=== ps2_frame_rx ===
ps2_frame_rx/placement_by_type.png
Scale bar: 20 um.
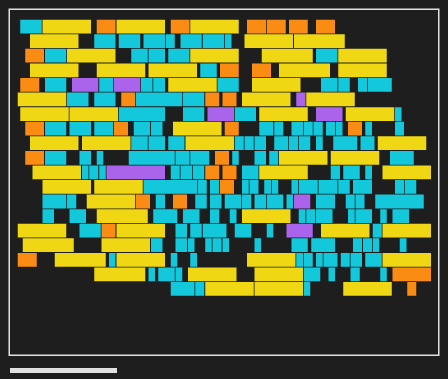
`config.mk`:
```
export PLATFORM = sky130hd
export DESIGN_NAME = ps2_frame_rx
export DESIGN_NICKNAME = d
export VERILOG_FILES = /design/src/rtl/ps2_frame_rx.sv
export SDC_FILE = /design/constraint.sdc
export NUM_CORES = 1
export LEC_CHECK = 0
export CAP_MARGIN = 20
export CORE_ASPECT_RATIO = 0.8
export CORE_UTILIZATION = 52
export DETAILED_ROUTE_END_ITERATION = 12
export MAX_ROUTING_LAYER = met4
export PLACE_DENSITY = 0.85
export SKIP_CTS_REPAIR_TIMING = 1
export SYNTH_ARGS = -nofsm -noshare
export SYNTH_HDL_FRONTEND = slang
export SYNTH_SLANG_ARGS = --single-unit
```
`constraint.sdc`:
```
create_clock -name clk -period 1.9 [get_ports clk]
set_input_delay 0.38 -clock clk [delete_from_list [all_inputs] [get_ports clk]]
set_output_delay 0.38 -clock clk [all_outputs]
set_load 0.01 [all_outputs]
```
`src/rtl/ps2_frame_rx.sv`:
```
// PS/2 keyboard frame receiver: synchronises and filters the PS/2 lines, deserialises
// 11-bit frames, checks parity/stop/timeout and strips F0 (break) and E0 (extended) prefixes.
module ps2_frame_rx #(
    parameter int unsigned FILTER_LEN = 4,
    parameter int unsigned TIMEOUT    = 50000
) (
    input  logic       clk,
    input  logic       rstin,
    input  logic       ps2_clk,
    input  logic       ps2_data,
    output logic       WriteEn,
    output logic [7:0] Code_Key,
    output logic       Ext_Key,
    output logic       Frame_Err
);

    localparam int unsigned FiltW = (FILTER_LEN > 1) ? $clog2(FILTER_LEN) : 1;
    localparam int unsigned TmoW  = $clog2(TIMEOUT + 1);

    typedef enum logic [1:0] {
        StIdle,
        StShift,
        StDecode
    } state_t;

    logic             clk_meta;
    logic             clk_sync;
    logic             dat_meta;
    logic             dat_sync;

    logic             clk_filt;
    logic             clk_filt_prev;
    logic [FiltW-1:0] clk_cnt;
    logic             dat_filt;
    logic [FiltW-1:0] dat_cnt;

    logic             fall;
    logic             parity_ok;

    state_t           state;
    logic [3:0]       bit_cnt;
    logic [TmoW-1:0]  tmo_cnt;
    logic [7:0]       shift_reg;
    logic             par_bit;
    logic             brk_flag;
    logic             ext_flag;

    // Two-flop synchronisers; idle PS/2 lines are high, so reset to 1.
    always_ff @(posedge clk or negedge rstin) begin
        if (!rstin) begin
            clk_meta <= 1'b1;
            clk_sync <= 1'b1;
            dat_meta <= 1'b1;
            dat_sync <= 1'b1;
        end else begin
            clk_meta <= ps2_clk;
            clk_sync <= clk_meta;
            dat_meta <= ps2_data;
            dat_sync <= dat_meta;
        end
    end

    // The filtered level flips on the FILTER_LEN-th consecutive differing sample.
    always_ff @(posedge clk or negedge rstin) begin
        if (!rstin) begin
            clk_filt <= 1'b1;
            clk_cnt  <= '0;
        end else if (clk_sync == clk_filt) begin
            clk_cnt <= '0;
        end else if (clk_cnt == FiltW'(FILTER_LEN - 1)) begin
            clk_filt <= clk_sync;
            clk_cnt  <= '0;
        end else begin
            clk_cnt <= clk_cnt + FiltW'(1);
        end
    end

    always_ff @(posedge clk or negedge rstin) begin
        if (!rstin) begin
            dat_filt <= 1'b1;
            dat_cnt  <= '0;
        end else if (dat_sync == dat_filt) begin
            dat_cnt <= '0;
        end else if (dat_cnt == FiltW'(FILTER_LEN - 1)) begin
            dat_filt <= dat_sync;
            dat_cnt  <= '0;
        end else begin
            dat_cnt <= dat_cnt + FiltW'(1);
        end
    end

    always_ff @(posedge clk or negedge rstin) begin
        if (!rstin) begin
            clk_filt_prev <= 1'b1;
        end else begin
            clk_filt_prev <= clk_filt;
        end
    end

    assign fall      = clk_filt_prev & ~clk_filt;
    assign parity_ok = ^{shift_reg, par_bit};

    // The frame is judged on the stop-bit edge so the registered strobes land in the
    // DECODE cycle itself, one cycle after that edge.
    always_ff @(posedge clk or negedge rstin) begin
        if (!rstin) begin
            state     <= StIdle;
            bit_cnt   <= '0;
            tmo_cnt   <= '0;
            shift_reg <= '0;
            par_bit   <= 1'b0;
            brk_flag  <= 1'b0;
            ext_flag  <= 1'b0;
            WriteEn   <= 1'b0;
            Frame_Err <= 1'b0;
            Code_Key  <= 8'h00;
            Ext_Key   <= 1'b0;
        end else begin
            WriteEn   <= 1'b0;
            Frame_Err <= 1'b0;
            case (state)
                StIdle: begin
                    if (fall && !dat_filt) begin
                        state   <= StShift;
                        bit_cnt <= '0;
                        tmo_cnt <= '0;
                    end
                end
                StShift: begin
                    if (fall) begin
                        tmo_cnt <= '0;
                        bit_cnt <= bit_cnt + 4'd1;
                        if (bit_cnt < 4'd8) begin
                            shift_reg <= {dat_filt, shift_reg[7:1]};
                        end else if (bit_cnt == 4'd8) begin
                            par_bit <= dat_filt;
                        end else begin
                            state <= StDecode;
                            if (!parity_ok || !dat_filt) begin
                                Frame_Err <= 1'b1;
                                brk_flag  <= 1'b0;
                                ext_flag  <= 1'b0;
                            end else if (shift_reg == 8'hF0) begin
                                brk_flag <= 1'b1;
                            end else if (shift_reg == 8'hE0) begin
                                ext_flag <= 1'b1;
                            end else if (brk_flag) begin
                                brk_flag <= 1'b0;
                                ext_flag <= 1'b0;
                            end else begin
                                Code_Key <= shift_reg;
                                Ext_Key  <= ext_flag;
                                WriteEn  <= 1'b1;
                                ext_flag <= 1'b0;
                            end
                        end
                    end else if (tmo_cnt == TmoW'(TIMEOUT - 2)) begin
                        // Registered strobe: firing at count TIMEOUT-2 puts Frame_Err
                        // exactly TIMEOUT cycles after the last edge.
                        Frame_Err <= 1'b1;
                        brk_flag  <= 1'b0;
                        ext_flag  <= 1'b0;
                        state     <= StIdle;
                    end else begin
                        tmo_cnt <= tmo_cnt + TmoW'(1);
                    end
                end
                StDecode: begin
                    state <= StIdle;
                end
                default: begin
                    state <= StIdle;
                end
            endcase
        end
    end

endmodule

```
==> flow.log <==
[flow] summary of implementation run
[metrics] fraction of the core area covered by cells at the end of the flow: 0.651
[metrics] # rows: 22
[metrics] Synth Instances: approximately 220
[metrics] fin worst setup slack: -0.0675 ns
[metrics] synth-to-layout area growth: 19.3%
[metrics] violated checks: negative setup slack
[metrics] power share of the clock group: 0.179
[metrics] per-cell routed wire length: about 15 um
[metrics] Non-Filler Instances: ~310
[metrics] nets@finish: 258
[metrics] combinational share of power: 0.418
[metrics] DRT antenna net count: 0
[metrics] Data buffer area share: 0.0840
[metrics] vias: about 1,700
[metrics] # Cells Yosys: 216
[metrics] arrival time of data at the critical path endpoint: about 2.2 ns
[metrics] post-layout period usage: 1.04
[metrics] number of hold violations in the final report: 0
[metrics] Routed WL: 4670 um
[metrics] max reg flops: 16
[metrics] outcome: finished with violations
[metrics] flop count: ~55
[metrics] dominant cell type by area after synthesis: dfrtp_1
[metrics] switching power: roughly 1500 uW
[metrics] Buf+Inv Stages, Crit Path: 0
[metrics] crit-path leading delay family: XOR/XNOR gates
[metrics] setup violation total in the final timing report: 9
[metrics] crit path to: Code_Key[5]$_DFFE_PN0P_
[metrics] Port Buf Inserts: 14
[metrics] fin crit period: 1.97 ns
[metrics] share of synthesized cell area in and, or, nand and nor gates: 0.177
[metrics] multi-input gate share of total cell area: 0.384
[metrics] VDD IR max: 1.20 mV
[metrics] via count of the first global-routing pass: between 1,500 and 2,000
About ps2_frame_rx/placement_by_type.png:
| color | class | cells | share of their area |
|---|---|---|---|
| orange | remaining buffers and delay cells | 28 | 8.6% |
| yellow | sequential cells | 55 | 47% |
| cyan | combinational and other logic | 158 | 40% |
| purple | clock drivers and dummy loads | 8 | 3.8% |

cells in the final DEF, fill, tap and decap left out, drive strengths merged, types with 2 or more instances in the layout:
master         Yosys  routed
or3                4       4
clkdlybuf4s50      0      13
nor2              17      17
nor4bb             2       2
nor4               3       3
mux2              20      20
nand4              3       3
nor3              12      12
nand3              8       8
nor2b              5       5
a21oi              5       5
dfrtp             48      48
xor2               3       3
and3               2       2
clkbuf             3       5
buf                1      15
nand2b             4       4
ha                 6       6
nand4b             3       4
xnor2             15      15
inv                8       8
dfstp              7       7
o31ai              3       3
o21ai             10      10
clkinv             0       2
nand2             12      12

=== pipeline_hazard_ctrl ===
pipeline_hazard_ctrl/congestion.png
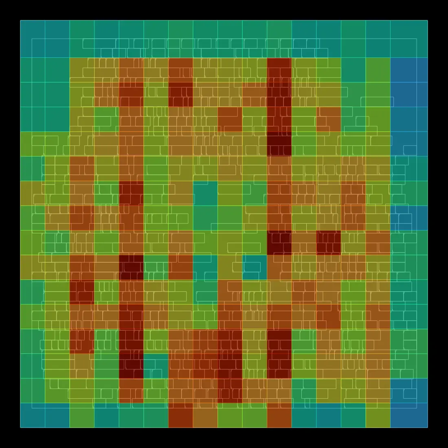
pipeline_hazard_ctrl/placement_by_type.png
Scale bar: 20 um.
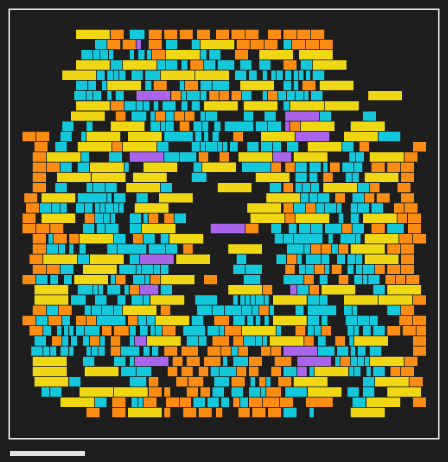
[config.mk]
export PLATFORM = sky130hd
export DESIGN_NAME = pipeline_hazard_ctrl
export DESIGN_NICKNAME = d
export VERILOG_FILES = /design/src/rtl/pipeline_hazard_ctrl_pkg.sv /design/src/rtl/pipeline_hazard_ctrl_sat_counter.sv /design/src/rtl/pipeline_hazard_ctrl.sv
export SDC_FILE = /design/constraint.sdc
export NUM_CORES = 1
export LEC_CHECK = 0
export CORE_MARGIN = 3
export CORE_UTILIZATION = 45
export DETAILED_ROUTE_END_ITERATION = 12
export PLACE_DENSITY = 0.8
export REMOVE_ABC_BUFFERS = 1
export SYNTH_ARGS = -nofsm -noshare
export SYNTH_HDL_FRONTEND = slang
export SYNTH_HIERARCHICAL = 1
export SYNTH_SLANG_ARGS = --single-unit
[constraint.sdc]
create_clock -name clk -period 2.1 [get_ports clk]
set_input_delay 0.315 -clock clk [delete_from_list [all_inputs] [get_ports clk]]
set_output_delay 0.315 -clock clk [all_outputs]
set_load 0.01 [all_outputs]
[src/rtl/pipeline_hazard_ctrl_pkg.sv]
// ============================================================================
// Module      : pipeline_hazard_ctrl_pkg
// Description : Shared state encodings and constants for the hazard controller.
// Revision    : 1.0 - initial release
// ============================================================================
`default_nettype none

package pipeline_hazard_ctrl_pkg;

  typedef enum logic [1:0] {
    ST_IDLE     = 2'd0,
    ST_FILL     = 2'd1,
    ST_RUN      = 2'd2,
    ST_REDIRECT = 2'd3
  } state_t;

  localparam logic [4:0]  REG_ZERO     = 5'd0;
  localparam logic [31:0] BUBBLE_INSTR = 32'h0;

  // A source operand collides with the load destination only if it is actually read.
  function automatic logic src_hit(input logic uses, input logic [4:0] rs,
                                   input logic [4:0] rd);
    return uses && (rs == rd);
  endfunction

endpackage

`default_nettype wire

[src/rtl/pipeline_hazard_ctrl_sat_counter.sv]
// ============================================================================
// Module      : sat_counter
// Description : Up-counter that sticks at all-ones instead of wrapping.
// Revision    : 1.0 - initial release
// ============================================================================
`default_nettype none

module sat_counter #(
  parameter int CNT_W = 32
) (
  input  logic             clk,
  input  logic             arst_n,
  input  logic             inc,
  output logic [CNT_W-1:0] count
);

  localparam logic [CNT_W-1:0] C_MAX = {CNT_W{1'b1}};
  localparam logic [CNT_W-1:0] C_ONE = {{(CNT_W-1){1'b0}}, 1'b1};

  always_ff @(posedge clk or negedge arst_n) begin
    if (!arst_n) begin
      count <= '0;
    end else if (inc && (count != C_MAX)) begin
      count <= count + C_ONE;
    end
  end

endmodule

`default_nettype wire

[src/rtl/pipeline_hazard_ctrl.sv]
// ============================================================================
// Module      : pipeline_hazard_ctrl
// Description : 5-stage pipeline sequencer: fill bubbles, load-use stall,
//               MEM-stage redirect flush and performance counters.
// Revision    : 1.0 - initial release
// ============================================================================
`default_nettype none

module pipeline_hazard_ctrl
  import pipeline_hazard_ctrl_pkg::*;
#(
  parameter int IMEM_LAT = 1,
  parameter int CNT_W    = 32
) (
  input  logic             clk,
  input  logic             arst_n,
  input  logic             enable,
  input  logic [4:0]       id_rs1,
  input  logic [4:0]       id_rs2,
  input  logic             id_uses_rs1,
  input  logic             id_uses_rs2,
  input  logic [4:0]       ex_rd,
  input  logic             ex_mem_read,
  input  logic             mem_branch,
  input  logic             mem_zero,
  input  logic             mem_jump,
  output logic             pc_en,
  output logic             if_id_en,
  output logic             if_id_flush,
  output logic             id_ex_flush,
  output logic             ex_mem_flush,
  output logic [1:0]       ctrl_state,
  output logic [CNT_W-1:0] stall_cnt,
  output logic [CNT_W-1:0] flush_cnt,
  output logic [CNT_W-1:0] active_cnt
);

  localparam logic [1:0] C_LAT = 2'(IMEM_LAT);

  state_t     r_state;
  logic [1:0] r_bubble;
  logic       w_redirect;
  logic       w_load_use;
  logic       w_stall_inc;
  logic       w_flush_inc;
  logic       w_active_inc;

  assign w_redirect = mem_jump | (mem_branch & mem_zero);
  assign w_load_use = ex_mem_read && (ex_rd != REG_ZERO) &&
                      (src_hit(id_uses_rs1, id_rs1, ex_rd) ||
                       src_hit(id_uses_rs2, id_rs2, ex_rd));

  always_comb begin
    pc_en        = 1'b0;
    if_id_en     = 1'b0;
    if_id_flush  = 1'b0;
    id_ex_flush  = 1'b0;
    ex_mem_flush = 1'b0;
    if (enable) begin
      unique case (r_state)
        ST_IDLE: ;
        ST_FILL: begin
          pc_en       = 1'b1;
          if_id_en    = 1'b1;
          if_id_flush = 1'b1;
        end
        ST_RUN, ST_REDIRECT: begin
          if (w_redirect) begin
            pc_en        = 1'b1;
            if_id_flush  = 1'b1;
            id_ex_flush  = 1'b1;
            ex_mem_flush = 1'b1;
          end else if (r_state == ST_REDIRECT) begin
            // Bubbles carry no register uses, so load-use is irrelevant here.
            pc_en       = 1'b1;
            if_id_en    = 1'b1;
            if_id_flush = 1'b1;
          end else if (w_load_use) begin
            id_ex_flush = 1'b1;
          end else begin
            pc_en    = 1'b1;
            if_id_en = 1'b1;
          end
        end
        default: ;
      endcase
    end
  end

  always_ff @(posedge clk or negedge arst_n) begin
    if (!arst_n) begin
      r_state  <= ST_IDLE;
      r_bubble <= 2'd0;
    end else if (!enable) begin
      r_state  <= ST_IDLE;
      r_bubble <= 2'd0;
    end else begin
      unique case (r_state)
        ST_IDLE: begin
          r_state  <= ST_FILL;
          r_bubble <= C_LAT;
        end
        ST_FILL: begin
          if (r_bubble <= 2'd1) r_state <= ST_RUN;
          else                  r_bubble <= r_bubble - 2'd1;
        end
        ST_RUN: begin
          if (w_redirect) begin
            r_state  <= ST_REDIRECT;
            r_bubble <= C_LAT;
          end
        end
        ST_REDIRECT: begin
          if (w_redirect)            r_bubble <= C_LAT;
          else if (r_bubble <= 2'd1) r_state  <= ST_RUN;
          else                       r_bubble <= r_bubble - 2'd1;
        end
        default: r_state <= ST_IDLE;
      endcase
    end
  end

  assign ctrl_state   = r_state;
  assign w_stall_inc  = enable && (r_state == ST_RUN) && !w_redirect && w_load_use;
  assign w_flush_inc  = enable && ((r_state == ST_RUN) || (r_state == ST_REDIRECT)) && w_redirect;
  assign w_active_inc = enable && (r_state != ST_IDLE);

  sat_counter #(.CNT_W(CNT_W)) u_stall_cnt (
    .clk(clk), .arst_n(arst_n), .inc(w_stall_inc), .count(stall_cnt)
  );

  sat_counter #(.CNT_W(CNT_W)) u_flush_cnt (
    .clk(clk), .arst_n(arst_n), .inc(w_flush_inc), .count(flush_cnt)
  );

  sat_counter #(.CNT_W(CNT_W)) u_active_cnt (
    .clk(clk), .arst_n(arst_n), .inc(w_active_inc), .count(active_cnt)
  );

endmodule

`default_nettype wire

==> flow.log <==
[flow] summary of implementation run
[metrics] drt via density: 5.65
[metrics] worst hold margin: between 0.4 and 0.5 ns
[metrics] initial cell density of the core: 0.471
[metrics] post-synthesis async set-or-reset flop share: 1.00
[metrics] detailed placement HPWL: 11,000 um
[metrics] post-synthesis cell type with the largest instance count: dfrtp_1
[metrics] met1 WL: 6080 um
[metrics] number of buffers inserted by post-CTS setup repair: 2
[metrics] global-route met3 utilization: 0.0377
[metrics] clock buffers created by TritonCTS: 9
[metrics] DRT antenna net count: 0
[metrics] Non-Filler Instances: 859
[metrics] Mux cell area share: 0.0107
[metrics] chain of cells forming the critical path: inv_1, nor3_2, buf_4, and3_4, nand3_1, nor3_2, nand4_1, xnor2_1
[metrics] Routed WL: 14,900 um
[metrics] most frequently placed logic cells in the final layout: 107 x clkdlybuf4s50_1, 100 x dfrtp_1, 83 x buf_4, 75 x xnor2_1, 51 x nand2_1
[metrics] aggregate negative setup slack: 0 ns
[metrics] top post-synthesis cells by area: dfrtp_1 48%, xnor2_1 13%, nand4_1 4.9%, nand3_1 4.2%, nand2_1 3.7%
[metrics] outcome: finished, final reports clean
[metrics] dominant cell type by area after synthesis: dfrtp_1
[metrics] crit-path leading delay family: simple AND/OR/NAND/NOR gates
[metrics] Adder-Cell Fraction of Synth Area: 0.0119
[metrics] cell leakage power: 0.00331 uW
[metrics] Main logic family: simple AND/OR/NAND/NOR gates
[metrics] met3 wire len: roughly 690 um
## Picture notes: pipeline_hazard_ctrl/congestion.png
overall routing resource usage: 0.230
global route hottest layer: met2
fraction of the core area covered by cells at the end of the flow: 0.692
met1 track demand over resource: 0.280

## Picture notes: pipeline_hazard_ctrl/placement_by_type.png
| color | class | cells | share of their area |
|---|---|---|---|
| cyan | combinational and other logic | 390 | 37% |
| purple | clock drivers and dummy loads | 16 | 3.7% |
| orange | remaining buffers and delay cells | 213 | 26% |
| yellow | sequential cells | 100 | 33% |
# rows: 38
area of the core region: 11,100 um^2
flop share of the area: 0.325
final non-filler cell area: 7700 um^2

power breakdown:
part | switching [uW] | internal, uW
sequential | 156 | 2030
combinational | 329 | 387
clock | 694 | 869
total | 1180 | 3280
registers in the layout, indices dropped and copies added (netlist names):
| name | flops |
|---|---|
| r_bubble | 2 |
| u_stall_cnt/count | 32 |
| ctrl_state | 2 |
| u_active_cnt/count | 32 |
| u_flush_cnt/count | 32 |

=== weight_loader ===
weight_loader/logic_types.png
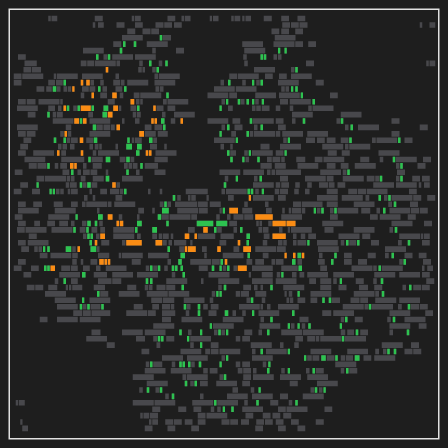
weight_loader/wires.png
Scale bar: 50 um. Two of the layers only.
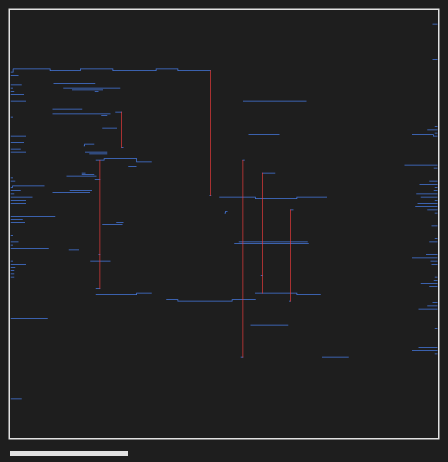
[src/rtl/weight_loader.sv]
// Weight loader: reads TAPS bytes per kernel from weight memory and writes one packed word per kernel
// into the weight buffer. Optional tap checksum is enabled with `define WLOAD_CHECKSUM_EN.
module weight_loader #(
    parameter int WEIGHT_W  = 8,
    parameter int TAPS      = 9,
    parameter int NUM_SLOTS = 6,
    parameter int ADDR_W    = 16
) (
    input  logic                     clk,
    input  logic                     rst_n,
    input  logic                     start,
    input  logic [ADDR_W-1:0]        base_addr,
    input  logic [2:0]               num_kernels,
    output logic                     mem_rd,
    output logic [ADDR_W-1:0]        mem_addr,
    input  logic                     mem_valid,
    input  logic [WEIGHT_W-1:0]      mem_rdata,
    output logic                     buf_wr,
    output logic [2:0]               buf_index,
    output logic [TAPS*WEIGHT_W-1:0] buf_data,
    output logic                     busy,
    output logic                     done,
    output logic [15:0]              checksum
);

    typedef enum logic [2:0] {IDLE, REQ, WAIT, WRITE, FIN} state_t;

    state_t                   state;
    logic [2:0]               nk;
    logic [2:0]               slot;
    logic [3:0]               tap;
    logic [ADDR_W-1:0]        cur_addr;
    logic [TAPS*WEIGHT_W-1:0] pack;
    logic [TAPS*WEIGHT_W-1:0] pack_next;
    logic [2:0]               nk_clamped;

    always_comb begin
        nk_clamped = (num_kernels > 3'(NUM_SLOTS)) ? 3'(NUM_SLOTS) : num_kernels;
    end

    // Pack word with the incoming tap merged in, so the final tap reaches buf_data on the same edge
    always_comb begin
        pack_next = pack;
        pack_next[tap*WEIGHT_W +: WEIGHT_W] = mem_rdata;
    end

    always_ff @(posedge clk or negedge rst_n) begin
        if (!rst_n) begin
            state     <= IDLE;
            nk        <= '0;
            slot      <= '0;
            tap       <= '0;
            cur_addr  <= '0;
            pack      <= '0;
            mem_rd    <= 1'b0;
            mem_addr  <= '0;
            buf_wr    <= 1'b0;
            buf_index <= '0;
            buf_data  <= '0;
            busy      <= 1'b0;
            done      <= 1'b0;
        end else begin
            case (state)
                IDLE: begin
                    if (start) begin
                        cur_addr <= base_addr;
                        nk       <= nk_clamped;
                        slot     <= '0;
                        tap      <= '0;
                        busy     <= 1'b1;
                        if (nk_clamped == 3'd0) begin
                            state <= FIN;
                        end else begin
                            state    <= REQ;
                            mem_rd   <= 1'b1;
                            mem_addr <= base_addr;
                        end
                    end
                end
                REQ: begin
                    mem_rd <= 1'b0;
                    state  <= WAIT;
                end
                WAIT: begin
                    if (mem_valid) begin
                        pack     <= pack_next;
                        cur_addr <= cur_addr + 1'b1;
                        if (tap == 4'(TAPS-1)) begin
                            tap       <= '0;
                            state     <= WRITE;
                            buf_wr    <= 1'b1;
                            buf_index <= slot;
                            buf_data  <= pack_next;
                        end else begin
                            tap      <= tap + 4'd1;
                            state    <= REQ;
                            mem_rd   <= 1'b1;
                            mem_addr <= cur_addr + 1'b1;
                        end
                    end
                end
                WRITE: begin
                    buf_wr <= 1'b0;
                    if (slot == nk - 3'd1) begin
                        state <= FIN;
                        done  <= 1'b1;
                    end else begin
                        slot     <= slot + 3'd1;
                        state    <= REQ;
                        mem_rd   <= 1'b1;
                        mem_addr <= cur_addr;
                    end
                end
                FIN: begin
                    // An empty load enters FIN with done low and spends one extra cycle raising it
                    if (done) begin
                        done  <= 1'b0;
                        busy  <= 1'b0;
                        state <= IDLE;
                    end else begin
                        done <= 1'b1;
                    end
                end
                default: state <= IDLE;
            endcase
        end
    end

`ifdef WLOAD_CHECKSUM_EN
    logic [15:0] csum;

    always_ff @(posedge clk or negedge rst_n) begin
        if (!rst_n) begin
            csum <= '0;
        end else if (state == IDLE && start) begin
            csum <= '0;
        end else if (state == WAIT && mem_valid) begin
            csum <= csum + 16'(mem_rdata);
        end
    end

    assign checksum = csum;
`else
    assign checksum = 16'd0;
`endif

endmodule

[config.mk]
export PLATFORM = sky130hd
export DESIGN_NAME = weight_loader
export DESIGN_NICKNAME = d
export VERILOG_FILES = /design/src/rtl/weight_loader.sv
export SDC_FILE = /design/constraint.sdc
export NUM_CORES = 1
export LEC_CHECK = 0
export CAP_MARGIN = 20
export CORE_UTILIZATION = 30
export CTS_BUF_LIST = sky130_fd_sc_hd__clkbuf_8
export DETAILED_ROUTE_END_ITERATION = 10
export GPL_TIMING_DRIVEN = 0
export PLACE_DENSITY = 0.51
export SLEW_MARGIN = 0
export SYNTH_ARGS = -nofsm -noshare
export SYNTH_HDL_FRONTEND = slang
export SYNTH_SLANG_ARGS = --single-unit
[constraint.sdc]
create_clock -name clk -period 2.8 [get_ports clk]
set_clock_uncertainty 0.1 [all_clocks]
set_input_delay 0.42 -clock clk [delete_from_list [all_inputs] [get_ports clk]]
set_output_delay 0.42 -clock clk [all_outputs]
set_load 0.05 [all_outputs]
==> flow.log <==
[flow] summary of implementation run
[metrics] switching power: 3870 uW
[metrics] area post-placement: around 12,000 um^2
[metrics] # Cells Yosys: 996
[metrics] initial cell density of the core: 0.306
[metrics] Die Span X: 182 um
[metrics] area of the core region: 31,700 um^2
[metrics] met1 track demand over resource: 0.240
[metrics] Synth Instances: 996
[metrics] overall power of the completed layout: 9070 uW
[metrics] Warnings, synthesis: 0
[metrics] Data buffer area share: 0.148
[metrics] outcome: finished, final reports clean
[metrics] Buf+Inv Stages, Crit Path: 4
[metrics] drt via density: 4.85
[metrics] DRT antenna net count: 0
[metrics] synth-to-layout area growth: 24.5%
[metrics] flip-flops with a built-in enable: 0
[metrics] flip-flop and latch count after synthesis: 196
[metrics] die height: 182 um
[metrics] via count of the first global-routing pass: 7,525
[metrics] cell depth of the worst flop-to-flop path: 10
[metrics] kind of launch point of the worst setup path: flop
[metrics] top post-synthesis cells by area: dfrtp_1 51%, o21ai_0 8.1%, nand2_1 8.1%, mux2i_1 7.4%, mux2_2 4.3%
[metrics] per-cell routed wire length: around 18 um
[metrics] detailed placement HPWL: 19,900 um
[metrics] Top-Level Pins: around 140
[metrics] # rows: around 65
[metrics] power per cell area: 751 nW/um^2
[metrics] Port Buf Inserts: 125
[metrics] area taken by flip-flops and latches: roughly 4900 um^2
[metrics] number of buffers added to fix hold violations after cts: 1
[metrics] max-cap violations: 0
[metrics] antenna cells: 0
[metrics] fin worst setup slack: 0.120 ns
[metrics] CP max-delay cell: or4_1
[metrics] clock tree buffer count of the final layout: 17
[metrics] fin crit period: around 2.7 ns
[metrics] Main logic family: simple AND/OR/NAND/NOR gates
[metrics] flop count: 196
[metrics] Clock H-tree levels: 4
[metrics] Regs by FF count: buf_data: 72 flops, pack: 72 flops
[metrics] Iter 0 DRT Violations: approximately 450
[metrics] post-layout period usage: 0.957
[metrics] fraction of the core area covered by cells at the end of the flow: 0.381
[metrics] met1 WL: 13,300 um
About weight_loader/logic_types.png:
| color | family | cells | most used |
|---|---|---|---|
| green | nand cells | 243 | nand2_1 |
| orange | nor cells | 59 | nor2_1 |
Non-Filler Instances: 1,578
multi-input gate share of total cell area: 0.366
most used logic cell in the final layout: nand2_1

About weight_loader/wires.png:
| color | layer | wire length |
|---|---|---|
| red | metal 4 | 296 um |
| blue | metal 3 | 916 um |
vias: 7,646
Routed WL: 27,700 um
overall routing resource usage: 0.173

==> layout by cell type (no fill, tap or decap), types with 7 or more instances in the layout <==
cell type and n:
clkbuf_1 32, buf_2 15, o21ai_2 7, dfrtp_1 194, clkdlybuf4s50_1 124, conb_1 16, clkbuf_8 17, nand2_1 209
clkbuf_2 8, and2_1 7, a21oi_1 24, nand3_1 18, mux2i_1 72, and3_1 27, buf_4 22, mux2_2 37
o21ai_0 157, inv_1 8, or3_1 7, xnor2_1 7, nor3_1 9, nor2_1 28

=== histogram_compute ===
histogram_compute/logic_types.png
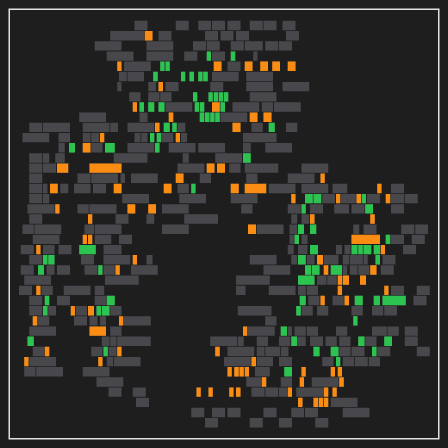
histogram_compute/wires.png
Scale bar: 20 um. Two of the layers only.
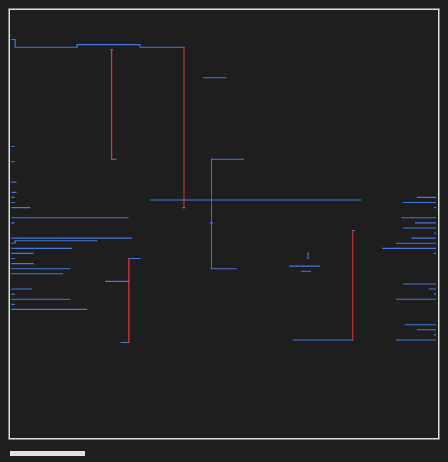
## src/rtl/histogram_compute_pkg.sv

```systemverilog
// Shared definitions for the histogram-equalisation blocks: bin geometry,
// pixel width and the histogram controller state encoding.
package histogram_compute_pkg;

  localparam int NUM_BINS = 256;
  localparam int PIX_W    = 8;
  localparam int BIN_AW   = 8;

  typedef logic [PIX_W-1:0]  pixel_t;
  typedef logic [BIN_AW-1:0] bin_addr_t;

  // Controller states, kept as plain constants so older code can compare
  // against them directly.
  localparam logic [2:0] ST_IDLE  = 3'd0;
  localparam logic [2:0] ST_CLEAR = 3'd1;
  localparam logic [2:0] ST_ACCUM = 3'd2;
  localparam logic [2:0] ST_DRAIN = 3'd3;
  localparam logic [2:0] ST_DONE  = 3'd4;

  localparam bin_addr_t LAST_BIN = 8'd255;

  // True on the final bin of the clear sweep.
  function automatic logic is_last_bin(input bin_addr_t idx);
    return (idx == LAST_BIN);
  endfunction

endpackage

```

## src/rtl/histogram_compute_rmw_pipe.sv

```systemverilog
// Read-modify-write pipeline for histogram bins.
// Stage 1: the pixel arrives from input memory and addresses the bin read.
// Stage 2: the bin value arrives, is incremented (saturating) and written.
// A write to the same bin in the previous cycle is forwarded because the
// scratch memory returns old data on a same-address read-during-write.
module hist_rmw_pipe
  import histogram_compute_pkg::*;
#(
  parameter int COUNT_W = 16
) (
  input  logic               clock,
  input  logic               reset,
  input  logic               pix_issue,
  input  pixel_t             pix_data,
  input  logic [COUNT_W-1:0] scratch_rd_data,
  output logic               scratch_rd_en,
  output bin_addr_t          scratch_rd_addr,
  output logic               pipe_wr_en,
  output bin_addr_t          pipe_wr_addr,
  output logic [COUNT_W-1:0] pipe_wr_data,
  output logic               sat_hit,
  output logic               rd_stage_valid
);

  localparam logic [COUNT_W-1:0] COUNT_MAX = {COUNT_W{1'b1}};

  logic               rd_valid_r;
  logic               wr_valid_r;
  pixel_t             wr_bin_r;
  logic               prev_wr_valid_r;
  pixel_t             prev_wr_bin_r;
  logic [COUNT_W-1:0] prev_wr_data_r;

  logic               fwd_s;
  logic [COUNT_W-1:0] count_s;

  // Increment that sticks at the top of the counter range.
  function automatic logic [COUNT_W-1:0] sat_inc(input logic [COUNT_W-1:0] c);
    if (c == COUNT_MAX) begin
      return COUNT_MAX;
    end else begin
      return c + COUNT_W'(1);
    end
  endfunction

  // Advance the pixel through the read and write stages; remember the last write.
  always_ff @(posedge clock) begin
    if (reset) begin
      rd_valid_r      <= 1'b0;
      wr_valid_r      <= 1'b0;
      wr_bin_r        <= 8'd0;
      prev_wr_valid_r <= 1'b0;
      prev_wr_bin_r   <= 8'd0;
      prev_wr_data_r  <= {COUNT_W{1'b0}};
    end else begin
      rd_valid_r      <= pix_issue;
      wr_valid_r      <= rd_valid_r;
      wr_bin_r        <= pix_data;
      prev_wr_valid_r <= wr_valid_r;
      prev_wr_bin_r   <= wr_bin_r;
      prev_wr_data_r  <= pipe_wr_data;
    end
  end

  // Select the current bin count (forwarded or from memory) and form the write.
  always_comb begin
    fwd_s = prev_wr_valid_r && (prev_wr_bin_r == wr_bin_r);
    if (fwd_s) begin
      count_s = prev_wr_data_r;
    end else begin
      count_s = scratch_rd_data;
    end
    scratch_rd_en   = rd_valid_r && !reset;
    scratch_rd_addr = pix_data;
    pipe_wr_en      = wr_valid_r && !reset;
    pipe_wr_addr    = wr_bin_r;
    pipe_wr_data    = sat_inc(count_s);
    sat_hit         = pipe_wr_en && (count_s == COUNT_MAX);
    rd_stage_valid  = rd_valid_r;
  end

endmodule

```

## src/rtl/histogram_compute.sv

```systemverilog
// Histogram controller: clears all 256 bins, streams every pixel of the image
// through the read-modify-write pipe, waits for the last write and pulses done.
module histogram_compute
  import histogram_compute_pkg::*;
#(
  parameter int NUM_PIXELS = 16384,
  parameter int ADDR_W     = 14,
  parameter int COUNT_W    = 16
) (
  input  logic               clock,
  input  logic               reset,
  input  logic               histogram_start_pulse,
  input  logic               histogram_en,
  output logic               input_mem_rd_en,
  output logic [ADDR_W-1:0]  input_mem_addr,
  input  logic [7:0]         input_mem_rd_data,
  output logic               scratch_rd_en,
  output logic [7:0]         scratch_rd_addr,
  input  logic [COUNT_W-1:0] scratch_rd_data,
  output logic               scratch_wr_en,
  output logic [7:0]         scratch_wr_addr,
  output logic [COUNT_W-1:0] scratch_wr_data,
  output logic               input_mem_done,
  output logic               histogram_computation_done,
  output logic               histogram_saturated,
  output logic               busy
);

  localparam logic [ADDR_W-1:0] LAST_ADDR = ADDR_W'(NUM_PIXELS - 1);

  logic [2:0]         state_r;
  logic [2:0]         state_nxt_s;
  bin_addr_t          clear_idx_r;
  logic [ADDR_W-1:0]  rd_addr_r;
  logic               imd_r;
  logic               done_r;
  logic               busy_r;
  logic               sat_r;

  logic               start_ok_s;
  logic               issue_s;
  logic               last_issue_s;
  logic               clear_wr_s;

  logic               pipe_rd_en_s;
  bin_addr_t          pipe_rd_addr_s;
  logic               pipe_wr_en_s;
  bin_addr_t          pipe_wr_addr_s;
  logic [COUNT_W-1:0] pipe_wr_data_s;
  logic               sat_hit_s;
  logic               rd_stage_valid_s;

  hist_rmw_pipe #(
    .COUNT_W (COUNT_W)
  ) u_rmw_pipe (
    .clock           (clock),
    .reset           (reset),
    .pix_issue       (issue_s),
    .pix_data        (input_mem_rd_data),
    .scratch_rd_data (scratch_rd_data),
    .scratch_rd_en   (pipe_rd_en_s),
    .scratch_rd_addr (pipe_rd_addr_s),
    .pipe_wr_en      (pipe_wr_en_s),
    .pipe_wr_addr    (pipe_wr_addr_s),
    .pipe_wr_data    (pipe_wr_data_s),
    .sat_hit         (sat_hit_s),
    .rd_stage_valid  (rd_stage_valid_s)
  );

  // Qualify start/issue and choose the next controller state.
  always_comb begin
    start_ok_s   = (state_r == ST_IDLE) && histogram_start_pulse;
    issue_s      = (state_r == ST_ACCUM) && histogram_en && !reset;
    last_issue_s = issue_s && (rd_addr_r == LAST_ADDR);
    clear_wr_s   = (state_r == ST_CLEAR) && !reset;
    state_nxt_s  = state_r;
    case (state_r)
      ST_IDLE: begin
        if (start_ok_s) begin
          state_nxt_s = ST_CLEAR;
        end else begin
          state_nxt_s = ST_IDLE;
        end
      end
      ST_CLEAR: begin
        if (is_last_bin(clear_idx_r)) begin
          state_nxt_s = ST_ACCUM;
        end else begin
          state_nxt_s = ST_CLEAR;
        end
      end
      ST_ACCUM: begin
        if (last_issue_s) begin
          state_nxt_s = ST_DRAIN;
        end else begin
          state_nxt_s = ST_ACCUM;
        end
      end
      ST_DRAIN: begin
        // With nothing left in the read stage, this cycle's write is the last.
        if (!rd_stage_valid_s) begin
          state_nxt_s = ST_DONE;
        end else begin
          state_nxt_s = ST_DRAIN;
        end
      end
      ST_DONE: begin
        state_nxt_s = ST_IDLE;
      end
      default: begin
        state_nxt_s = ST_IDLE;
      end
    endcase
  end

  // Controller state register.
  always_ff @(posedge clock) begin
    if (reset) begin
      state_r <= ST_IDLE;
    end else begin
      state_r <= state_nxt_s;
    end
  end

  // Clear sweep index: counts through the bins while clearing, parked at 0 otherwise.
  always_ff @(posedge clock) begin
    if (reset) begin
      clear_idx_r <= 8'd0;
    end else if (state_r == ST_CLEAR) begin
      clear_idx_r <= clear_idx_r + 8'd1;
    end else begin
      clear_idx_r <= 8'd0;
    end
  end

  // Pixel address counter: advances only on cycles that issue a read.
  always_ff @(posedge clock) begin
    if (reset) begin
      rd_addr_r <= {ADDR_W{1'b0}};
    end else if (start_ok_s) begin
      rd_addr_r <= {ADDR_W{1'b0}};
    end else if (issue_s) begin
      rd_addr_r <= rd_addr_r + ADDR_W'(1);
    end else begin
      rd_addr_r <= rd_addr_r;
    end
  end

  // Registered status flags: busy, done pulse, address-issue complete, saturation.
  always_ff @(posedge clock) begin
    if (reset) begin
      busy_r <= 1'b0;
      done_r <= 1'b0;
      imd_r  <= 1'b0;
      sat_r  <= 1'b0;
    end else begin
      busy_r <= (state_nxt_s != ST_IDLE);
      done_r <= (state_nxt_s == ST_DONE);
      if (start_ok_s) begin
        imd_r <= 1'b0;
      end else if (last_issue_s) begin
        imd_r <= 1'b1;
      end else begin
        imd_r <= imd_r;
      end
      if (start_ok_s) begin
        sat_r <= 1'b0;
      end else if (sat_hit_s) begin
        sat_r <= 1'b1;
      end else begin
        sat_r <= sat_r;
      end
    end
  end

  // Drive the memory strobes and status outputs; clear writes own the write port in CLEAR.
  always_comb begin
    input_mem_rd_en = issue_s;
    input_mem_addr  = rd_addr_r;
    scratch_rd_en   = pipe_rd_en_s;
    scratch_rd_addr = pipe_rd_addr_s;
    if (clear_wr_s) begin
      scratch_wr_en   = 1'b1;
      scratch_wr_addr = clear_idx_r;
      scratch_wr_data = {COUNT_W{1'b0}};
    end else begin
      scratch_wr_en   = pipe_wr_en_s;
      scratch_wr_addr = pipe_wr_addr_s;
      scratch_wr_data = pipe_wr_data_s;
    end
    input_mem_done             = imd_r;
    histogram_computation_done = done_r;
    histogram_saturated        = sat_r;
    busy                       = busy_r;
  end

endmodule

```

## config.mk

```make
export PLATFORM = sky130hd
export DESIGN_NAME = histogram_compute
export DESIGN_NICKNAME = d
export VERILOG_FILES = /design/src/rtl/histogram_compute_pkg.sv /design/src/rtl/histogram_compute_rmw_pipe.sv /design/src/rtl/histogram_compute.sv
export SDC_FILE = /design/constraint.sdc
export NUM_CORES = 1
export LEC_CHECK = 0
export CORE_MARGIN = 2
export CORE_UTILIZATION = 27
export DETAILED_ROUTE_END_ITERATION = 16
export PLACE_DENSITY_LB_ADDON = 0.3
export RECOVER_POWER = 100
export SYNTH_ARGS = -nofsm -noshare
export SYNTH_HDL_FRONTEND = slang
export SYNTH_SLANG_ARGS = --single-unit
export TNS_END_PERCENT = 30
```

## constraint.sdc

```tcl
create_clock -name clock -period 9.5 [get_ports clock]
set_input_delay 2.375 -clock clock [delete_from_list [all_inputs] [get_ports clock]]
set_output_delay 2.375 -clock clock [all_outputs]
set_load 0.1 [all_outputs]
```

==> flow.log <==
[flow] summary of implementation run
[metrics] post-layout period usage: 0.885
[metrics] fill cell count: 1,242
[metrics] max reg flops: 16
[metrics] clock-pin slew reported for the worst setup and hold paths after clock tree synthesis: roughly 0.06 ns
[metrics] maximum number of pins on one net before global-route repair: 38
[metrics] Cell Area, Synth: between 3000 and 4000 um^2
[metrics] most used logic cell in the final layout: dfxtp_1
[metrics] flip-flops with a built-in enable: 0
[metrics] cell depth of the worst flop-to-flop path: 11
[metrics] # rows: 40
[metrics] crit path capture type: output pin
[metrics] origin of the worst setup path: scratch_rd_data[0]
[metrics] Max-slew headroom: 0.213
[metrics] kind of launch point of the worst setup path: input pin
[metrics] Top-area cell share: 0.390
[metrics] cell leakage power: around 0.0018 uW
[metrics] outcome: finished, final reports clean
[metrics] Final Skew: 0.0123 ns
[metrics] Non-Filler Instances: 608
[metrics] met2 track utilization from global routing: 0.209
[metrics] Die Span X: 114 um
[metrics] Chip Area, Yosys: 3290 um^2
[metrics] unrepaired setup endpoints after global routing: no
[metrics] Overflow after GRT: 0
[metrics] share of cells above drive strength 1: 0.0672
[metrics] Synth Instances: 387
[metrics] Worst Hold Endpoint: input_mem_done$_SDFFE_PP0N_
[metrics] setup violation total in the final timing report: 0
[metrics] most frequently placed logic cells in the final layout: 64 x dfxtp_1, 61 x nor2_1, 55 x dlygate4sd3_1, 43 x nand2_1, 24 x clkdlybuf4s50_1
[metrics] aggregate negative setup slack: 0 ns
[metrics] Comb. pwr: 144 uW
[metrics] number of hold violations in the final report: 0
[metrics] clock net sink count: 64
[metrics] sequential power: 285 uW
[metrics] fin worst setup slack: roughly 1.1 ns
[metrics] arrival time of data at the critical path endpoint: 6.04 ns
About histogram_compute/logic_types.png:
| color | family | cells | most used | where |
|---|---|---|---|---|
| orange | nor cells | 92 | nor2_1 | spread over the die |
| green | nand cells | 81 | nand2_1 | spread over the die |

About histogram_compute/wires.png:
| color | layer | wire length |
|---|---|---|
| red | metal 4 | 153 um |
| blue | metal 3 | 476 um |
vias: 2,866
per-cell routed wire length: 13.6 um
overall routing resource usage: 0.132

## kinds of logic after synthesis
logic type / count (synthesis) / share of synthesized area
muxes: 18 / 0.0575
DFF: 64 / 0.390
AOI/OAI and AO/OA: 32 / 0.0605
and+or+nand+nor: 202 / 0.331
buffers and inverters: 28 / 0.0434
adders and majority gates: 3 / 0.0114
xor gates and xnor gates: 40 / 0.107
## cell type report
type | count | share of cell area
clock buffers | 12 | 0.0580
clock inverters | 3 | 0.00396
inverters | 5 | 0.00425
multi-input cells | 295 | 0.420
flip-flops and latches | 64 | 0.290
well taps | 147 | 0.0416
repair buffers | 82 | 0.182

=== multicycle_carry_adder ===
multicycle_carry_adder/wires.png
Scale bar: 20 um. Two of the layers only.
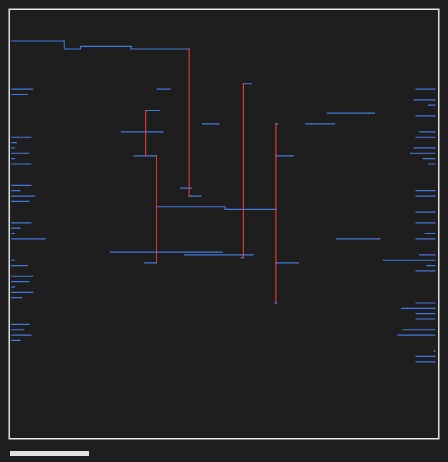
[src/rtl/multicycle_carry_adder.sv]
// Iterative carry-chain adder/subtractor.
// Sums CHUNK_WIDTH bits per clock, carry kept in a register between chunks.
module multicycle_carry_adder #(
    parameter int DATA_WIDTH  = 32,
    parameter int CHUNK_WIDTH = 8
) (
    input  logic                  clk_i,
    input  logic                  rst_i,
    input  logic [DATA_WIDTH-1:0] operand_A_i,
    input  logic [DATA_WIDTH-1:0] operand_B_i,
    input  logic                  carry_i,
    input  logic                  subtract_i,
    input  logic                  valid_i,
    output logic                  ready_o,
    output logic [DATA_WIDTH-1:0] result_o,
    output logic                  carry_o,
    output logic                  overflow_o,
    output logic                  valid_o,
    input  logic                  ready_i
);

    localparam int STEPS = DATA_WIDTH / CHUNK_WIDTH;
    localparam int CNT_W = (STEPS > 1) ? $clog2(STEPS) : 1;
    localparam logic [CNT_W-1:0] LAST = CNT_W'(STEPS - 1);

    generate
        if (DATA_WIDTH % CHUNK_WIDTH != 0) begin : g_bad_width
            $error("DATA_WIDTH must be a multiple of CHUNK_WIDTH");
        end
    endgenerate

    typedef enum logic [1:0] {
        IDLE,
        COMPUTE,
        DONE
    } state_t;

    state_t                  state_q;
    logic [CNT_W-1:0]        cnt_q;
    logic                    carry_q;
    logic [DATA_WIDTH-1:0]   a_q;
    logic [DATA_WIDTH-1:0]   b_q;

    logic [CHUNK_WIDTH-1:0]  a_chunk;
    logic [CHUNK_WIDTH-1:0]  b_chunk;
    logic [CHUNK_WIDTH:0]    chunk_sum;
    logic                    msb_cin;

    // Select the active chunk of both operands and ripple-add it with the carry
    always_comb begin
        a_chunk = '0;
        b_chunk = '0;
        for (int k = 0; k < STEPS; k++) begin
            if (cnt_q == CNT_W'(k)) begin
                a_chunk = a_q[k*CHUNK_WIDTH +: CHUNK_WIDTH];
                b_chunk = b_q[k*CHUNK_WIDTH +: CHUNK_WIDTH];
            end
        end
        chunk_sum = {1'b0, a_chunk}
                  + {1'b0, b_chunk}
                  + {{CHUNK_WIDTH{1'b0}}, carry_q};
        // Carry that entered the top bit of this chunk
        msb_cin = a_chunk[CHUNK_WIDTH-1]
                ^ b_chunk[CHUNK_WIDTH-1]
                ^ chunk_sum[CHUNK_WIDTH-1];
    end

    // Control FSM with registered handshake and result outputs
    always_ff @(posedge clk_i) begin
        if (rst_i) begin
            state_q    <= IDLE;
            cnt_q      <= '0;
            carry_q    <= 1'b0;
            a_q        <= '0;
            b_q        <= '0;
            result_o   <= '0;
            carry_o    <= 1'b0;
            overflow_o <= 1'b0;
            valid_o    <= 1'b0;
            ready_o    <= 1'b1;
        end else begin
            unique case (state_q)
                IDLE: begin
                    if (valid_i) begin
                        a_q     <= operand_A_i;
                        b_q     <= subtract_i ? ~operand_B_i : operand_B_i;
                        carry_q <= subtract_i ? ~carry_i : carry_i;
                        cnt_q   <= '0;
                        ready_o <= 1'b0;
                        state_q <= COMPUTE;
                    end
                end
                COMPUTE: begin
                    for (int k = 0; k < STEPS; k++) begin
                        if (cnt_q == CNT_W'(k)) begin
                            result_o[k*CHUNK_WIDTH +: CHUNK_WIDTH] <=
                                chunk_sum[CHUNK_WIDTH-1:0];
                        end
                    end
                    carry_q <= chunk_sum[CHUNK_WIDTH];
                    if (cnt_q == LAST) begin
                        carry_o    <= chunk_sum[CHUNK_WIDTH];
                        overflow_o <= msb_cin ^ chunk_sum[CHUNK_WIDTH];
                        valid_o    <= 1'b1;
                        state_q    <= DONE;
                    end else begin
                        cnt_q <= cnt_q + CNT_W'(1);
                    end
                end
                DONE: begin
                    if (ready_i) begin
                        valid_o <= 1'b0;
                        ready_o <= 1'b1;
                        state_q <= IDLE;
                    end
                end
                default: begin
                    state_q <= IDLE;
                end
            endcase
        end
    end

endmodule

[config.mk]
export PLATFORM = sky130hd
export DESIGN_NAME = multicycle_carry_adder
export DESIGN_NICKNAME = d
export VERILOG_FILES = /design/src/rtl/multicycle_carry_adder.sv
export SDC_FILE = /design/constraint.sdc
export NUM_CORES = 1
export LEC_CHECK = 0
export CORE_MARGIN = 2
export CORE_UTILIZATION = 45
export DETAILED_ROUTE_END_ITERATION = 8
export GPL_TIMING_DRIVEN = 1
export HOLD_SLACK_MARGIN = 0.08
export PLACE_DENSITY_LB_ADDON = 0.08
export SLEW_MARGIN = 10
export SYNTH_ARGS = -nofsm -noshare
export SYNTH_HDL_FRONTEND = slang
export SYNTH_SLANG_ARGS = --single-unit
[constraint.sdc]
create_clock -name clk_i -period 2.9 [get_ports clk_i]
set_input_delay 0.58 -clock clk_i [delete_from_list [all_inputs] [get_ports clk_i]]
set_output_delay 0.58 -clock clk_i [all_outputs]
set_load 0.005 [all_outputs]
==> flow.log <==
[flow] summary of implementation run
[metrics] Commonest cells post-synth: 120 x nand2_1, 105 x dfxtp_1, 84 x a21oi_1
[metrics] Final Max Tran Viols: 0
[metrics] clock buffers created by TritonCTS: 9
[metrics] # rows: 38
[metrics] DRT antenna net count: 0
[metrics] nets@finish: 788
[metrics] Cell Area, Synth: 4950 um^2
[metrics] dominant cell type by area after synthesis: dfxtp_1
[metrics] cell depth of the worst flop-to-flop path: 13
[metrics] outcome: finished, final reports clean
[metrics] via count of the first global-routing pass: 4,034
[metrics] cell count after placement: 834
[metrics] Warnings, synthesis: 0
[metrics] Main logic family: AND-OR/OR-AND gates
[metrics] path length in cells of the critical path: 13
[metrics] Clock Tree Buf Depth: 2
[metrics] Clk Latency, worst-skew pair: between 0.3 and 0.4 ns
[metrics] Non-Filler Instances: roughly 850
[metrics] kind of launch point of the worst setup path: flop
[metrics] met2 track utilization from global routing: 0.352
[metrics] cell chosen for the clock root: clkbuf_8
[metrics] chain of cells forming the critical path: inv_2, ha_4, nand3b_1, a21oi_2, a21oi_1, nor2_1, a21oi_1, fa_2, fa_2, nand2b_4, a21oi_4, a21oi_4, a311o_1
[metrics] min-delay src: a_q[19]$_SDFFE_PP0P_
[metrics] # Cells Yosys: around 600
[metrics] post-synthesis cell type with the largest instance count: nand2_1
[metrics] final non-filler cell area: 6450 um^2
[metrics] pre-CTS WS: -0.0501 ns
[metrics] Max-slew headroom: 0.536
[metrics] worst-margin pin slew: 0.695 ns
[metrics] Top-Level Pins: between 100 and 150
Notes on multicycle_carry_adder/wires.png above:
| color | layer | wire length |
|---|---|---|
| blue | metal 3 | 443 um |
| red | metal 4 | 166 um |
vias: 4,287
per-cell routed wire length: 14.1 um

## cell type report
class                      count  area, um^2
clock buffer                  10         128
clock inverter                 4        31.3
fill                        1014        4340
inverter                       6        22.5
multi-input combinational    455        2750
sequential                   105        2100
tap                          140         175
timing repair buffer         128        1240
## state kept, by name (all words and copies together) (netlist names)
signal      count
ready_o         1
a_q            32
valid_o         1
result_o       32
carry_q         1
b_q            32
carry_o         1
cnt_q           2
state_q         2
overflow_o      1
## where the power goes
group / switching [uW] / leakage [uW] / internal, uW
registers: 51.6 / 0.000862 / 1530
logic: 346 / 0.00135 / 332
clock network: 491 / 0.0000709 / 307

=== rat_reduce ===
rat_reduce/wires.png
Scale bar: 100 um. Two of the layers only.
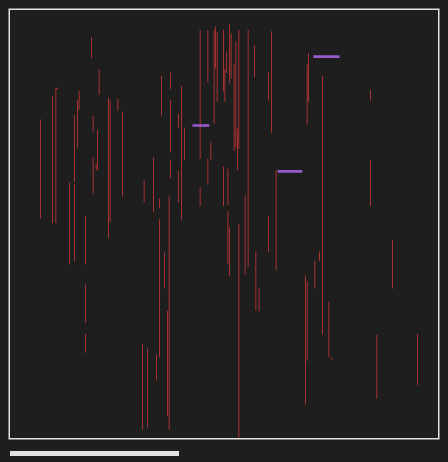
rat_reduce/placement_by_type.png
Scale bar: 100 um.
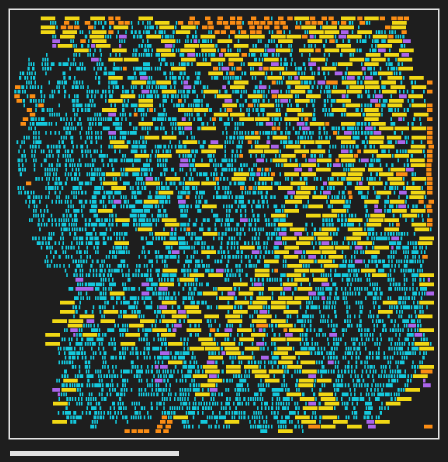
==> src/rtl/rat_pkg.sv <==
// Shared types and constants for the rational (rat) datapath.
// Latency: n/a (declarations only).
// Backpressure: n/a.
package rat_pkg;

  // Default datapath width for num/den terms
  localparam int RAT_WIDTH = 32;

  // Reduction FSM states
  typedef enum logic [2:0] {
    IDLE,
    CHECK,
    TWOS,
    GCD,
    DIV,
    DONE
  } rat_state_e;

  // Worst-case cycles from input transfer to out_valid for a given width
  function automatic int unsigned rat_lat_bound(input int unsigned width);
    return 4 * width + 8;
  endfunction

endpackage

==> src/rtl/rat_udiv.sv <==
// Sequential restoring unsigned divider, one quotient bit per cycle.
// Latency: start sampled, then exactly WIDTH iterations; done pulses one cycle after the last.
// Backpressure: none; a new start restarts the divider, results hold until the next start.
module rat_udiv import rat_pkg::*; #(
  parameter int WIDTH = RAT_WIDTH
) (
  input  logic             clk,
  input  logic             rst,
  input  logic             start,
  input  logic [WIDTH-1:0] dividend,
  input  logic [WIDTH-1:0] divisor,
  output logic [WIDTH-1:0] quotient,
  output logic [WIDTH-1:0] remainder,
  output logic             done
);

  localparam int CW = $clog2(WIDTH) + 1;

  logic [WIDTH-1:0] rem_q, quo_q, dvs_q;
  logic [CW-1:0]    cnt_q;
  logic             busy_q, done_q;

  logic [WIDTH:0]   shift_d, trial_d;
  logic [WIDTH-1:0] rem_d, quo_d;

  // One restoring step: bring in the next dividend bit, subtract if it fits
  always_comb begin
    shift_d = {rem_q, quo_q[WIDTH-1]};
    trial_d = shift_d - {1'b0, dvs_q};
    rem_d   = shift_d[WIDTH-1:0];
    quo_d   = {quo_q[WIDTH-2:0], 1'b0};
    if (!trial_d[WIDTH]) begin
      rem_d = trial_d[WIDTH-1:0];
      quo_d = {quo_q[WIDTH-2:0], 1'b1};
    end
  end

  // Operand load on start, then iterate WIDTH times and pulse done
  always_ff @(posedge clk or negedge rst) begin
    if (!rst) begin
      rem_q  <= '0;
      quo_q  <= '0;
      dvs_q  <= '0;
      cnt_q  <= '0;
      busy_q <= 1'b0;
      done_q <= 1'b0;
    end else begin
      done_q <= 1'b0;
      if (start) begin
        rem_q  <= '0;
        quo_q  <= dividend;
        dvs_q  <= divisor;
        cnt_q  <= CW'(WIDTH);
        busy_q <= 1'b1;
      end else if (busy_q) begin
        rem_q <= rem_d;
        quo_q <= quo_d;
        cnt_q <= cnt_q - CW'(1);
        if (cnt_q == CW'(1)) begin
          busy_q <= 1'b0;
          done_q <= 1'b1;
        end
      end
    end
  end

  assign quotient  = quo_q;
  assign remainder = rem_q;
  assign done      = done_q;

endmodule

==> src/rtl/rat_reduce.sv <==
// Reduces unsigned num/den to lowest terms (binary GCD, then divide both by it); RAT_REDUCE_GCD_PORT_EN adds out_gcd.
// Latency: 2 cycles for zero/error pairs, otherwise variable, bounded by 4*WIDTH+8 cycles.
// Backpressure: one pair in flight; in_ready low while busy, result held in DONE until out_ready.
module rat_reduce import rat_pkg::*; #(
  parameter int WIDTH = RAT_WIDTH
) (
  input  logic             clk,
  input  logic             rst,
  input  logic [WIDTH-1:0] in_num,
  input  logic [WIDTH-1:0] in_den,
  input  logic             in_valid,
  output logic             in_ready,
  output logic [WIDTH-1:0] out_num,
  output logic [WIDTH-1:0] out_den,
  output logic             out_err,
  output logic             out_valid,
  input  logic             out_ready
`ifdef RAT_REDUCE_GCD_PORT_EN
  ,output logic [WIDTH-1:0] out_gcd
`endif
);

  localparam int KW = $clog2(WIDTH) + 1;

  rat_state_e       state_q;
  logic [WIDTH-1:0] num_q, den_q;
  logic [WIDTH-1:0] a_q, b_q;
  logic [KW-1:0]    k_q;
  logic [WIDTH-1:0] g_q;
  logic             div_start_q;
  logic             in_ready_q;
  logic             out_valid_q;
  logic             out_err_q;
  logic [WIDTH-1:0] out_num_q, out_den_q;
`ifdef RAT_REDUCE_GCD_PORT_EN
  logic [WIDTH-1:0] out_gcd_q;
`endif

  logic [WIDTH-1:0] q_num, q_den, r_num, r_den;
  logic             done_num, done_den;

  // Both terms are divided by the same g, so the two dividers finish together
  rat_udiv #(.WIDTH(WIDTH)) u_div_num (
    .clk       (clk),
    .rst       (rst),
    .start     (div_start_q),
    .dividend  (num_q),
    .divisor   (g_q),
    .quotient  (q_num),
    .remainder (r_num),
    .done      (done_num)
  );

  rat_udiv #(.WIDTH(WIDTH)) u_div_den (
    .clk       (clk),
    .rst       (rst),
    .start     (div_start_q),
    .dividend  (den_q),
    .divisor   (g_q),
    .quotient  (q_den),
    .remainder (r_den),
    .done      (done_den)
  );

  // Reduction FSM: capture, screen zero cases, strip common twos, Stein loop, divide, hold result
  always_ff @(posedge clk or negedge rst) begin
    if (!rst) begin
      state_q     <= IDLE;
      num_q       <= '0;
      den_q       <= '0;
      a_q         <= '0;
      b_q         <= '0;
      k_q         <= '0;
      g_q         <= '0;
      div_start_q <= 1'b0;
      in_ready_q  <= 1'b1;
      out_valid_q <= 1'b0;
      out_err_q   <= 1'b0;
      out_num_q   <= '0;
      out_den_q   <= '0;
`ifdef RAT_REDUCE_GCD_PORT_EN
      out_gcd_q   <= '0;
`endif
    end else begin
      div_start_q <= 1'b0;
      unique case (state_q)
        IDLE: begin
          if (in_valid && in_ready_q) begin
            num_q      <= in_num;
            den_q      <= in_den;
            a_q        <= in_num;
            b_q        <= in_den;
            k_q        <= '0;
            in_ready_q <= 1'b0;
            state_q    <= CHECK;
          end
        end
        CHECK: begin
          if (den_q == '0) begin
            out_err_q   <= 1'b1;
            out_num_q   <= num_q;
            out_den_q   <= '0;
`ifdef RAT_REDUCE_GCD_PORT_EN
            out_gcd_q   <= '0;
`endif
            out_valid_q <= 1'b1;
            state_q     <= DONE;
          end else if (num_q == '0) begin
            out_err_q   <= 1'b0;
            out_num_q   <= '0;
            out_den_q   <= WIDTH'(1);
`ifdef RAT_REDUCE_GCD_PORT_EN
            out_gcd_q   <= den_q;
`endif
            out_valid_q <= 1'b1;
            state_q     <= DONE;
          end else begin
            state_q <= TWOS;
          end
        end
        TWOS: begin
          // Common factors of two are counted in k and restored after the loop
          if (!a_q[0] && !b_q[0]) begin
            a_q <= a_q >> 1;
            b_q <= b_q >> 1;
            k_q <= k_q + KW'(1);
          end else begin
            state_q <= GCD;
          end
        end
        GCD: begin
          // a and b are nonzero here; subtraction always takes larger minus smaller
          if (a_q == b_q) begin
            g_q         <= a_q << k_q;
            div_start_q <= 1'b1;
            state_q     <= DIV;
          end else if (!a_q[0]) begin
            a_q <= a_q >> 1;
          end else if (!b_q[0]) begin
            b_q <= b_q >> 1;
          end else if (a_q > b_q) begin
            a_q <= a_q - b_q;
          end else begin
            b_q <= b_q - a_q;
          end
        end
        DIV: begin
          if (done_num && done_den) begin
            out_err_q   <= 1'b0;
            out_num_q   <= q_num;
            out_den_q   <= q_den;
`ifdef RAT_REDUCE_GCD_PORT_EN
            out_gcd_q   <= g_q;
`endif
            out_valid_q <= 1'b1;
            state_q     <= DONE;
          end
        end
        DONE: begin
          if (out_ready) begin
            out_valid_q <= 1'b0;
            in_ready_q  <= 1'b1;
            state_q     <= IDLE;
          end
        end
        default: begin
          out_valid_q <= 1'b0;
          in_ready_q  <= 1'b1;
          state_q     <= IDLE;
        end
      endcase
    end
  end

  // g divides both terms, so a nonzero remainder means the GCD logic is broken
  a_exact_div: assert property (@(posedge clk) disable iff (!rst)
    (state_q == DIV && done_num && done_den) |-> (r_num == '0 && r_den == '0));

  assign in_ready  = in_ready_q;
  assign out_valid = out_valid_q;
  assign out_err   = out_err_q;
  assign out_num   = out_num_q;
  assign out_den   = out_den_q;
`ifdef RAT_REDUCE_GCD_PORT_EN
  assign out_gcd   = out_gcd_q;
`endif

endmodule

==> config.mk <==
export PLATFORM = sky130hd
export DESIGN_NAME = rat_reduce
export DESIGN_NICKNAME = d
export VERILOG_FILES = /design/src/rtl/rat_pkg.sv /design/src/rtl/rat_udiv.sv /design/src/rtl/rat_reduce.sv
export SDC_FILE = /design/constraint.sdc
export NUM_CORES = 1
export LEC_CHECK = 0
export ABC_AREA = 1
export CAP_MARGIN = 10
export CORE_MARGIN = 2
export CORE_UTILIZATION = 50
export CTS_BUF_LIST = sky130_fd_sc_hd__clkbuf_2 sky130_fd_sc_hd__clkbuf_4 sky130_fd_sc_hd__clkbuf_8
export DETAILED_ROUTE_END_ITERATION = 12
export PLACE_DENSITY = 0.68
export SETUP_SLACK_MARGIN = 0.05
export SLEW_MARGIN = 5
export SYNTH_ARGS = -nofsm -noshare
export SYNTH_HDL_FRONTEND = slang
export SYNTH_HIERARCHICAL = 1
export SYNTH_SLANG_ARGS = --single-unit
==> constraint.sdc <==
create_clock -name clk -period 4.14 [get_ports clk]
set_input_delay 0.828 -clock clk [delete_from_list [all_inputs] [get_ports clk]]
set_output_delay 0.828 -clock clk [all_outputs]
set_load 0.01 [all_outputs]
==> flow.log <==
[flow] summary of implementation run
[metrics] outcome: finished, final reports clean
[metrics] cell depth of the worst flop-to-flop path: 18
[metrics] number of buffers added to fix hold violations after cts: 0
[metrics] global route hottest layer: met2
[metrics] synth-to-layout area growth: 11.5%
[metrics] number of signal-net inverters in the final layout: 663
[metrics] flip-flop and latch count after synthesis: ~450
[metrics] main flop type: dfrtp_1
[metrics] most frequently placed logic cells in the final layout: 1,852 x nand2_1, 644 x inv_1, 442 x dfrtp_1, 252 x o21ai_0, 237 x nand3_1
[metrics] Combinational Area: 16,700 um^2
[metrics] Multi-Input Combinational: 3,361
[metrics] worst hold margin: 0.172 ns
[metrics] Comb. pwr: 275 uW
[metrics] Synth Instances: 4,640
[metrics] Die Span X: 254 um
[metrics] fill cell count: 6,228
[metrics] cell count after placement: 5,476
[metrics] largest power group: the clock network
[metrics] maximum number of pins on one net before global-route repair: 95
[metrics] global-route met3 utilization: 0.0717
[metrics] Cell Area, Synth: 31,200 um^2
[metrics] fin worst setup slack: 0.554 ns
[metrics] met1 track demand over resource: 0.473
[metrics] Clock H-tree levels: 3
[metrics] flop share of the area: 0.320
[metrics] CTS-repair resized insts: 0
[metrics] first-pass GRT wire length: 165,000 um
[metrics] uppermost layer routed: met5
[metrics] fin crit period: 3.59 ns
[metrics] area taken by flip-flops and latches: roughly 11,000 um^2
[metrics] Port Buf Inserts: about 130
[metrics] Clock Tree Buf Depth: 3
[metrics] Non-Filler Instances: 5,616
[metrics] dominant cell type by area after synthesis: dfrtp_1
[metrics] Iter 0 DRT Violations: 3,486
About rat_reduce/wires.png:
| color | layer | wire length |
|---|---|---|
| purple | metal 5 | 35.0 um |
| red | metal 4 | 3,170 um |
overall routing resource usage: 0.331
Routed WL: 106,000 um

About rat_reduce/placement_by_type.png:
| color | class | cells | share of their area |
|---|---|---|---|
| orange | remaining buffers and delay cells | 170 | 5.0% |
| cyan | combinational and other logic | 4,024 | 57% |
| purple | clock drivers and dummy loads | 139 | 5.1% |
| yellow | sequential cells | 445 | 33% |

[cells by family (layout without fill, tap and decap cells)]
logic type               Yosys count  after routing  share of synthesized area
AND-OR/OR-AND                    632            632                      0.121
XOR/XNOR                          65             65                     0.0182
adder cells (fa/ha/maj)          138            138                     0.0563
buffers and inverters            834            972                      0.108
flip-flops                       445            445                      0.357
multiplexers                       9              9                    0.00289
other                              0              1                          0
AND/OR/NAND/NOR                 2517           2517                      0.336

=== regfile_write_arbiter ===
## src/rtl/rf_arb_pkg.sv

```systemverilog
// Shared constants and the writeback request record for the register-file write arbiter.
package rf_arb_pkg;

  localparam int ADDR_W = 5;
  localparam int DATA_W = 32;
  localparam logic [ADDR_W-1:0] ZERO_REG = 5'b00000;

  typedef struct packed {
    logic [ADDR_W-1:0] reg_addr;
    logic [DATA_W-1:0] data;
  } wr_req_t;

endpackage

```

## src/rtl/rr_arbiter.sv

```systemverilog
// One-hot grant generator: round-robin by default, lowest-index-wins when RF_ARB_FIXED_PRIO_EN is defined.
module rr_arbiter #(
  parameter int NUM_REQ = 3
) (
  input  logic               clk,
  input  logic               reset,
  input  logic [NUM_REQ-1:0] req,
  input  logic               enable,
  output logic [NUM_REQ-1:0] grant
);

`ifdef RF_ARB_FIXED_PRIO_EN

  // Isolate the lowest set request bit.
  always_comb begin
    grant = '0;
    if (enable && !reset) begin
      grant = req & (~req + {{(NUM_REQ-1){1'b0}}, 1'b1});
    end else begin
      grant = '0;
    end
  end

`else

  localparam int PTR_W = $clog2(NUM_REQ);

  logic [PTR_W-1:0] rr_ptr;
  logic [PTR_W-1:0] next_ptr;
  logic             found;

  function automatic int wrap(input int v);
    return (v >= NUM_REQ) ? (v - NUM_REQ) : v;
  endfunction

  // Search from rr_ptr upward, wrapping; the first valid requester wins.
  always_comb begin
    grant    = '0;
    next_ptr = rr_ptr;
    found    = 1'b0;
    if (enable && !reset) begin
      for (int k = 0; k < NUM_REQ; k++) begin
        if (!found && req[wrap(int'(rr_ptr) + k)]) begin
          found                        = 1'b1;
          grant[wrap(int'(rr_ptr) + k)] = 1'b1;
          next_ptr                     = PTR_W'(wrap(wrap(int'(rr_ptr) + k) + 1));
        end
      end
    end else begin
      grant = '0;
    end
  end

  always_ff @(posedge clk) begin
    if (reset) begin
      rr_ptr <= '0;
    end else if (found) begin
      rr_ptr <= next_ptr;
    end else begin
      rr_ptr <= rr_ptr;
    end
  end

`endif

endmodule

```

## src/rtl/regfile_write_arbiter.sv

```systemverilog
// Shares the register-file write port among NUM_REQ writeback sources; writes to $zero are consumed and dropped.
// Build option: RF_ARB_FIXED_PRIO_EN selects fixed (lowest index) priority instead of round-robin.
module regfile_write_arbiter
  import rf_arb_pkg::*;
#(
  parameter int NUM_REQ = 3,
  parameter int DATA_W  = 32,
  parameter int ADDR_W  = 5
) (
  input  logic                      clk,
  input  logic                      reset,
  input  logic [NUM_REQ-1:0]        req_valid,
  input  logic [NUM_REQ*ADDR_W-1:0] req_reg,
  input  logic [NUM_REQ*DATA_W-1:0] req_data,
  output logic [NUM_REQ-1:0]        req_ready,
  input  logic                      stall,
  output logic [ADDR_W-1:0]         write_reg,
  output logic [DATA_W-1:0]         write_data,
  output logic                      RegWrite
);

  logic [NUM_REQ-1:0] grant;
  logic [ADDR_W-1:0]  sel_reg;
  logic [DATA_W-1:0]  sel_data;

  rr_arbiter #(
    .NUM_REQ(NUM_REQ)
  ) u_arb (
    .clk    (clk),
    .reset  (reset),
    .req    (req_valid),
    .enable (~stall),
    .grant  (grant)
  );

  assign req_ready = grant;

  always_comb begin
    sel_reg  = '0;
    sel_data = '0;
    for (int i = 0; i < NUM_REQ; i++) begin
      if (grant[i]) begin
        sel_reg  = req_reg[i*ADDR_W +: ADDR_W];
        sel_data = req_data[i*DATA_W +: DATA_W];
      end
    end
  end

  // Address/data hold between grants so the register file sees a stable bus.
  always_ff @(posedge clk) begin
    if (reset) begin
      write_reg  <= '0;
      write_data <= '0;
      RegWrite   <= 1'b0;
    end else if (|grant) begin
      write_reg  <= sel_reg;
      write_data <= sel_data;
      RegWrite   <= (sel_reg != ADDR_W'(ZERO_REG));
    end else begin
      write_reg  <= write_reg;
      write_data <= write_data;
      RegWrite   <= 1'b0;
    end
  end

endmodule

```

## config.mk

```make
export PLATFORM = sky130hd
export DESIGN_NAME = regfile_write_arbiter
export DESIGN_NICKNAME = d
export VERILOG_FILES = /design/src/rtl/rf_arb_pkg.sv /design/src/rtl/rr_arbiter.sv /design/src/rtl/regfile_write_arbiter.sv
export SDC_FILE = /design/constraint.sdc
export NUM_CORES = 1
export LEC_CHECK = 0
export CORE_MARGIN = 3
export CORE_UTILIZATION = 37
export CTS_BUF_LIST = sky130_fd_sc_hd__clkbuf_16
export DETAILED_ROUTE_END_ITERATION = 16
export GPL_TIMING_DRIVEN = 0
export PLACE_DENSITY_LB_ADDON = 0.08
export SYNTH_ARGS = -nofsm -noshare
export SYNTH_HDL_FRONTEND = slang
export SYNTH_SLANG_ARGS = --single-unit
```

## constraint.sdc

```tcl
create_clock -name clk -period 7.9 [get_ports clk]
set_clock_uncertainty 0.1 [all_clocks]
set_input_delay 1.58 -clock clk [delete_from_list [all_inputs] [get_ports clk]]
set_output_delay 1.58 -clock clk [all_outputs]
set_load 0.05 [all_outputs]
```

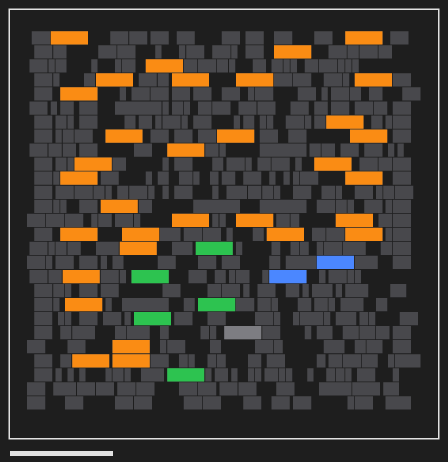
regfile_write_arbiter/flops_by_reg.png
Scale bar: 20 um. Other sequential cells in the stronger gray, the rest of the logic in the fainter gray.
| color | netlist name | sequential cells |
|---|---|---|
| green | `write_reg` | 5 |
| orange | `write_data` | 32 |
| blue | `u_arb.rr_ptr` | 2 |
not colored: 1

==> flow.log <==
[flow] summary of implementation run
[metrics] outcome: finished, final reports clean
[metrics] clock-pin slew reported for the worst setup and hold paths after clock tree synthesis: 0.06 ns
[metrics] chain of cells forming the critical path: clkdlybuf4s50_1, mux2i_1, nor3_1, a21o_1, o211ai_2, clkbuf_1, clkbuf_1, inv_1, clkdlybuf4s50_1
[metrics] area fraction of clock buffers and clock inverters: 0.0333
[metrics] multi-input gate share of total cell area: 0.313
[metrics] CP max-delay cell: clkdlybuf4s50_1
[metrics] data required time of the worst path: about 6.2 ns
[metrics] class of the worst hold path: reg -> reg
[metrics] Main logic family: AND-OR/OR-AND gates
[metrics] synthesized area divided by synthesized cell count: 8.10 um^2
[metrics] Unique masters post-synth: 42
[metrics] dominant cell type by area after synthesis: dfxtp_1
[metrics] share of cells above drive strength 1: 0.0806
[metrics] initial cell density of the core: 0.390
[metrics] post-layout period usage: 0.794
[metrics] Post-Syn Nets: about 390
[metrics] Mux cell area share: 0.0240
[metrics] crit-path leading delay family: buffers and inverters
[metrics] fill cell count: 478
[metrics] global route hottest layer: met2
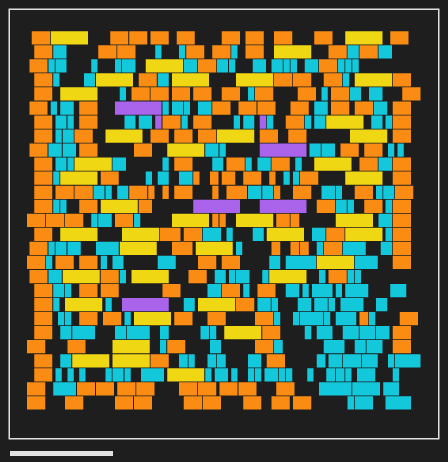
regfile_write_arbiter/placement_by_type.png
Scale bar: 20 um.
| color | class | cells | share of their area |
|---|---|---|---|
| cyan | combinational and other logic | 210 | 33% |
| orange | remaining buffers and delay cells | 177 | 43% |
| yellow | sequential cells | 40 | 21% |
| purple | clock drivers and dummy loads | 7 | 3.4% |

-- Yosys cell counts (4+ instances only) --
library cell / number
o211ai_1: 5
a31oi_1: 32
clkbuf_1: 8
inv_1: 6
buf_2: 6
nor2_1: 36
a22oi_1: 29
nand2_1: 52
dfxtp_1: 40
ha_1: 4
a22oi_2: 5
-- layer usage --
layer  wire length (um)  up-vias
met4                171        0
met1               3140     1232
met5                  0        -
met3                722       14
li1                   -     1311
met2               3840      120

=== snake_body_walker ===
snake_body_walker/logic_types.png
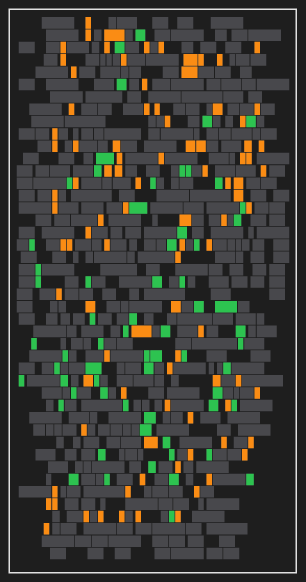
snake_body_walker/wires.png
Scale bar: 20 um. Two of the layers only.
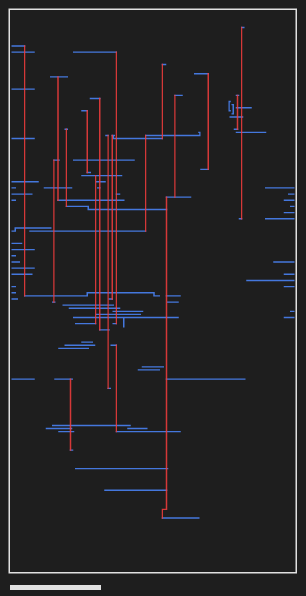
snake_body_walker/congestion.png
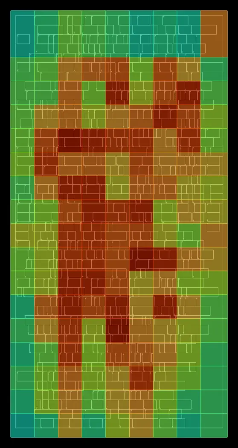
### src/rtl/snake_pkg.sv
// Shared types and constants for the snake body walker: direction and
// command encodings, controller states and the reset cell.
package snake_pkg;

   typedef enum logic [1:0] {
      DIR_PX = 2'b00,
      DIR_PY = 2'b01,
      DIR_NX = 2'b10,
      DIR_NY = 2'b11
   } dir_t;

   typedef enum logic [1:0] {
      OP_PUSH = 2'b00,
      OP_POP  = 2'b01,
      OP_SCAN = 2'b10,
      OP_NOP  = 2'b11
   } op_t;

   typedef enum logic [1:0] {
      ST_IDLE,
      ST_SCAN,
      ST_DONE
   } state_t;

   localparam int SNAKE_HEAD_X0 = 8;
   localparam int SNAKE_HEAD_Y0 = 7;

endpackage

### src/rtl/snake_step.sv
// One grid step from (x,y) in direction dir, wrapping at the grid edges.
module snake_step
   import snake_pkg::*;
#(
   parameter int GRID_W = 16,
   parameter int GRID_H = 15,
   parameter int X_BITS = $clog2(GRID_W),
   parameter int Y_BITS = $clog2(GRID_H)
) (
   input  logic [X_BITS-1:0] x,
   input  logic [Y_BITS-1:0] y,
   input  logic [1:0]        dir,
   output logic [X_BITS-1:0] nx,
   output logic [Y_BITS-1:0] ny
);

   localparam logic [X_BITS-1:0] X_MAX = X_BITS'(GRID_W - 1);
   localparam logic [Y_BITS-1:0] Y_MAX = Y_BITS'(GRID_H - 1);

   always_comb begin
      nx = x;
      ny = y;
      case (dir_t'(dir))
         DIR_PX:  nx = (x == X_MAX) ? '0 : x + X_BITS'(1);
         DIR_NX:  nx = (x == '0) ? X_MAX : x - X_BITS'(1);
         DIR_PY:  ny = (y == Y_MAX) ? '0 : y + Y_BITS'(1);
         DIR_NY:  ny = (y == '0) ? Y_MAX : y - Y_BITS'(1);
         default: ;
      endcase
   end

endmodule

### src/rtl/snake_body_walker.sv
// Snake body controller: turns push/pop/scan commands into direction shift
// register shifts, tracks head/tail/length and streams body cells on a scan.
module snake_body_walker
   import snake_pkg::*;
#(
   parameter int WIDTH    = 2,
   parameter int DEPTH    = 234,
   parameter int GRID_W   = 16,
   parameter int GRID_H   = 15,
   parameter int X_BITS   = $clog2(GRID_W),
   parameter int Y_BITS   = $clog2(GRID_H),
   parameter int LEN_BITS = $clog2(DEPTH + 1),
   parameter int HEAD_X0  = SNAKE_HEAD_X0,
   parameter int HEAD_Y0  = SNAKE_HEAD_Y0
) (
   input  logic                clk,
   input  logic                rst,
   input  logic                cmd_valid,
   output logic                cmd_ready,
   input  logic [1:0]          cmd_op,
   input  logic [WIDTH-1:0]    cmd_dir,
   input  logic [X_BITS-1:0]   query_x,
   input  logic [Y_BITS-1:0]   query_y,
   output logic                sr_shift,
   output logic [WIDTH-1:0]    sr_in,
   input  logic [WIDTH-1:0]    sr_out,
   output logic [X_BITS-1:0]   head_x,
   output logic [Y_BITS-1:0]   head_y,
   output logic [X_BITS-1:0]   tail_x,
   output logic [Y_BITS-1:0]   tail_y,
   output logic [LEN_BITS-1:0] length,
   output logic                seg_valid,
   output logic [X_BITS-1:0]   seg_x,
   output logic [Y_BITS-1:0]   seg_y,
   output logic                scan_done,
   output logic                hit,
   output logic                scan_err,
   output logic                err
);

   localparam logic [LEN_BITS-1:0] DEPTH_L = LEN_BITS'(DEPTH);

   state_t              state;
   logic [LEN_BITS-1:0] cnt;
   logic [X_BITS-1:0]   pos_x;
   logic [Y_BITS-1:0]   pos_y;
   dir_t                tail_dir;
   logic                tail_dir_valid;
   logic                hit_acc;

   logic                accept;
   op_t                 op;
   logic                full;
   logic                push_ok;
   logic                can_pop;
   logic                is_pop;
   logic                link;
   logic                seg_match;
   logic [X_BITS-1:0]   upd_x_in;
   logic [Y_BITS-1:0]   upd_y_in;
   logic [1:0]          upd_dir;
   logic [X_BITS-1:0]   upd_x;
   logic [Y_BITS-1:0]   upd_y;
   logic [X_BITS-1:0]   walk_x;
   logic [Y_BITS-1:0]   walk_y;
   logic [X_BITS-1:0]   fin_x;
   logic [Y_BITS-1:0]   fin_y;

   assign accept    = cmd_valid && (state == ST_IDLE);
   assign op        = op_t'(cmd_op);
   assign full      = (length == DEPTH_L);
   assign push_ok   = accept && (op == OP_PUSH) && !full;
   assign can_pop   = (length != '0) && tail_dir_valid;
   assign is_pop    = (op == OP_POP);
   // Only the last `length` stages of a full revolution hold live links.
   assign link      = (state == ST_SCAN) && (cnt >= DEPTH_L - length);
   assign seg_match = (pos_x == query_x) && (pos_y == query_y);

   // The register shifts on an accepted push or on every scan cycle (rotate).
   assign sr_shift  = push_ok || (state == ST_SCAN);
   assign sr_in     = (state == ST_SCAN) ? sr_out : cmd_dir;

   assign upd_x_in  = is_pop ? tail_x : head_x;
   assign upd_y_in  = is_pop ? tail_y : head_y;
   assign upd_dir   = is_pop ? tail_dir : cmd_dir;

   snake_step #(
      .GRID_W (GRID_W),
      .GRID_H (GRID_H),
      .X_BITS (X_BITS),
      .Y_BITS (Y_BITS)
   ) u_step_ends (
      .x   (upd_x_in),
      .y   (upd_y_in),
      .dir (upd_dir),
      .nx  (upd_x),
      .ny  (upd_y)
   );

   snake_step #(
      .GRID_W (GRID_W),
      .GRID_H (GRID_H),
      .X_BITS (X_BITS),
      .Y_BITS (Y_BITS)
   ) u_step_walk (
      .x   (pos_x),
      .y   (pos_y),
      .dir (sr_out),
      .nx  (walk_x),
      .ny  (walk_y)
   );

   assign fin_x = link ? walk_x : pos_x;
   assign fin_y = link ? walk_y : pos_y;

   always_ff @(posedge clk) begin
      if (rst) begin
         state          <= ST_IDLE;
         cmd_ready      <= 1'b1;
         head_x         <= X_BITS'(HEAD_X0);
         head_y         <= Y_BITS'(HEAD_Y0);
         tail_x         <= X_BITS'(HEAD_X0);
         tail_y         <= Y_BITS'(HEAD_Y0);
         length         <= '0;
         cnt            <= '0;
         pos_x          <= '0;
         pos_y          <= '0;
         tail_dir       <= DIR_PX;
         tail_dir_valid <= 1'b0;
         hit_acc        <= 1'b0;
         seg_valid      <= 1'b0;
         seg_x          <= '0;
         seg_y          <= '0;
         scan_done      <= 1'b0;
         hit            <= 1'b0;
         scan_err       <= 1'b0;
         err            <= 1'b0;
      end else begin
         err       <= 1'b0;
         seg_valid <= 1'b0;
         scan_done <= 1'b0;
         hit       <= 1'b0;
         scan_err  <= 1'b0;
         case (state)
            ST_IDLE: begin
               if (accept) begin
                  case (op)
                     OP_PUSH: begin
                        if (full) begin
                           err <= 1'b1;
                        end else begin
                           head_x <= upd_x;
                           head_y <= upd_y;
                           length <= length + LEN_BITS'(1);
                        end
                     end
                     OP_POP: begin
                        if (can_pop) begin
                           tail_x         <= upd_x;
                           tail_y         <= upd_y;
                           length         <= length - LEN_BITS'(1);
                           tail_dir_valid <= 1'b0;
                        end else begin
                           err <= 1'b1;
                        end
                     end
                     OP_SCAN: begin
                        state     <= ST_SCAN;
                        cmd_ready <= 1'b0;
                        cnt       <= '0;
                        pos_x     <= tail_x;
                        pos_y     <= tail_y;
                        hit_acc   <= 1'b0;
                     end
                     default: ;
                  endcase
               end
            end
            ST_SCAN: begin
               cnt <= cnt + LEN_BITS'(1);
               if (link) begin
                  seg_valid <= 1'b1;
                  seg_x     <= pos_x;
                  seg_y     <= pos_y;
                  pos_x     <= walk_x;
                  pos_y     <= walk_y;
                  if (seg_match) begin
                     hit_acc <= 1'b1;
                  end
                  if (cnt == DEPTH_L - length) begin
                     tail_dir       <= dir_t'(sr_out);
                     tail_dir_valid <= 1'b1;
                  end
               end
               // The walk must land exactly on the head after the last link.
               if (cnt == DEPTH_L - LEN_BITS'(1)) begin
                  state     <= ST_DONE;
                  scan_done <= 1'b1;
                  hit       <= hit_acc || (link && seg_match);
                  scan_err  <= (fin_x != head_x) || (fin_y != head_y);
               end
            end
            ST_DONE: begin
               state     <= ST_IDLE;
               cmd_ready <= 1'b1;
            end
            default: begin
               state     <= ST_IDLE;
               cmd_ready <= 1'b1;
            end
         endcase
      end
   end

endmodule
### config.mk
export PLATFORM = sky130hd
export DESIGN_NAME = snake_body_walker
export DESIGN_NICKNAME = d
export VERILOG_FILES = /design/src/rtl/snake_pkg.sv /design/src/rtl/snake_step.sv /design/src/rtl/snake_body_walker.sv
export SDC_FILE = /design/constraint.sdc
export NUM_CORES = 1
export LEC_CHECK = 0
export CAP_MARGIN = 20
export CORE_ASPECT_RATIO = 2
export CORE_UTILIZATION = 56
export CTS_CLUSTER_SIZE = 8
export DETAILED_ROUTE_END_ITERATION = 7
export HOLD_SLACK_MARGIN = 0.12
export PLACE_DENSITY = 0.81
export SLEW_MARGIN = 15
export SYNTH_ARGS = -nofsm -noshare
export SYNTH_HDL_FRONTEND = slang
export SYNTH_SLANG_ARGS = --single-unit
### constraint.sdc
create_clock -name clk -period 3.8 [get_ports clk]
set_input_delay 0.57 -clock clk [delete_from_list [all_inputs] [get_ports clk]]
set_output_delay 0.57 -clock clk [all_outputs]
set_load 0.05 [all_outputs]
==> flow.log <==
[flow] summary of implementation run
[metrics] nets@finish: about 600
[metrics] Clock Tree Buf Depth: 2
[metrics] Overflow after GRT: 0
[metrics] fraction of power spent switching nets: 0.281
[metrics] fin worst setup slack: 0.290 ns
[metrics] Worst Hold Endpoint: seg_x[3]$_SDFFE_PP0P_
[metrics] initial cell density of the core: 0.577
[metrics] power share of the clock group: 0.432
[metrics] synthesized-area fraction occupied by ao, oa, aoi and oai cells: 0.198
[metrics] proportion of power drawn by flip-flops and latches: 0.387
[metrics] Cell Area, Synth: ~4200 um^2
[metrics] r2r setup slk: 0.29 ns
[metrics] hold path cells: 2
[metrics] clock-pin slew reported for the worst setup and hold paths after clock tree synthesis: 0.05 ns
[metrics] drt via density: 5.89
[metrics] flop share of the area: 0.237
[metrics] area fraction of clock buffers and clock inverters: 0.0545
[metrics] Port Buf Inserts: ~57
[metrics] share of synthesized cell area in and, or, nand and nor gates: 0.200
[metrics] # Cells Yosys: between 400 and 500
[metrics] post-layout period usage: 0.924
[metrics] global route hottest layer: met2
[metrics] combinational share of power: 0.181
[metrics] multi-input gate share of total cell area: 0.543
[metrics] setup violation total in the final timing report: 0
[metrics] critical register-to-register path endpoint: scan_err$_SDFF_PP0_
[metrics] Multi-Input Combinational: approximately 390
[metrics] cell leakage power: slightly above 0.002 uW
[metrics] outcome: finished, final reports clean
[metrics] TritonCTS clock tree: built
[metrics] class of the worst hold path: reg -> reg
[metrics] Final Max Tran Viols: 0
About snake_body_walker/logic_types.png:
| color | family | cells | most used |
|---|---|---|---|
| orange | nor cells | 94 | nor2_1 |
| green | nand cells | 64 | nand2_1 |

About snake_body_walker/wires.png:
| color | layer | wire length |
|---|---|---|
| blue | metal 3 | 511 um |
| red | metal 4 | 616 um |
overall routing resource usage: 0.288
vias: 3,809
per-cell routed wire length: 16.7 um

About snake_body_walker/congestion.png:
global-route met3 utilization: 0.0595
met1 track demand over resource: 0.289

-- critical path, stage by stage, from the launching register on --
cell       delay [ns]
dfxtp_1          0.38
ha_1             0.25
o21ai_0          0.26
a21boi_0         0.17
xor2_1           0.17
ha_1             0.31
nand4_1          0.21
o31a_2           0.46
a2111oi_1        0.52
or3_1            0.20
nand3_1          0.08
nor4_1           0.20
a41oi_1          0.15
-- metal layers --
layer,up-vias,part of all wire
met5,-,0
met4,0,0.057
met3,44,0.047
met2,126,0.53
met1,1767,0.37
li1,1872,-

=== fft_bfly_seq ===
--- config.mk ---
export PLATFORM = sky130hd
export DESIGN_NAME = fft_bfly_seq
export DESIGN_NICKNAME = d
export VERILOG_FILES = /design/src/rtl/fft_bfly_seq.sv
export SDC_FILE = /design/constraint.sdc
export NUM_CORES = 1
export LEC_CHECK = 0
export ABC_AREA = 1
export CORE_ASPECT_RATIO = 0.7
export CORE_MARGIN = 8
export CORE_UTILIZATION = 35
export CTS_BUF_LIST = sky130_fd_sc_hd__clkbuf_4
export DETAILED_ROUTE_END_ITERATION = 10
export SLEW_MARGIN = 20
export SYNTH_ARGS = -nofsm -noshare
export SYNTH_HDL_FRONTEND = slang
export SYNTH_SLANG_ARGS = --single-unit
--- constraint.sdc ---
create_clock -name clk -period 2.8 [get_ports clk]
set_input_delay 0.28 -clock clk [delete_from_list [all_inputs] [get_ports clk]]
set_output_delay 0.28 -clock clk [all_outputs]
set_load 0.05 [all_outputs]
--- src/rtl/fft_bfly_seq.sv ---
// Radix-2 DIT butterfly sequencer: drives a shared combinational FFT ALU
// through ten single-cycle operations to form y0 = x0 + w*x1, y1 = x0 - w*x1.
// Build option: define FFT_BFLY_SCALE_EN to halve the final sums (block
// scaling per stage) instead of saturating them.
//
// state | meaning
// IDLE  | waiting for operands, in_ready_o high
// MUL0  | p0 = x1_re * w_re
// MUL1  | p1 = x1_im * w_im
// MUL2  | p2 = x1_re * w_im
// MUL3  | p3 = x1_im * w_re
// TRE   | t_re = p0 - p1
// TIM   | t_im = p2 + p3
// Y0R   | y0_re = x0_re + t_re
// Y0I   | y0_im = x0_im + t_im
// Y1R   | y1_re = x0_re - t_re
// Y1I   | y1_im = x0_im - t_im
// OUT   | results valid, waiting for out_ready_i

`ifndef ALUMODE_IDLE
`define ALUMODE_IDLE     5'd0
`endif
`ifndef ALUMODE_A_ADD_B
`define ALUMODE_A_ADD_B  5'd1
`endif
`ifndef ALUMODE_A_SUB_B
`define ALUMODE_A_SUB_B  5'd2
`endif
`ifndef ALUMODE_A_MULT_B
`define ALUMODE_A_MULT_B 5'd3
`endif

module fft_bfly_seq #(
    parameter int Q_FRAC = 15
) (
    input  logic               clk,
    input  logic               rst,
    input  logic               in_valid_i,
    output logic               in_ready_o,
    input  logic signed [15:0] x0_re_i,
    input  logic signed [15:0] x0_im_i,
    input  logic signed [15:0] x1_re_i,
    input  logic signed [15:0] x1_im_i,
    input  logic signed [15:0] w_re_i,
    input  logic signed [15:0] w_im_i,
    output logic [4:0]         alu_mode_o,
    output logic signed [15:0] op_a_o,
    output logic signed [15:0] op_b_o,
    output logic signed [15:0] op_c_o,
    input  logic signed [31:0] alu_res_i,
    output logic               out_valid_o,
    input  logic               out_ready_i,
    output logic signed [15:0] y0_re_o,
    output logic signed [15:0] y0_im_o,
    output logic signed [15:0] y1_re_o,
    output logic signed [15:0] y1_im_o
);

    typedef enum logic [3:0] {
        S_IDLE, S_MUL0, S_MUL1, S_MUL2, S_MUL3, S_TRE, S_TIM,
        S_Y0R, S_Y0I, S_Y1R, S_Y1I, S_OUT
    } state_t;

    state_t state_q, state_d;
    logic signed [15:0] x0_re_q, x0_im_q, x1_re_q, x1_im_q, w_re_q, w_im_q;
    logic signed [15:0] x0_re_d, x0_im_d, x1_re_d, x1_im_d, w_re_d, w_im_d;
    logic signed [15:0] p0_q, p1_q, p2_q, p3_q, t_re_q, t_im_q;
    logic signed [15:0] p0_d, p1_d, p2_d, p3_d, t_re_d, t_im_d;
    logic signed [15:0] y0_re_q, y0_im_q, y1_re_q, y1_im_q;
    logic signed [15:0] y0_re_d, y0_im_d, y1_re_d, y1_im_d;
    logic [4:0]         mode_q, mode_d;
    logic signed [15:0] op_a_q, op_a_d, op_b_q, op_b_d;
    logic               out_valid_q, out_valid_d;

    logic signed [31:0] prod_shift;
    logic signed [15:0] prod_sat;
    logic signed [16:0] sum17;
    logic signed [15:0] sum_sat;
    logic signed [15:0] y_val;

    // Result conditioning: products scaled by Q_FRAC, sums kept to 17 bits.
    always_comb begin
        prod_shift = alu_res_i >>> Q_FRAC;
        if (prod_shift > 32'sd32767)
            prod_sat = 16'sh7fff;
        else if (prod_shift < -32'sd32768)
            prod_sat = 16'sh8000;
        else
            prod_sat = prod_shift[15:0];
        sum17 = alu_res_i[16:0];
        if (sum17 > 17'sd32767)
            sum_sat = 16'sh7fff;
        else if (sum17 < -17'sd32768)
            sum_sat = 16'sh8000;
        else
            sum_sat = sum17[15:0];
`ifdef FFT_BFLY_SCALE_EN
        y_val = sum17[16:1];
`else
        y_val = sum_sat;
`endif
    end

    // Next-state logic and result capture, one ALU step per state.
    always_comb begin
        state_d = state_q;
        x0_re_d = x0_re_q;  x0_im_d = x0_im_q;
        x1_re_d = x1_re_q;  x1_im_d = x1_im_q;
        w_re_d  = w_re_q;   w_im_d  = w_im_q;
        p0_d = p0_q;  p1_d = p1_q;  p2_d = p2_q;  p3_d = p3_q;
        t_re_d = t_re_q;  t_im_d = t_im_q;
        y0_re_d = y0_re_q;  y0_im_d = y0_im_q;
        y1_re_d = y1_re_q;  y1_im_d = y1_im_q;
        case (state_q)
            S_IDLE: if (in_valid_i) begin
                x0_re_d = x0_re_i;  x0_im_d = x0_im_i;
                x1_re_d = x1_re_i;  x1_im_d = x1_im_i;
                w_re_d  = w_re_i;   w_im_d  = w_im_i;
                state_d = S_MUL0;
            end
            S_MUL0: begin p0_d = prod_sat;   state_d = S_MUL1; end
            S_MUL1: begin p1_d = prod_sat;   state_d = S_MUL2; end
            S_MUL2: begin p2_d = prod_sat;   state_d = S_MUL3; end
            S_MUL3: begin p3_d = prod_sat;   state_d = S_TRE;  end
            S_TRE:  begin t_re_d = sum_sat;  state_d = S_TIM;  end
            S_TIM:  begin t_im_d = sum_sat;  state_d = S_Y0R;  end
            S_Y0R:  begin y0_re_d = y_val;   state_d = S_Y0I;  end
            S_Y0I:  begin y0_im_d = y_val;   state_d = S_Y1R;  end
            S_Y1R:  begin y1_re_d = y_val;   state_d = S_Y1I;  end
            S_Y1I:  begin y1_im_d = y_val;   state_d = S_OUT;  end
            S_OUT:  if (out_ready_i) state_d = S_IDLE;
            default: state_d = S_IDLE;
        endcase
    end

    // ALU drive decoded from the next state so the registered mode/operands
    // line up with the state in which the ALU result is captured. Operands
    // come from the _d values so a result captured this cycle is usable next.
    always_comb begin
        mode_d = `ALUMODE_IDLE;
        op_a_d = '0;
        op_b_d = '0;
        case (state_d)
            S_MUL0: begin mode_d = `ALUMODE_A_MULT_B; op_a_d = x1_re_d; op_b_d = w_re_d; end
            S_MUL1: begin mode_d = `ALUMODE_A_MULT_B; op_a_d = x1_im_d; op_b_d = w_im_d; end
            S_MUL2: begin mode_d = `ALUMODE_A_MULT_B; op_a_d = x1_re_d; op_b_d = w_im_d; end
            S_MUL3: begin mode_d = `ALUMODE_A_MULT_B; op_a_d = x1_im_d; op_b_d = w_re_d; end
            S_TRE:  begin mode_d = `ALUMODE_A_SUB_B;  op_a_d = p0_d;    op_b_d = p1_d;   end
            S_TIM:  begin mode_d = `ALUMODE_A_ADD_B;  op_a_d = p2_d;    op_b_d = p3_d;   end
            S_Y0R:  begin mode_d = `ALUMODE_A_ADD_B;  op_a_d = x0_re_d; op_b_d = t_re_d; end
            S_Y0I:  begin mode_d = `ALUMODE_A_ADD_B;  op_a_d = x0_im_d; op_b_d = t_im_d; end
            S_Y1R:  begin mode_d = `ALUMODE_A_SUB_B;  op_a_d = x0_re_d; op_b_d = t_re_d; end
            S_Y1I:  begin mode_d = `ALUMODE_A_SUB_B;  op_a_d = x0_im_d; op_b_d = t_im_d; end
            default: ;
        endcase
        out_valid_d = (state_d == S_OUT);
    end

    // State and datapath registers with synchronous reset.
    always_ff @(posedge clk) begin
        if (rst) begin
            state_q <= S_IDLE;
            x0_re_q <= '0;  x0_im_q <= '0;  x1_re_q <= '0;  x1_im_q <= '0;
            w_re_q  <= '0;  w_im_q  <= '0;
            p0_q <= '0;  p1_q <= '0;  p2_q <= '0;  p3_q <= '0;
            t_re_q <= '0;  t_im_q <= '0;
            y0_re_q <= '0;  y0_im_q <= '0;  y1_re_q <= '0;  y1_im_q <= '0;
            mode_q <= `ALUMODE_IDLE;
            op_a_q <= '0;  op_b_q <= '0;
            out_valid_q <= 1'b0;
        end else begin
            state_q <= state_d;
            x0_re_q <= x0_re_d;  x0_im_q <= x0_im_d;
            x1_re_q <= x1_re_d;  x1_im_q <= x1_im_d;
            w_re_q  <= w_re_d;   w_im_q  <= w_im_d;
            p0_q <= p0_d;  p1_q <= p1_d;  p2_q <= p2_d;  p3_q <= p3_d;
            t_re_q <= t_re_d;  t_im_q <= t_im_d;
            y0_re_q <= y0_re_d;  y0_im_q <= y0_im_d;
            y1_re_q <= y1_re_d;  y1_im_q <= y1_im_d;
            mode_q <= mode_d;
            op_a_q <= op_a_d;  op_b_q <= op_b_d;
            out_valid_q <= out_valid_d;
        end
    end

    assign in_ready_o  = (state_q == S_IDLE);
    assign alu_mode_o  = mode_q;
    assign op_a_o      = op_a_q;
    assign op_b_o      = op_b_q;
    assign op_c_o      = '0;
    assign out_valid_o = out_valid_q;
    assign y0_re_o     = y0_re_q;
    assign y0_im_o     = y0_im_q;
    assign y1_re_o     = y1_re_q;
    assign y1_im_o     = y1_im_q;

endmodule

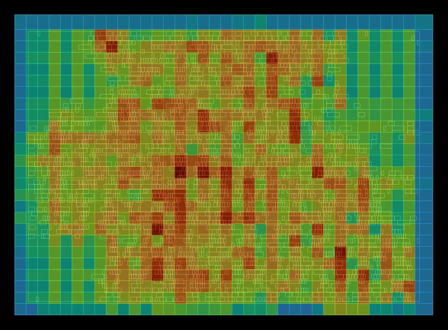
fft_bfly_seq/congestion.png
global route hottest layer: met2
met2 track utilization from global routing: 0.314
fraction of the core area covered by cells at the end of the flow: 0.454
per-cell routed wire length: 16.5 um

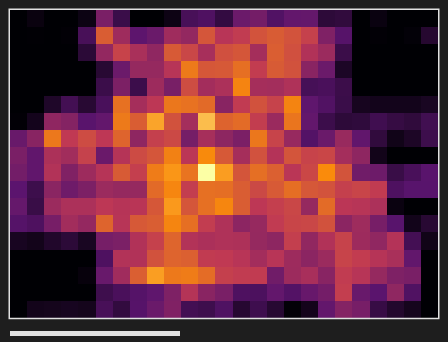
fft_bfly_seq/metal_density.png
Scale bar: 100 um. 25 x 18 tiles, from black (low) to pale yellow (high), scaled to the fullest tile. Values are wire area over tile area, all layers added.
fullest tile: 0.52
mean over tiles: 0.17
emptiest ninth of the die: top right

## power by group through the flow
stage / Clock, uW / Sequential (uW) / Combinational (uW)
2_1_floorplan: 0 / 4910 / 1470
3_3_place_gp: 0 / 4740 / 2540
3_5_place_dp: 0 / 4750 / 2550
4_1_cts: 4090 / 4650 / 2570
5_1_grt: 4310 / 4680 / 2840
6_report: 3980 / 4650 / 2580
## worst max-delay path, stage by stage, from the launching register on
cell and delay (ns):
dfxtp_1 0.36, nor2_2 0.26, nand2_2 0.13, clkinv_2 0.25, buf_6 0.29, buf_12 0.17
==> flow.log <==
[flow] summary of implementation run
[metrics] Iter 0 DRT Violations: 1,306
[metrics] global-route met3 utilization: 0.0444
[metrics] kind of launch point of the worst setup path: flop
[metrics] maximum fanout along the worst path: 26
[metrics] overall power of the completed layout: 11,200 uW
[metrics] Top-Level Pins: around 250
[metrics] met2 wire len: roughly 22,000 um
[metrics] Internal: 7430 uW
[metrics] worst-margin pin slew: 1.08 ns
[metrics] area of the core region: a little under 40,000 um^2
[metrics] met1 WL: ~23,000 um
[metrics] post-layout period usage: 0.898
[metrics] Max-slew headroom: 0.282
[metrics] Seq/Total Area, Yosys: 0.432
[metrics] clock tree buffer count of the final layout: 118
[metrics] crit path to: in_ready_o
[metrics] flip-flops with a built-in enable: 0
[metrics] hold path cells: 4
[metrics] outcome: finished, final reports clean
[metrics] CTS-repair resized insts: 1
[metrics] Final Skew: 0.0811 ns
[metrics] area fraction of clock buffers and clock inverters: 0.0593
[metrics] die height: 181 um
[metrics] number of antenna violations at the first check in global routing: 1
[metrics] routability congestion estimate: 0.873
[metrics] Multi-Input Combinational: ~1,600
[metrics] number of signal-net inverters in the final layout: 126
[metrics] clock buffers created by TritonCTS: approximately 80
[metrics] met1 track demand over resource: 0.298
[metrics] Die ar.: between 40,000 and 50,000 um^2
[metrics] reg2reg start: state_q[1]$_SDFF_PP0_
[metrics] Fmax achieved: 0.398 GHz
[metrics] cell count after placement: 2,841
[metrics] synth-to-layout area growth: 27.9%
[metrics] r2r setup slk: 0.48 ns
[metrics] origin of the worst setup path: state_q[1]$_SDFF_PP0_
[metrics] Combinational Area: 6710 um^2
[metrics] Die Span X: 252 um
[metrics] # Cells Yosys: 2,167
[metrics] drt via density: approximately 4.9
[metrics] number of buffers added to fix hold violations after cts: 0
[metrics] fin worst setup slack: 0.284 ns

=== thumb_prefetch_buf_flat ===
thumb_prefetch_buf_flat/flops_by_reg.png
Scale bar: 50 um. Other sequential cells in the stronger gray, the rest of the logic in the fainter gray.
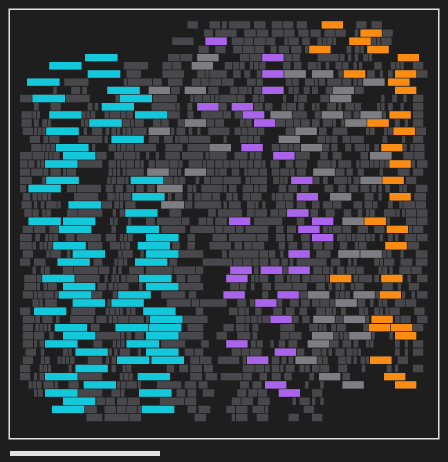
thumb_prefetch_buf_flat/placement_by_type.png
Scale bar: 50 um.
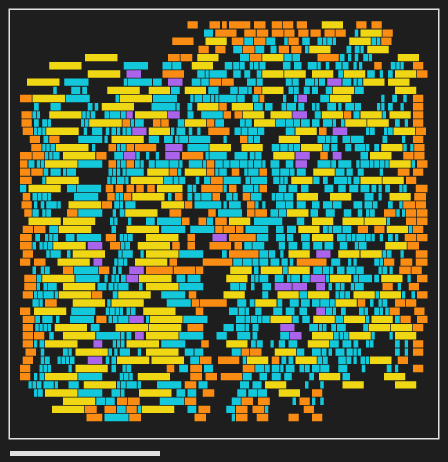
thumb_prefetch_buf_flat/wires.png
Scale bar: 50 um. Two of the layers only.
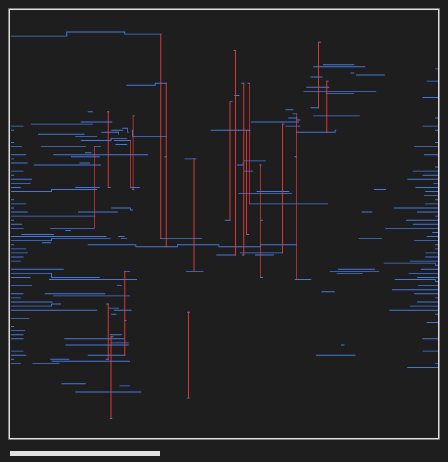
### config.mk
export PLATFORM = sky130hd
export DESIGN_NAME = thumb_prefetch_buf_flat
export DESIGN_NICKNAME = d
export VERILOG_FILES = /design/src/rtl/thumb_prefetch_buf_pkg.sv /design/src/rtl/thumb_prefetch_buf_if.sv /design/src/rtl/thumb_prefetch_buf_hw_queue.sv /design/src/rtl/thumb_prefetch_buf.sv /design/src/flat_wrapper.sv
export SDC_FILE = /design/constraint.sdc
export NUM_CORES = 1
export LEC_CHECK = 0
export CAP_MARGIN = 0
export CORE_MARGIN = 3
export CORE_UTILIZATION = 49
export CTS_BUF_LIST = sky130_fd_sc_hd__clkbuf_2 sky130_fd_sc_hd__clkbuf_4 sky130_fd_sc_hd__clkbuf_8
export CTS_CLUSTER_DIAMETER = 200
export DETAILED_ROUTE_END_ITERATION = 12
export PLACE_DENSITY = 0.76
export SYNTH_ARGS = -nofsm -noshare
export SYNTH_HDL_FRONTEND = slang
export SYNTH_SLANG_ARGS = --single-unit
### constraint.sdc
create_clock -name clk -period 3.13 [get_ports clk]
set_input_delay 0.626 -clock clk [delete_from_list [all_inputs] [get_ports clk]]
set_output_delay 0.626 -clock clk [all_outputs]
set_load 0.03 [all_outputs]
### src/rtl/thumb_prefetch_buf_pkg.sv
// rtl/thumb_prefetch_buf_pkg.sv - Thumb-2 fetch constants, request states and length decode
package thumb_fetch_pkg;

  localparam int DEFAULT_DEPTH = 4;

  // Leading hw0[15:11] patterns that introduce a 32-bit Thumb-2 encoding
  localparam logic [4:0] T32_PFX_0 = 5'b11101;
  localparam logic [4:0] T32_PFX_1 = 5'b11110;
  localparam logic [4:0] T32_PFX_2 = 5'b11111;

  typedef enum logic {
    ST_IDLE = 1'b0,
    ST_WAIT = 1'b1
  } req_state_t;

  function automatic logic is_thumb32(input logic [15:0] hw);
    return (hw[15:11] == T32_PFX_0) || (hw[15:11] == T32_PFX_1) ||
           (hw[15:11] == T32_PFX_2);
  endfunction

endpackage

### src/rtl/thumb_prefetch_buf_if.sv
// rtl/thumb_prefetch_buf_if.sv - memory, redirect and instruction handshake bundle
interface thumb_prefetch_buf_if;

  logic        mem_req;
  logic [31:0] mem_addr;
  logic        mem_rvalid;
  logic [31:0] mem_rdata;
  logic        redirect;
  logic [31:0] redirect_pc;
  logic        inst_valid;
  logic [31:0] inst;
  logic        inst_is32;
  logic [31:0] inst_pc;
  logic        inst_ready;

  // master: the prefetch buffer; slave: memory plus fetch stage
  modport master (
    output mem_req, mem_addr, inst_valid, inst, inst_is32, inst_pc,
    input  mem_rvalid, mem_rdata, redirect, redirect_pc, inst_ready
  );

  modport slave (
    input  mem_req, mem_addr, inst_valid, inst, inst_is32, inst_pc,
    output mem_rvalid, mem_rdata, redirect, redirect_pc, inst_ready
  );

endinterface

### src/rtl/thumb_prefetch_buf_hw_queue.sv
// rtl/thumb_prefetch_buf_hw_queue.sv - circular halfword FIFO, up to 2 pushes and 2 pops per cycle
module hw_queue
  import thumb_fetch_pkg::*;
#(
  parameter int DEPTH = DEFAULT_DEPTH,
  localparam int AW = $clog2(DEPTH),
  localparam int CW = AW + 1
) (
  input  logic          clk,
  input  logic          rst,
  input  logic          clear,
  input  logic [1:0]    push_cnt,
  input  logic [15:0]   push_hw0,
  input  logic [15:0]   push_hw1,
  input  logic [1:0]    pop_cnt,
  output logic [CW-1:0] count,
  output logic [15:0]   hw0,
  output logic [15:0]   hw1
);

  logic [15:0]   mem [DEPTH];
  logic [AW-1:0] wr_ptr;
  logic [AW-1:0] rd_ptr;

  always_ff @(posedge clk) begin
    if (rst || clear) begin
      wr_ptr <= '0;
      rd_ptr <= '0;
      count  <= '0;
    end else begin
      wr_ptr <= wr_ptr + AW'(push_cnt);
      rd_ptr <= rd_ptr + AW'(pop_cnt);
      count  <= count + CW'(push_cnt) - CW'(pop_cnt);
    end
  end

  // Storage needs no reset; entries are only read once count covers them
  always_ff @(posedge clk) begin
    if (!clear) begin
      if (push_cnt != 2'd0) mem[wr_ptr] <= push_hw0;
      if (push_cnt == 2'd2) mem[wr_ptr + AW'(1)] <= push_hw1;
    end
  end

  assign hw0 = mem[rd_ptr];
  assign hw1 = mem[rd_ptr + AW'(1)];

endmodule

### src/rtl/thumb_prefetch_buf.sv
// rtl/thumb_prefetch_buf.sv - word fetcher feeding a halfword queue that emits whole Thumb-2 instructions
module thumb_prefetch_buf
  import thumb_fetch_pkg::*;
#(
  parameter int          DEPTH    = DEFAULT_DEPTH,
  parameter logic [31:0] RESET_PC = 32'h0
) (
  input  logic                 clk,
  input  logic                 rst,
  thumb_prefetch_buf_if.master bus
);

  localparam int CW = $clog2(DEPTH) + 1;

  req_state_t    state, state_n;
  logic          discard, discard_n;
  logic          drop_low, drop_low_n;
  logic [31:0]   fetch_addr, fetch_addr_n;
  logic          req_issue;
  logic          mem_req_q;
  logic [31:0]   mem_addr_q;
  logic [31:0]   pc;

  logic [1:0]    push_cnt;
  logic [15:0]   push_hw0;
  logic [15:0]   push_hw1;
  logic [1:0]    pop_cnt;
  logic [CW-1:0] count;
  logic [15:0]   hw0;
  logic [15:0]   hw1;

  logic          head_is32;
  logic          head_ok;
  logic          valid;

  hw_queue #(.DEPTH(DEPTH)) u_queue (
    .clk      (clk),
    .rst      (rst),
    .clear    (bus.redirect),
    .push_cnt (push_cnt),
    .push_hw0 (push_hw0),
    .push_hw1 (push_hw1),
    .pop_cnt  (pop_cnt),
    .count    (count),
    .hw0      (hw0),
    .hw1      (hw1)
  );

  always_ff @(posedge clk) begin
    if (rst) begin
      state      <= ST_IDLE;
      discard    <= 1'b0;
      drop_low   <= RESET_PC[1];
      fetch_addr <= RESET_PC & ~32'h3;
    end else begin
      state      <= state_n;
      discard    <= discard_n;
      drop_low   <= drop_low_n;
      fetch_addr <= fetch_addr_n;
    end
  end

  always_comb begin
    state_n      = state;
    discard_n    = discard;
    drop_low_n   = drop_low;
    fetch_addr_n = fetch_addr;
    req_issue    = 1'b0;
    push_cnt     = 2'd0;
    push_hw0     = 16'h0000;
    push_hw1     = 16'h0000;

    case (state)
      ST_IDLE: begin
        if (!bus.redirect && (count <= CW'(DEPTH - 2))) begin
          req_issue    = 1'b1;
          state_n      = ST_WAIT;
          fetch_addr_n = fetch_addr + 32'd4;
        end
      end
      ST_WAIT: begin
        if (bus.mem_rvalid) begin
          state_n = ST_IDLE;
          if (discard) begin
            discard_n = 1'b0;
          end else if (!bus.redirect) begin
            if (drop_low) begin
              push_cnt   = 2'd1;
              push_hw0   = bus.mem_rdata[31:16];
              drop_low_n = 1'b0;
            end else begin
              push_cnt = 2'd2;
              push_hw0 = bus.mem_rdata[15:0];
              push_hw1 = bus.mem_rdata[31:16];
            end
          end
        end
      end
      default: state_n = ST_IDLE;
    endcase

    // A response landing in the redirect cycle is consumed and dropped here,
    // so only a still-pending one needs the discard flag
    if (bus.redirect) begin
      fetch_addr_n = bus.redirect_pc & ~32'h3;
      drop_low_n   = bus.redirect_pc[1];
      discard_n    = (state == ST_WAIT) && !bus.mem_rvalid;
    end
  end

  always_ff @(posedge clk) begin
    if (rst) begin
      mem_req_q  <= 1'b0;
      mem_addr_q <= 32'h0;
    end else begin
      mem_req_q <= req_issue;
      if (req_issue) mem_addr_q <= fetch_addr;
    end
  end

  assign head_is32 = is_thumb32(hw0);
  assign head_ok   = (count >= CW'(2)) || ((count == CW'(1)) && !head_is32);
  assign valid     = head_ok && !bus.redirect;
  assign pop_cnt   = (valid && bus.inst_ready) ? (head_is32 ? 2'd2 : 2'd1) : 2'd0;

  always_ff @(posedge clk) begin
    if (rst) begin
      pc <= RESET_PC;
    end else if (bus.redirect) begin
      pc <= bus.redirect_pc & ~32'h1;
    end else if (pop_cnt != 2'd0) begin
      pc <= pc + (head_is32 ? 32'd4 : 32'd2);
    end
  end

  assign bus.mem_req    = mem_req_q;
  assign bus.mem_addr   = mem_addr_q;
  assign bus.inst_valid = valid;
  assign bus.inst_is32  = valid && head_is32;
  assign bus.inst       = !valid ? 32'h0 : (head_is32 ? {hw0, hw1} : {hw0, 16'h0000});
  assign bus.inst_pc    = valid ? pc : 32'h0;

endmodule

### src/flat_wrapper.sv
// flat-port wrapper written by rule: the top's interface ports become plain ports
module thumb_prefetch_buf_flat import thumb_fetch_pkg::*;
#(
  parameter int          DEPTH    = DEFAULT_DEPTH,
  parameter logic [31:0] RESET_PC = 32'h0
)
  (clk, rst, bus_mem_req, bus_mem_addr, bus_inst_valid, bus_inst, bus_inst_is32, bus_inst_pc, bus_mem_rvalid, bus_mem_rdata, bus_redirect, bus_redirect_pc, bus_inst_ready);
  thumb_prefetch_buf_if bus_i ();
  input  logic clk;
  input  logic rst;
  output wire logic [$bits(bus_i.mem_req)-1:0] bus_mem_req;
  output wire logic [$bits(bus_i.mem_addr)-1:0] bus_mem_addr;
  output wire logic [$bits(bus_i.inst_valid)-1:0] bus_inst_valid;
  output wire logic [$bits(bus_i.inst)-1:0] bus_inst;
  output wire logic [$bits(bus_i.inst_is32)-1:0] bus_inst_is32;
  output wire logic [$bits(bus_i.inst_pc)-1:0] bus_inst_pc;
  input wire logic [$bits(bus_i.mem_rvalid)-1:0] bus_mem_rvalid;
  input wire logic [$bits(bus_i.mem_rdata)-1:0] bus_mem_rdata;
  input wire logic [$bits(bus_i.redirect)-1:0] bus_redirect;
  input wire logic [$bits(bus_i.redirect_pc)-1:0] bus_redirect_pc;
  input wire logic [$bits(bus_i.inst_ready)-1:0] bus_inst_ready;
  assign bus_mem_req = bus_i.mem_req;
  assign bus_mem_addr = bus_i.mem_addr;
  assign bus_inst_valid = bus_i.inst_valid;
  assign bus_inst = bus_i.inst;
  assign bus_inst_is32 = bus_i.inst_is32;
  assign bus_inst_pc = bus_i.inst_pc;
  assign bus_i.mem_rvalid = bus_mem_rvalid;
  assign bus_i.mem_rdata = bus_mem_rdata;
  assign bus_i.redirect = bus_redirect;
  assign bus_i.redirect_pc = bus_redirect_pc;
  assign bus_i.inst_ready = bus_inst_ready;
  thumb_prefetch_buf #(.DEPTH(DEPTH), .RESET_PC(RESET_PC)) u_core (.clk(clk), .rst(rst), .bus(bus_i));
endmodule
==> flow.log <==
[flow] summary of implementation run
[metrics] outcome: finished with violations
[metrics] violated checks: negative setup slack
[metrics] Seq/Total Area, Yosys: 0.435
[metrics] met1 WL: 10,300 um
[metrics] Top-Level Pins: approximately 170
[metrics] xor/xnor share of the synthesized area: 0.0346
[metrics] share of synthesized cell area in and, or, nand and nor gates: 0.209
[metrics] fin worst setup slack: -0.191 ns
[metrics] worst-margin pin slew: around 0.71 ns
[metrics] Buf+Inv Stages, Crit Path: 7
[metrics] data required time of the worst path: 2.50 ns
[metrics] Reg with most FFs: u_core.u_queue.mem
[metrics] uppermost layer routed: met4
[metrics] setup violation total in the final timing report: ~76
[metrics] detailed placement HPWL: 17,800 um
[metrics] aggregate negative setup slack: -10.32 ns
[metrics] clock-pin slew reported for the worst setup and hold paths after clock tree synthesis: about 0.11 ns
[metrics] nets@finish: about 1,300
[metrics] worst hold margin: 0.459 ns
[metrics] cell depth of the worst flop-to-flop path: 12
[metrics] area fraction of clock buffers and clock inverters: 0.0315
## Picture notes: thumb_prefetch_buf_flat/flops_by_reg.png
| color | netlist name | sequential cells | where |
|---|---|---|---|
| cyan | `u_core.u_queue.mem` | 64 | a vertical strip on the left |
| purple | `u_core.pc` | 31 | a vertical strip down the middle |
| orange | `u_core.bus.mem_addr` | 30 | a vertical strip on the right |
not colored: 41
sequential power: 2420 uW
fraction of the core area covered by cells at the end of the flow: 0.684
area taken by flip-flops and latches: 3970 um^2

## Picture notes: thumb_prefetch_buf_flat/placement_by_type.png
| color | class | cells | share of their area |
|---|---|---|---|
| orange | remaining buffers and delay cells | 240 | 21% |
| purple | clock drivers and dummy loads | 32 | 3.2% |
| yellow | sequential cells | 166 | 33% |
| cyan | combinational and other logic | 763 | 43% |
flop share of the area: 0.321
area of the core region: 18,100 um^2
final non-filler cell area: 12,400 um^2
# rows: 49

## Picture notes: thumb_prefetch_buf_flat/wires.png
| color | layer | wire length |
|---|---|---|
| blue | metal 3 | 1,630 um |
| red | metal 4 | 768 um |
overall routing resource usage: 0.250
vias: 8,176

cells in the final DEF (no fill, tap or decap), types with 40 or more instances in the layout:
cell type	netlist	layout
buf_4	3	59
nand2_1	181	180
dfxtp_1	102	100
buf_6	0	62
inv_1	41	40
and2_4	0	54
clkdlybuf4s50_1	0	96
edfxtp_1	64	64
nor2_1	53	50
a21oi_1	108	106
repair_timing:
| action | in CTS | in global routing |
|---|---|---|
| endpoints found under the hold margin | 0 | 0 |
| gates cloned | 3 | 3 |
| buffers inserted | 12 | 5 |
| setup endpoints to repair | 72 | 79 |
| pin swaps | 8 | 4 |
| resized | 110 | 41 |

=== vend_ctrl_param ===
===== src/rtl/vend_pkg.sv =====
// vend_pkg: shared state, coin values and greedy change selection for the vending controller
package vend_pkg;
  typedef enum logic [1:0] {IDLE, CREDIT, VEND, CHANGE} state_t;
  localparam int NICKEL_V = 1;
  localparam int DIME_V = 2;
  localparam int QUARTER_V = 5;
  typedef logic [2:0] coin_oh_t;
  function automatic coin_oh_t change_sel(input int r);
    return r >= QUARTER_V ? 3'b100 : r >= DIME_V ? 3'b010 : r >= NICKEL_V ? 3'b001 : 3'b000;
  endfunction
  function automatic int coin_val(input coin_oh_t c);
    return c[2] ? QUARTER_V : c[1] ? DIME_V : c[0] ? NICKEL_V : 0;
  endfunction
endpackage


===== src/rtl/vend_change_unit.sv =====
// vend_change_unit: holds remaining change and pays it out greedily, one coin per cycle
module vend_change_unit
  import vend_pkg::*;
#(
  parameter int W = 8
) (
  input  logic         clk,
  input  logic         rst,
  input  logic         load,
  input  logic [W-1:0] load_val,
  output coin_oh_t     coin,
  output logic [W-1:0] rem,
  output logic         done
);
  logic [W-1:0] src;
  coin_oh_t pick;
  always_comb begin
    src = load ? load_val : rem;
    pick = change_sel(int'(src));
    done = rem == '0;
  end
  always_ff @(posedge clk) begin
    if (rst) begin
      coin <= '0;
      rem <= '0;
    end else begin
      coin <= pick;
      rem <= src - W'(coin_val(pick));
    end
  end
endmodule


===== src/rtl/vend_ctrl_param.sv =====
// vend_ctrl_param: multi-product vending controller; define VEND_TIMEOUT_EN to auto-refund credit after TIMEOUT_CYC idle cycles
module vend_ctrl_param
  import vend_pkg::*;
#(
  parameter int N_PROD = 4,
  parameter int CREDIT_W = 8,
  parameter int MAX_CREDIT = 40,
  parameter logic [N_PROD*CREDIT_W-1:0] PRICES = {8'd7, 8'd5, 8'd4, 8'd3},
  parameter int TIMEOUT_CYC = 1000
) (
  input  logic                      clk,
  input  logic                      rst,
  input  logic                      nickel,
  input  logic                      dime,
  input  logic                      quarter,
  input  logic                      sel_valid,
  input  logic [$clog2(N_PROD)-1:0] sel,
  input  logic                      cancel,
  output logic                      vend,
  output logic [$clog2(N_PROD)-1:0] vend_id,
  output logic                      chg_nickel,
  output logic                      chg_dime,
  output logic                      chg_quarter,
  output logic                      coin_reject,
  output logic                      sel_denied,
  output logic [CREDIT_W-1:0]       credit,
  output logic                      busy
);
  state_t state, state_nx;
  logic [CREDIT_W-1:0] credit_q, rem, coin_v, price;
  coin_oh_t coin;
  logic done, open_st, any_coin, coin_ok, sel_ok, can_cancel, load, tmo;
`ifdef VEND_TIMEOUT_EN
  logic [$clog2(TIMEOUT_CYC+1)-1:0] tmr;
  always_comb tmo = state == CREDIT && int'(tmr) == TIMEOUT_CYC - 1 && !any_coin && !sel_valid;
  always_ff @(posedge clk) begin
    if (rst || state != CREDIT || coin_ok || sel_ok) tmr <= '0;
    else if (int'(tmr) < TIMEOUT_CYC - 1) tmr <= tmr + 1'b1;
  end
`else
  always_comb tmo = 1'b0;
`endif
  vend_change_unit #(.W(CREDIT_W)) u_chg (
    .clk(clk),
    .rst(rst),
    .load(load),
    .load_val(credit_q),
    .coin(coin),
    .rem(rem),
    .done(done)
  );
  always_comb begin
    open_st = state == IDLE || state == CREDIT;
    any_coin = nickel | dime | quarter;
    coin_v = CREDIT_W'(quarter ? QUARTER_V : dime ? DIME_V : NICKEL_V);
    price = int'(sel) < N_PROD ? PRICES[int'(sel)*CREDIT_W +: CREDIT_W] : '0;
    can_cancel = state == CREDIT && (cancel || tmo);
    coin_ok = open_st && !can_cancel && $onehot({nickel, dime, quarter})
              && int'(credit_q) + int'(coin_v) <= MAX_CREDIT;
    sel_ok = open_st && !can_cancel && !any_coin && sel_valid && int'(sel) < N_PROD && credit_q >= price;
    load = can_cancel || (state == VEND && credit_q != '0);
    credit = state == CHANGE ? rem : credit_q;
  end
  always_comb begin
    state_nx = can_cancel ? CHANGE : sel_ok ? VEND : coin_ok ? CREDIT :
               state == VEND ? (credit_q != '0 ? CHANGE : IDLE) :
               state == CHANGE ? (done ? IDLE : CHANGE) : state;
  end
  always_ff @(posedge clk) begin
    if (rst) state <= IDLE;
    else state <= state_nx;
  end
  always_ff @(posedge clk) begin
    if (rst) begin
      credit_q <= '0;
      vend <= 1'b0;
      vend_id <= '0;
      coin_reject <= 1'b0;
      sel_denied <= 1'b0;
      busy <= 1'b0;
    end else begin
      credit_q <= load ? '0 : sel_ok ? credit_q - price : coin_ok ? credit_q + coin_v : credit_q;
      vend <= sel_ok;
      vend_id <= sel_ok ? sel : '0;
      coin_reject <= any_coin && !coin_ok;
      sel_denied <= sel_valid && !sel_ok;
      busy <= state_nx == VEND || state_nx == CHANGE;
    end
  end
  always_comb {chg_quarter, chg_dime, chg_nickel} = coin;
endmodule


===== config.mk =====
export PLATFORM = sky130hd
export DESIGN_NAME = vend_ctrl_param
export DESIGN_NICKNAME = d
export VERILOG_FILES = /design/src/rtl/vend_pkg.sv /design/src/rtl/vend_change_unit.sv /design/src/rtl/vend_ctrl_param.sv
export SDC_FILE = /design/constraint.sdc
export NUM_CORES = 1
export LEC_CHECK = 0
export CORE_MARGIN = 5
export CORE_UTILIZATION = 50
export CTS_CLUSTER_SIZE = 12
export DETAILED_ROUTE_END_ITERATION = 12
export DONT_BUFFER_PORTS = 1
export PLACE_DENSITY = 0.71
export SETUP_SLACK_MARGIN = 0.2
export SLEW_MARGIN = 20
export SYNTH_ARGS = -nofsm -noshare
export SYNTH_HDL_FRONTEND = slang
export SYNTH_SLANG_ARGS = --single-unit

===== constraint.sdc =====
create_clock -name clk -period 3.65 [get_ports clk]
set_input_delay 0.73 -clock clk [delete_from_list [all_inputs] [get_ports clk]]
set_output_delay 0.73 -clock clk [all_outputs]
set_load 0.01 [all_outputs]

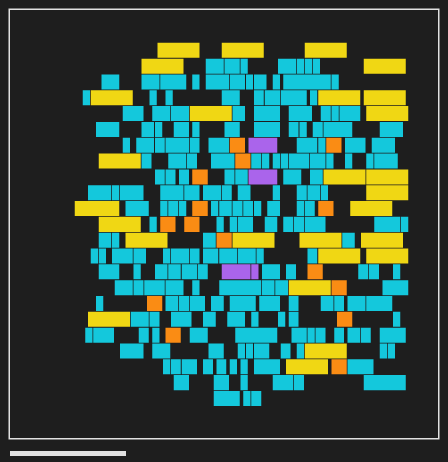
vend_ctrl_param/placement_by_type.png
Scale bar: 20 um.
| color | class | cells | share of their area |
|---|---|---|---|
| orange | remaining buffers and delay cells | 15 | 5.3% |
| yellow | sequential cells | 27 | 25% |
| cyan | combinational and other logic | 210 | 67% |
| purple | clock drivers and dummy loads | 4 | 2.1% |
# rows: 23
final non-filler cell area: 2200 um^2
fraction of the core area covered by cells at the end of the flow: 0.555

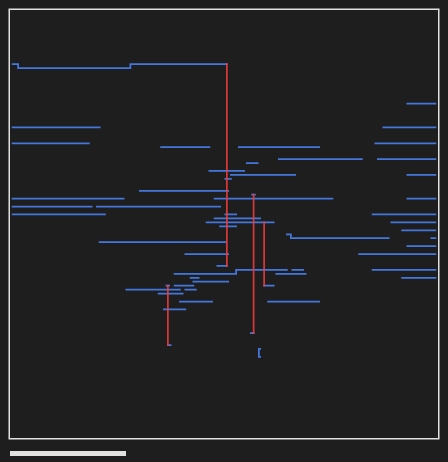
vend_ctrl_param/wires.png
Scale bar: 20 um. Two of the layers only.
| color | layer | wire length |
|---|---|---|
| blue | metal 3 | 478 um |
| red | metal 4 | 79.6 um |

-- kinds of logic after synthesis --
family,after synthesis,share of synthesized area
fa+ha+maj,15,0.108
mux,19,0.0997
flops,27,0.267
buf+inv,30,0.0644
simple gates,100,0.266
compound gates,45,0.147
xor+xnor,11,0.0477
-- stage by stage --
step	power (uW)	hold slack, ns	area (um^2)	setup slack [ns]
5_1_grt	1460	0.502	2200	0.237
3_3_place_gp	1130	0.550	2100	0.303
2_1_floorplan	1000	0.493	2020	0.417
4_1_cts	1320	0.508	2170	0.300
3_5_place_dp	1140	0.584	2100	0.226
6_report	1340	0.511	2200	0.492
==> flow.log <==
[flow] summary of implementation run
[metrics] outcome: finished, final reports clean
[metrics] global route hottest layer: met2
[metrics] origin of the worst setup path: credit_q[4]$_SDFFE_PP0P_
[metrics] aggregate negative setup slack: 0 ns
[metrics] Seq/Total Area, Yosys: 0.267
[metrics] post-layout period usage: 0.865
[metrics] most used logic cell in the final layout: dfxtp_1
[metrics] detailed placement HPWL: 3850 um
[metrics] unrepaired setup endpoints after global routing: no
[metrics] DRT antenna net count: 0
[metrics] crit path to: u_chg.rem[4]$_SDFF_PP0_
[metrics] number of hold violations in the final report: 0
[metrics] maximum fanout along the worst path: 10
[metrics] clock tree buffer count of the final layout: 4
[metrics] CTS-repair resized insts: 0
[metrics] reg2reg start: credit_q[4]$_SDFFE_PP0P_


==> gallery <==
Cell classes on the final placement.
(a)
Scale bar: 100 um.
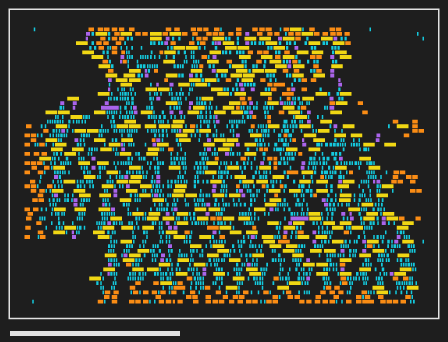
(b)
Scale bar: 20 um.
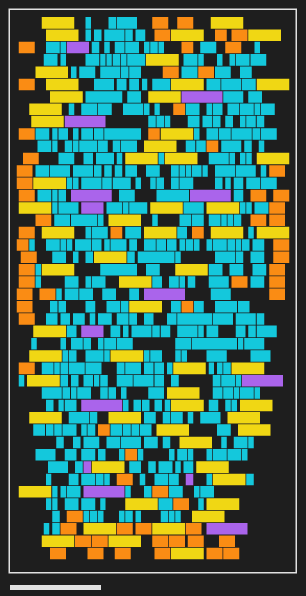
(c)
Scale bar: 50 um.
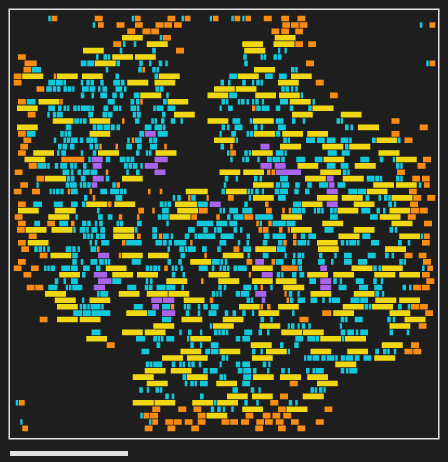
(d)
Scale bar: 20 um.
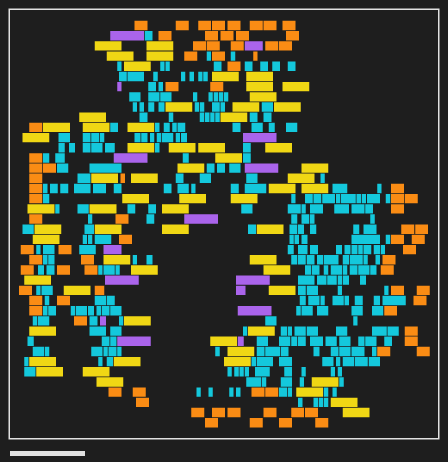
(e)
Scale bar: 20 um.
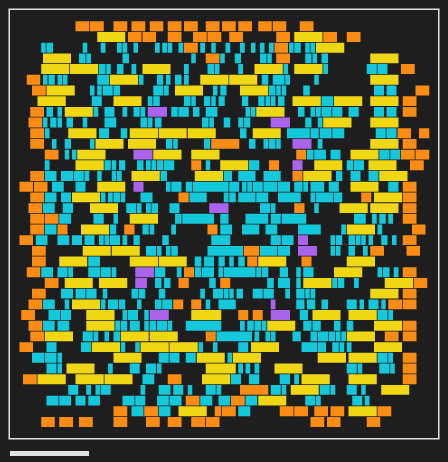
- most cells: (a)
- most sequential cells: (a)
- multicycle_carry_adder = (e)
- histogram_compute = (d)
- fft_bfly_seq = (a)
- snake_body_walker = (b)
- weight_loader = (c)


==> screenshots <==
Logic cells by family.
panel A
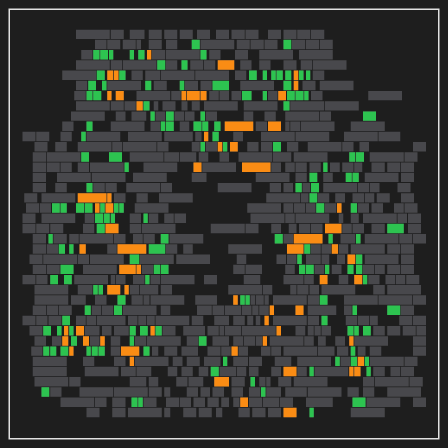
panel B
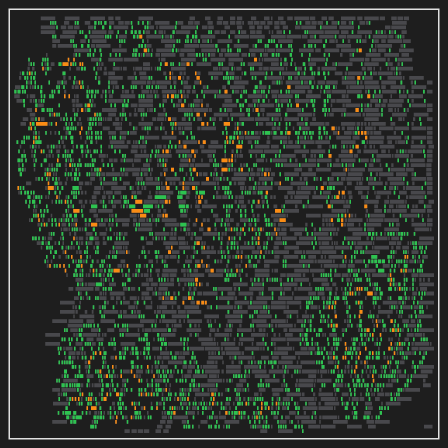
panel C
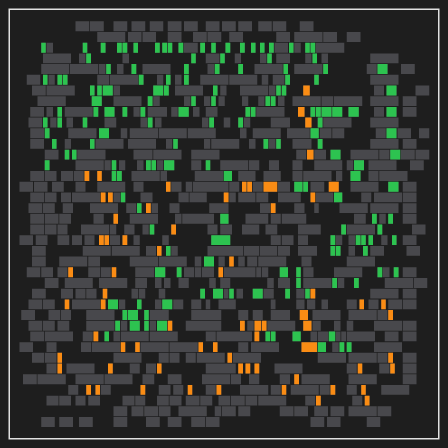
panel D
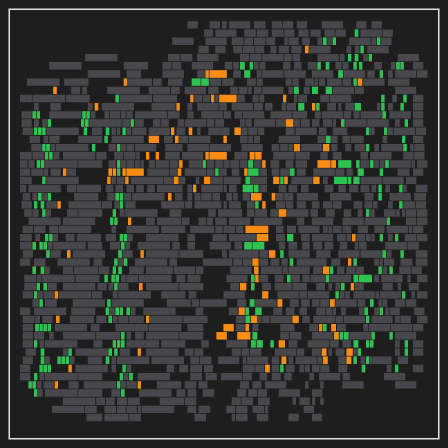
panel E
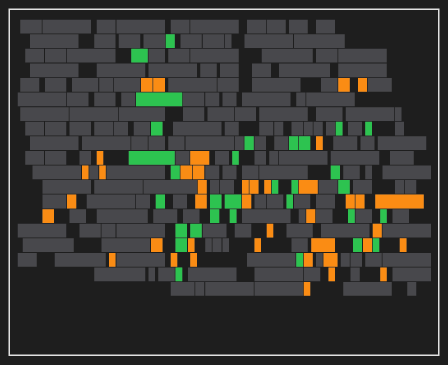
panel F
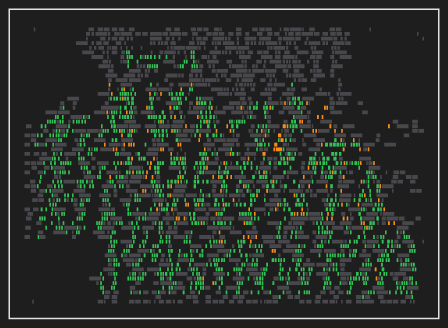
The one with the fewest cells is panel E.
The one with the most cells is panel B.
fft_bfly_seq is panel F.
rat_reduce is panel B.
multicycle_carry_adder is panel C.
pipeline_hazard_ctrl is panel A.
ps2_frame_rx is panel E.
thumb_prefetch_buf_flat is panel D.

No activity file was given, so power comes from the tool's default toggle rates.
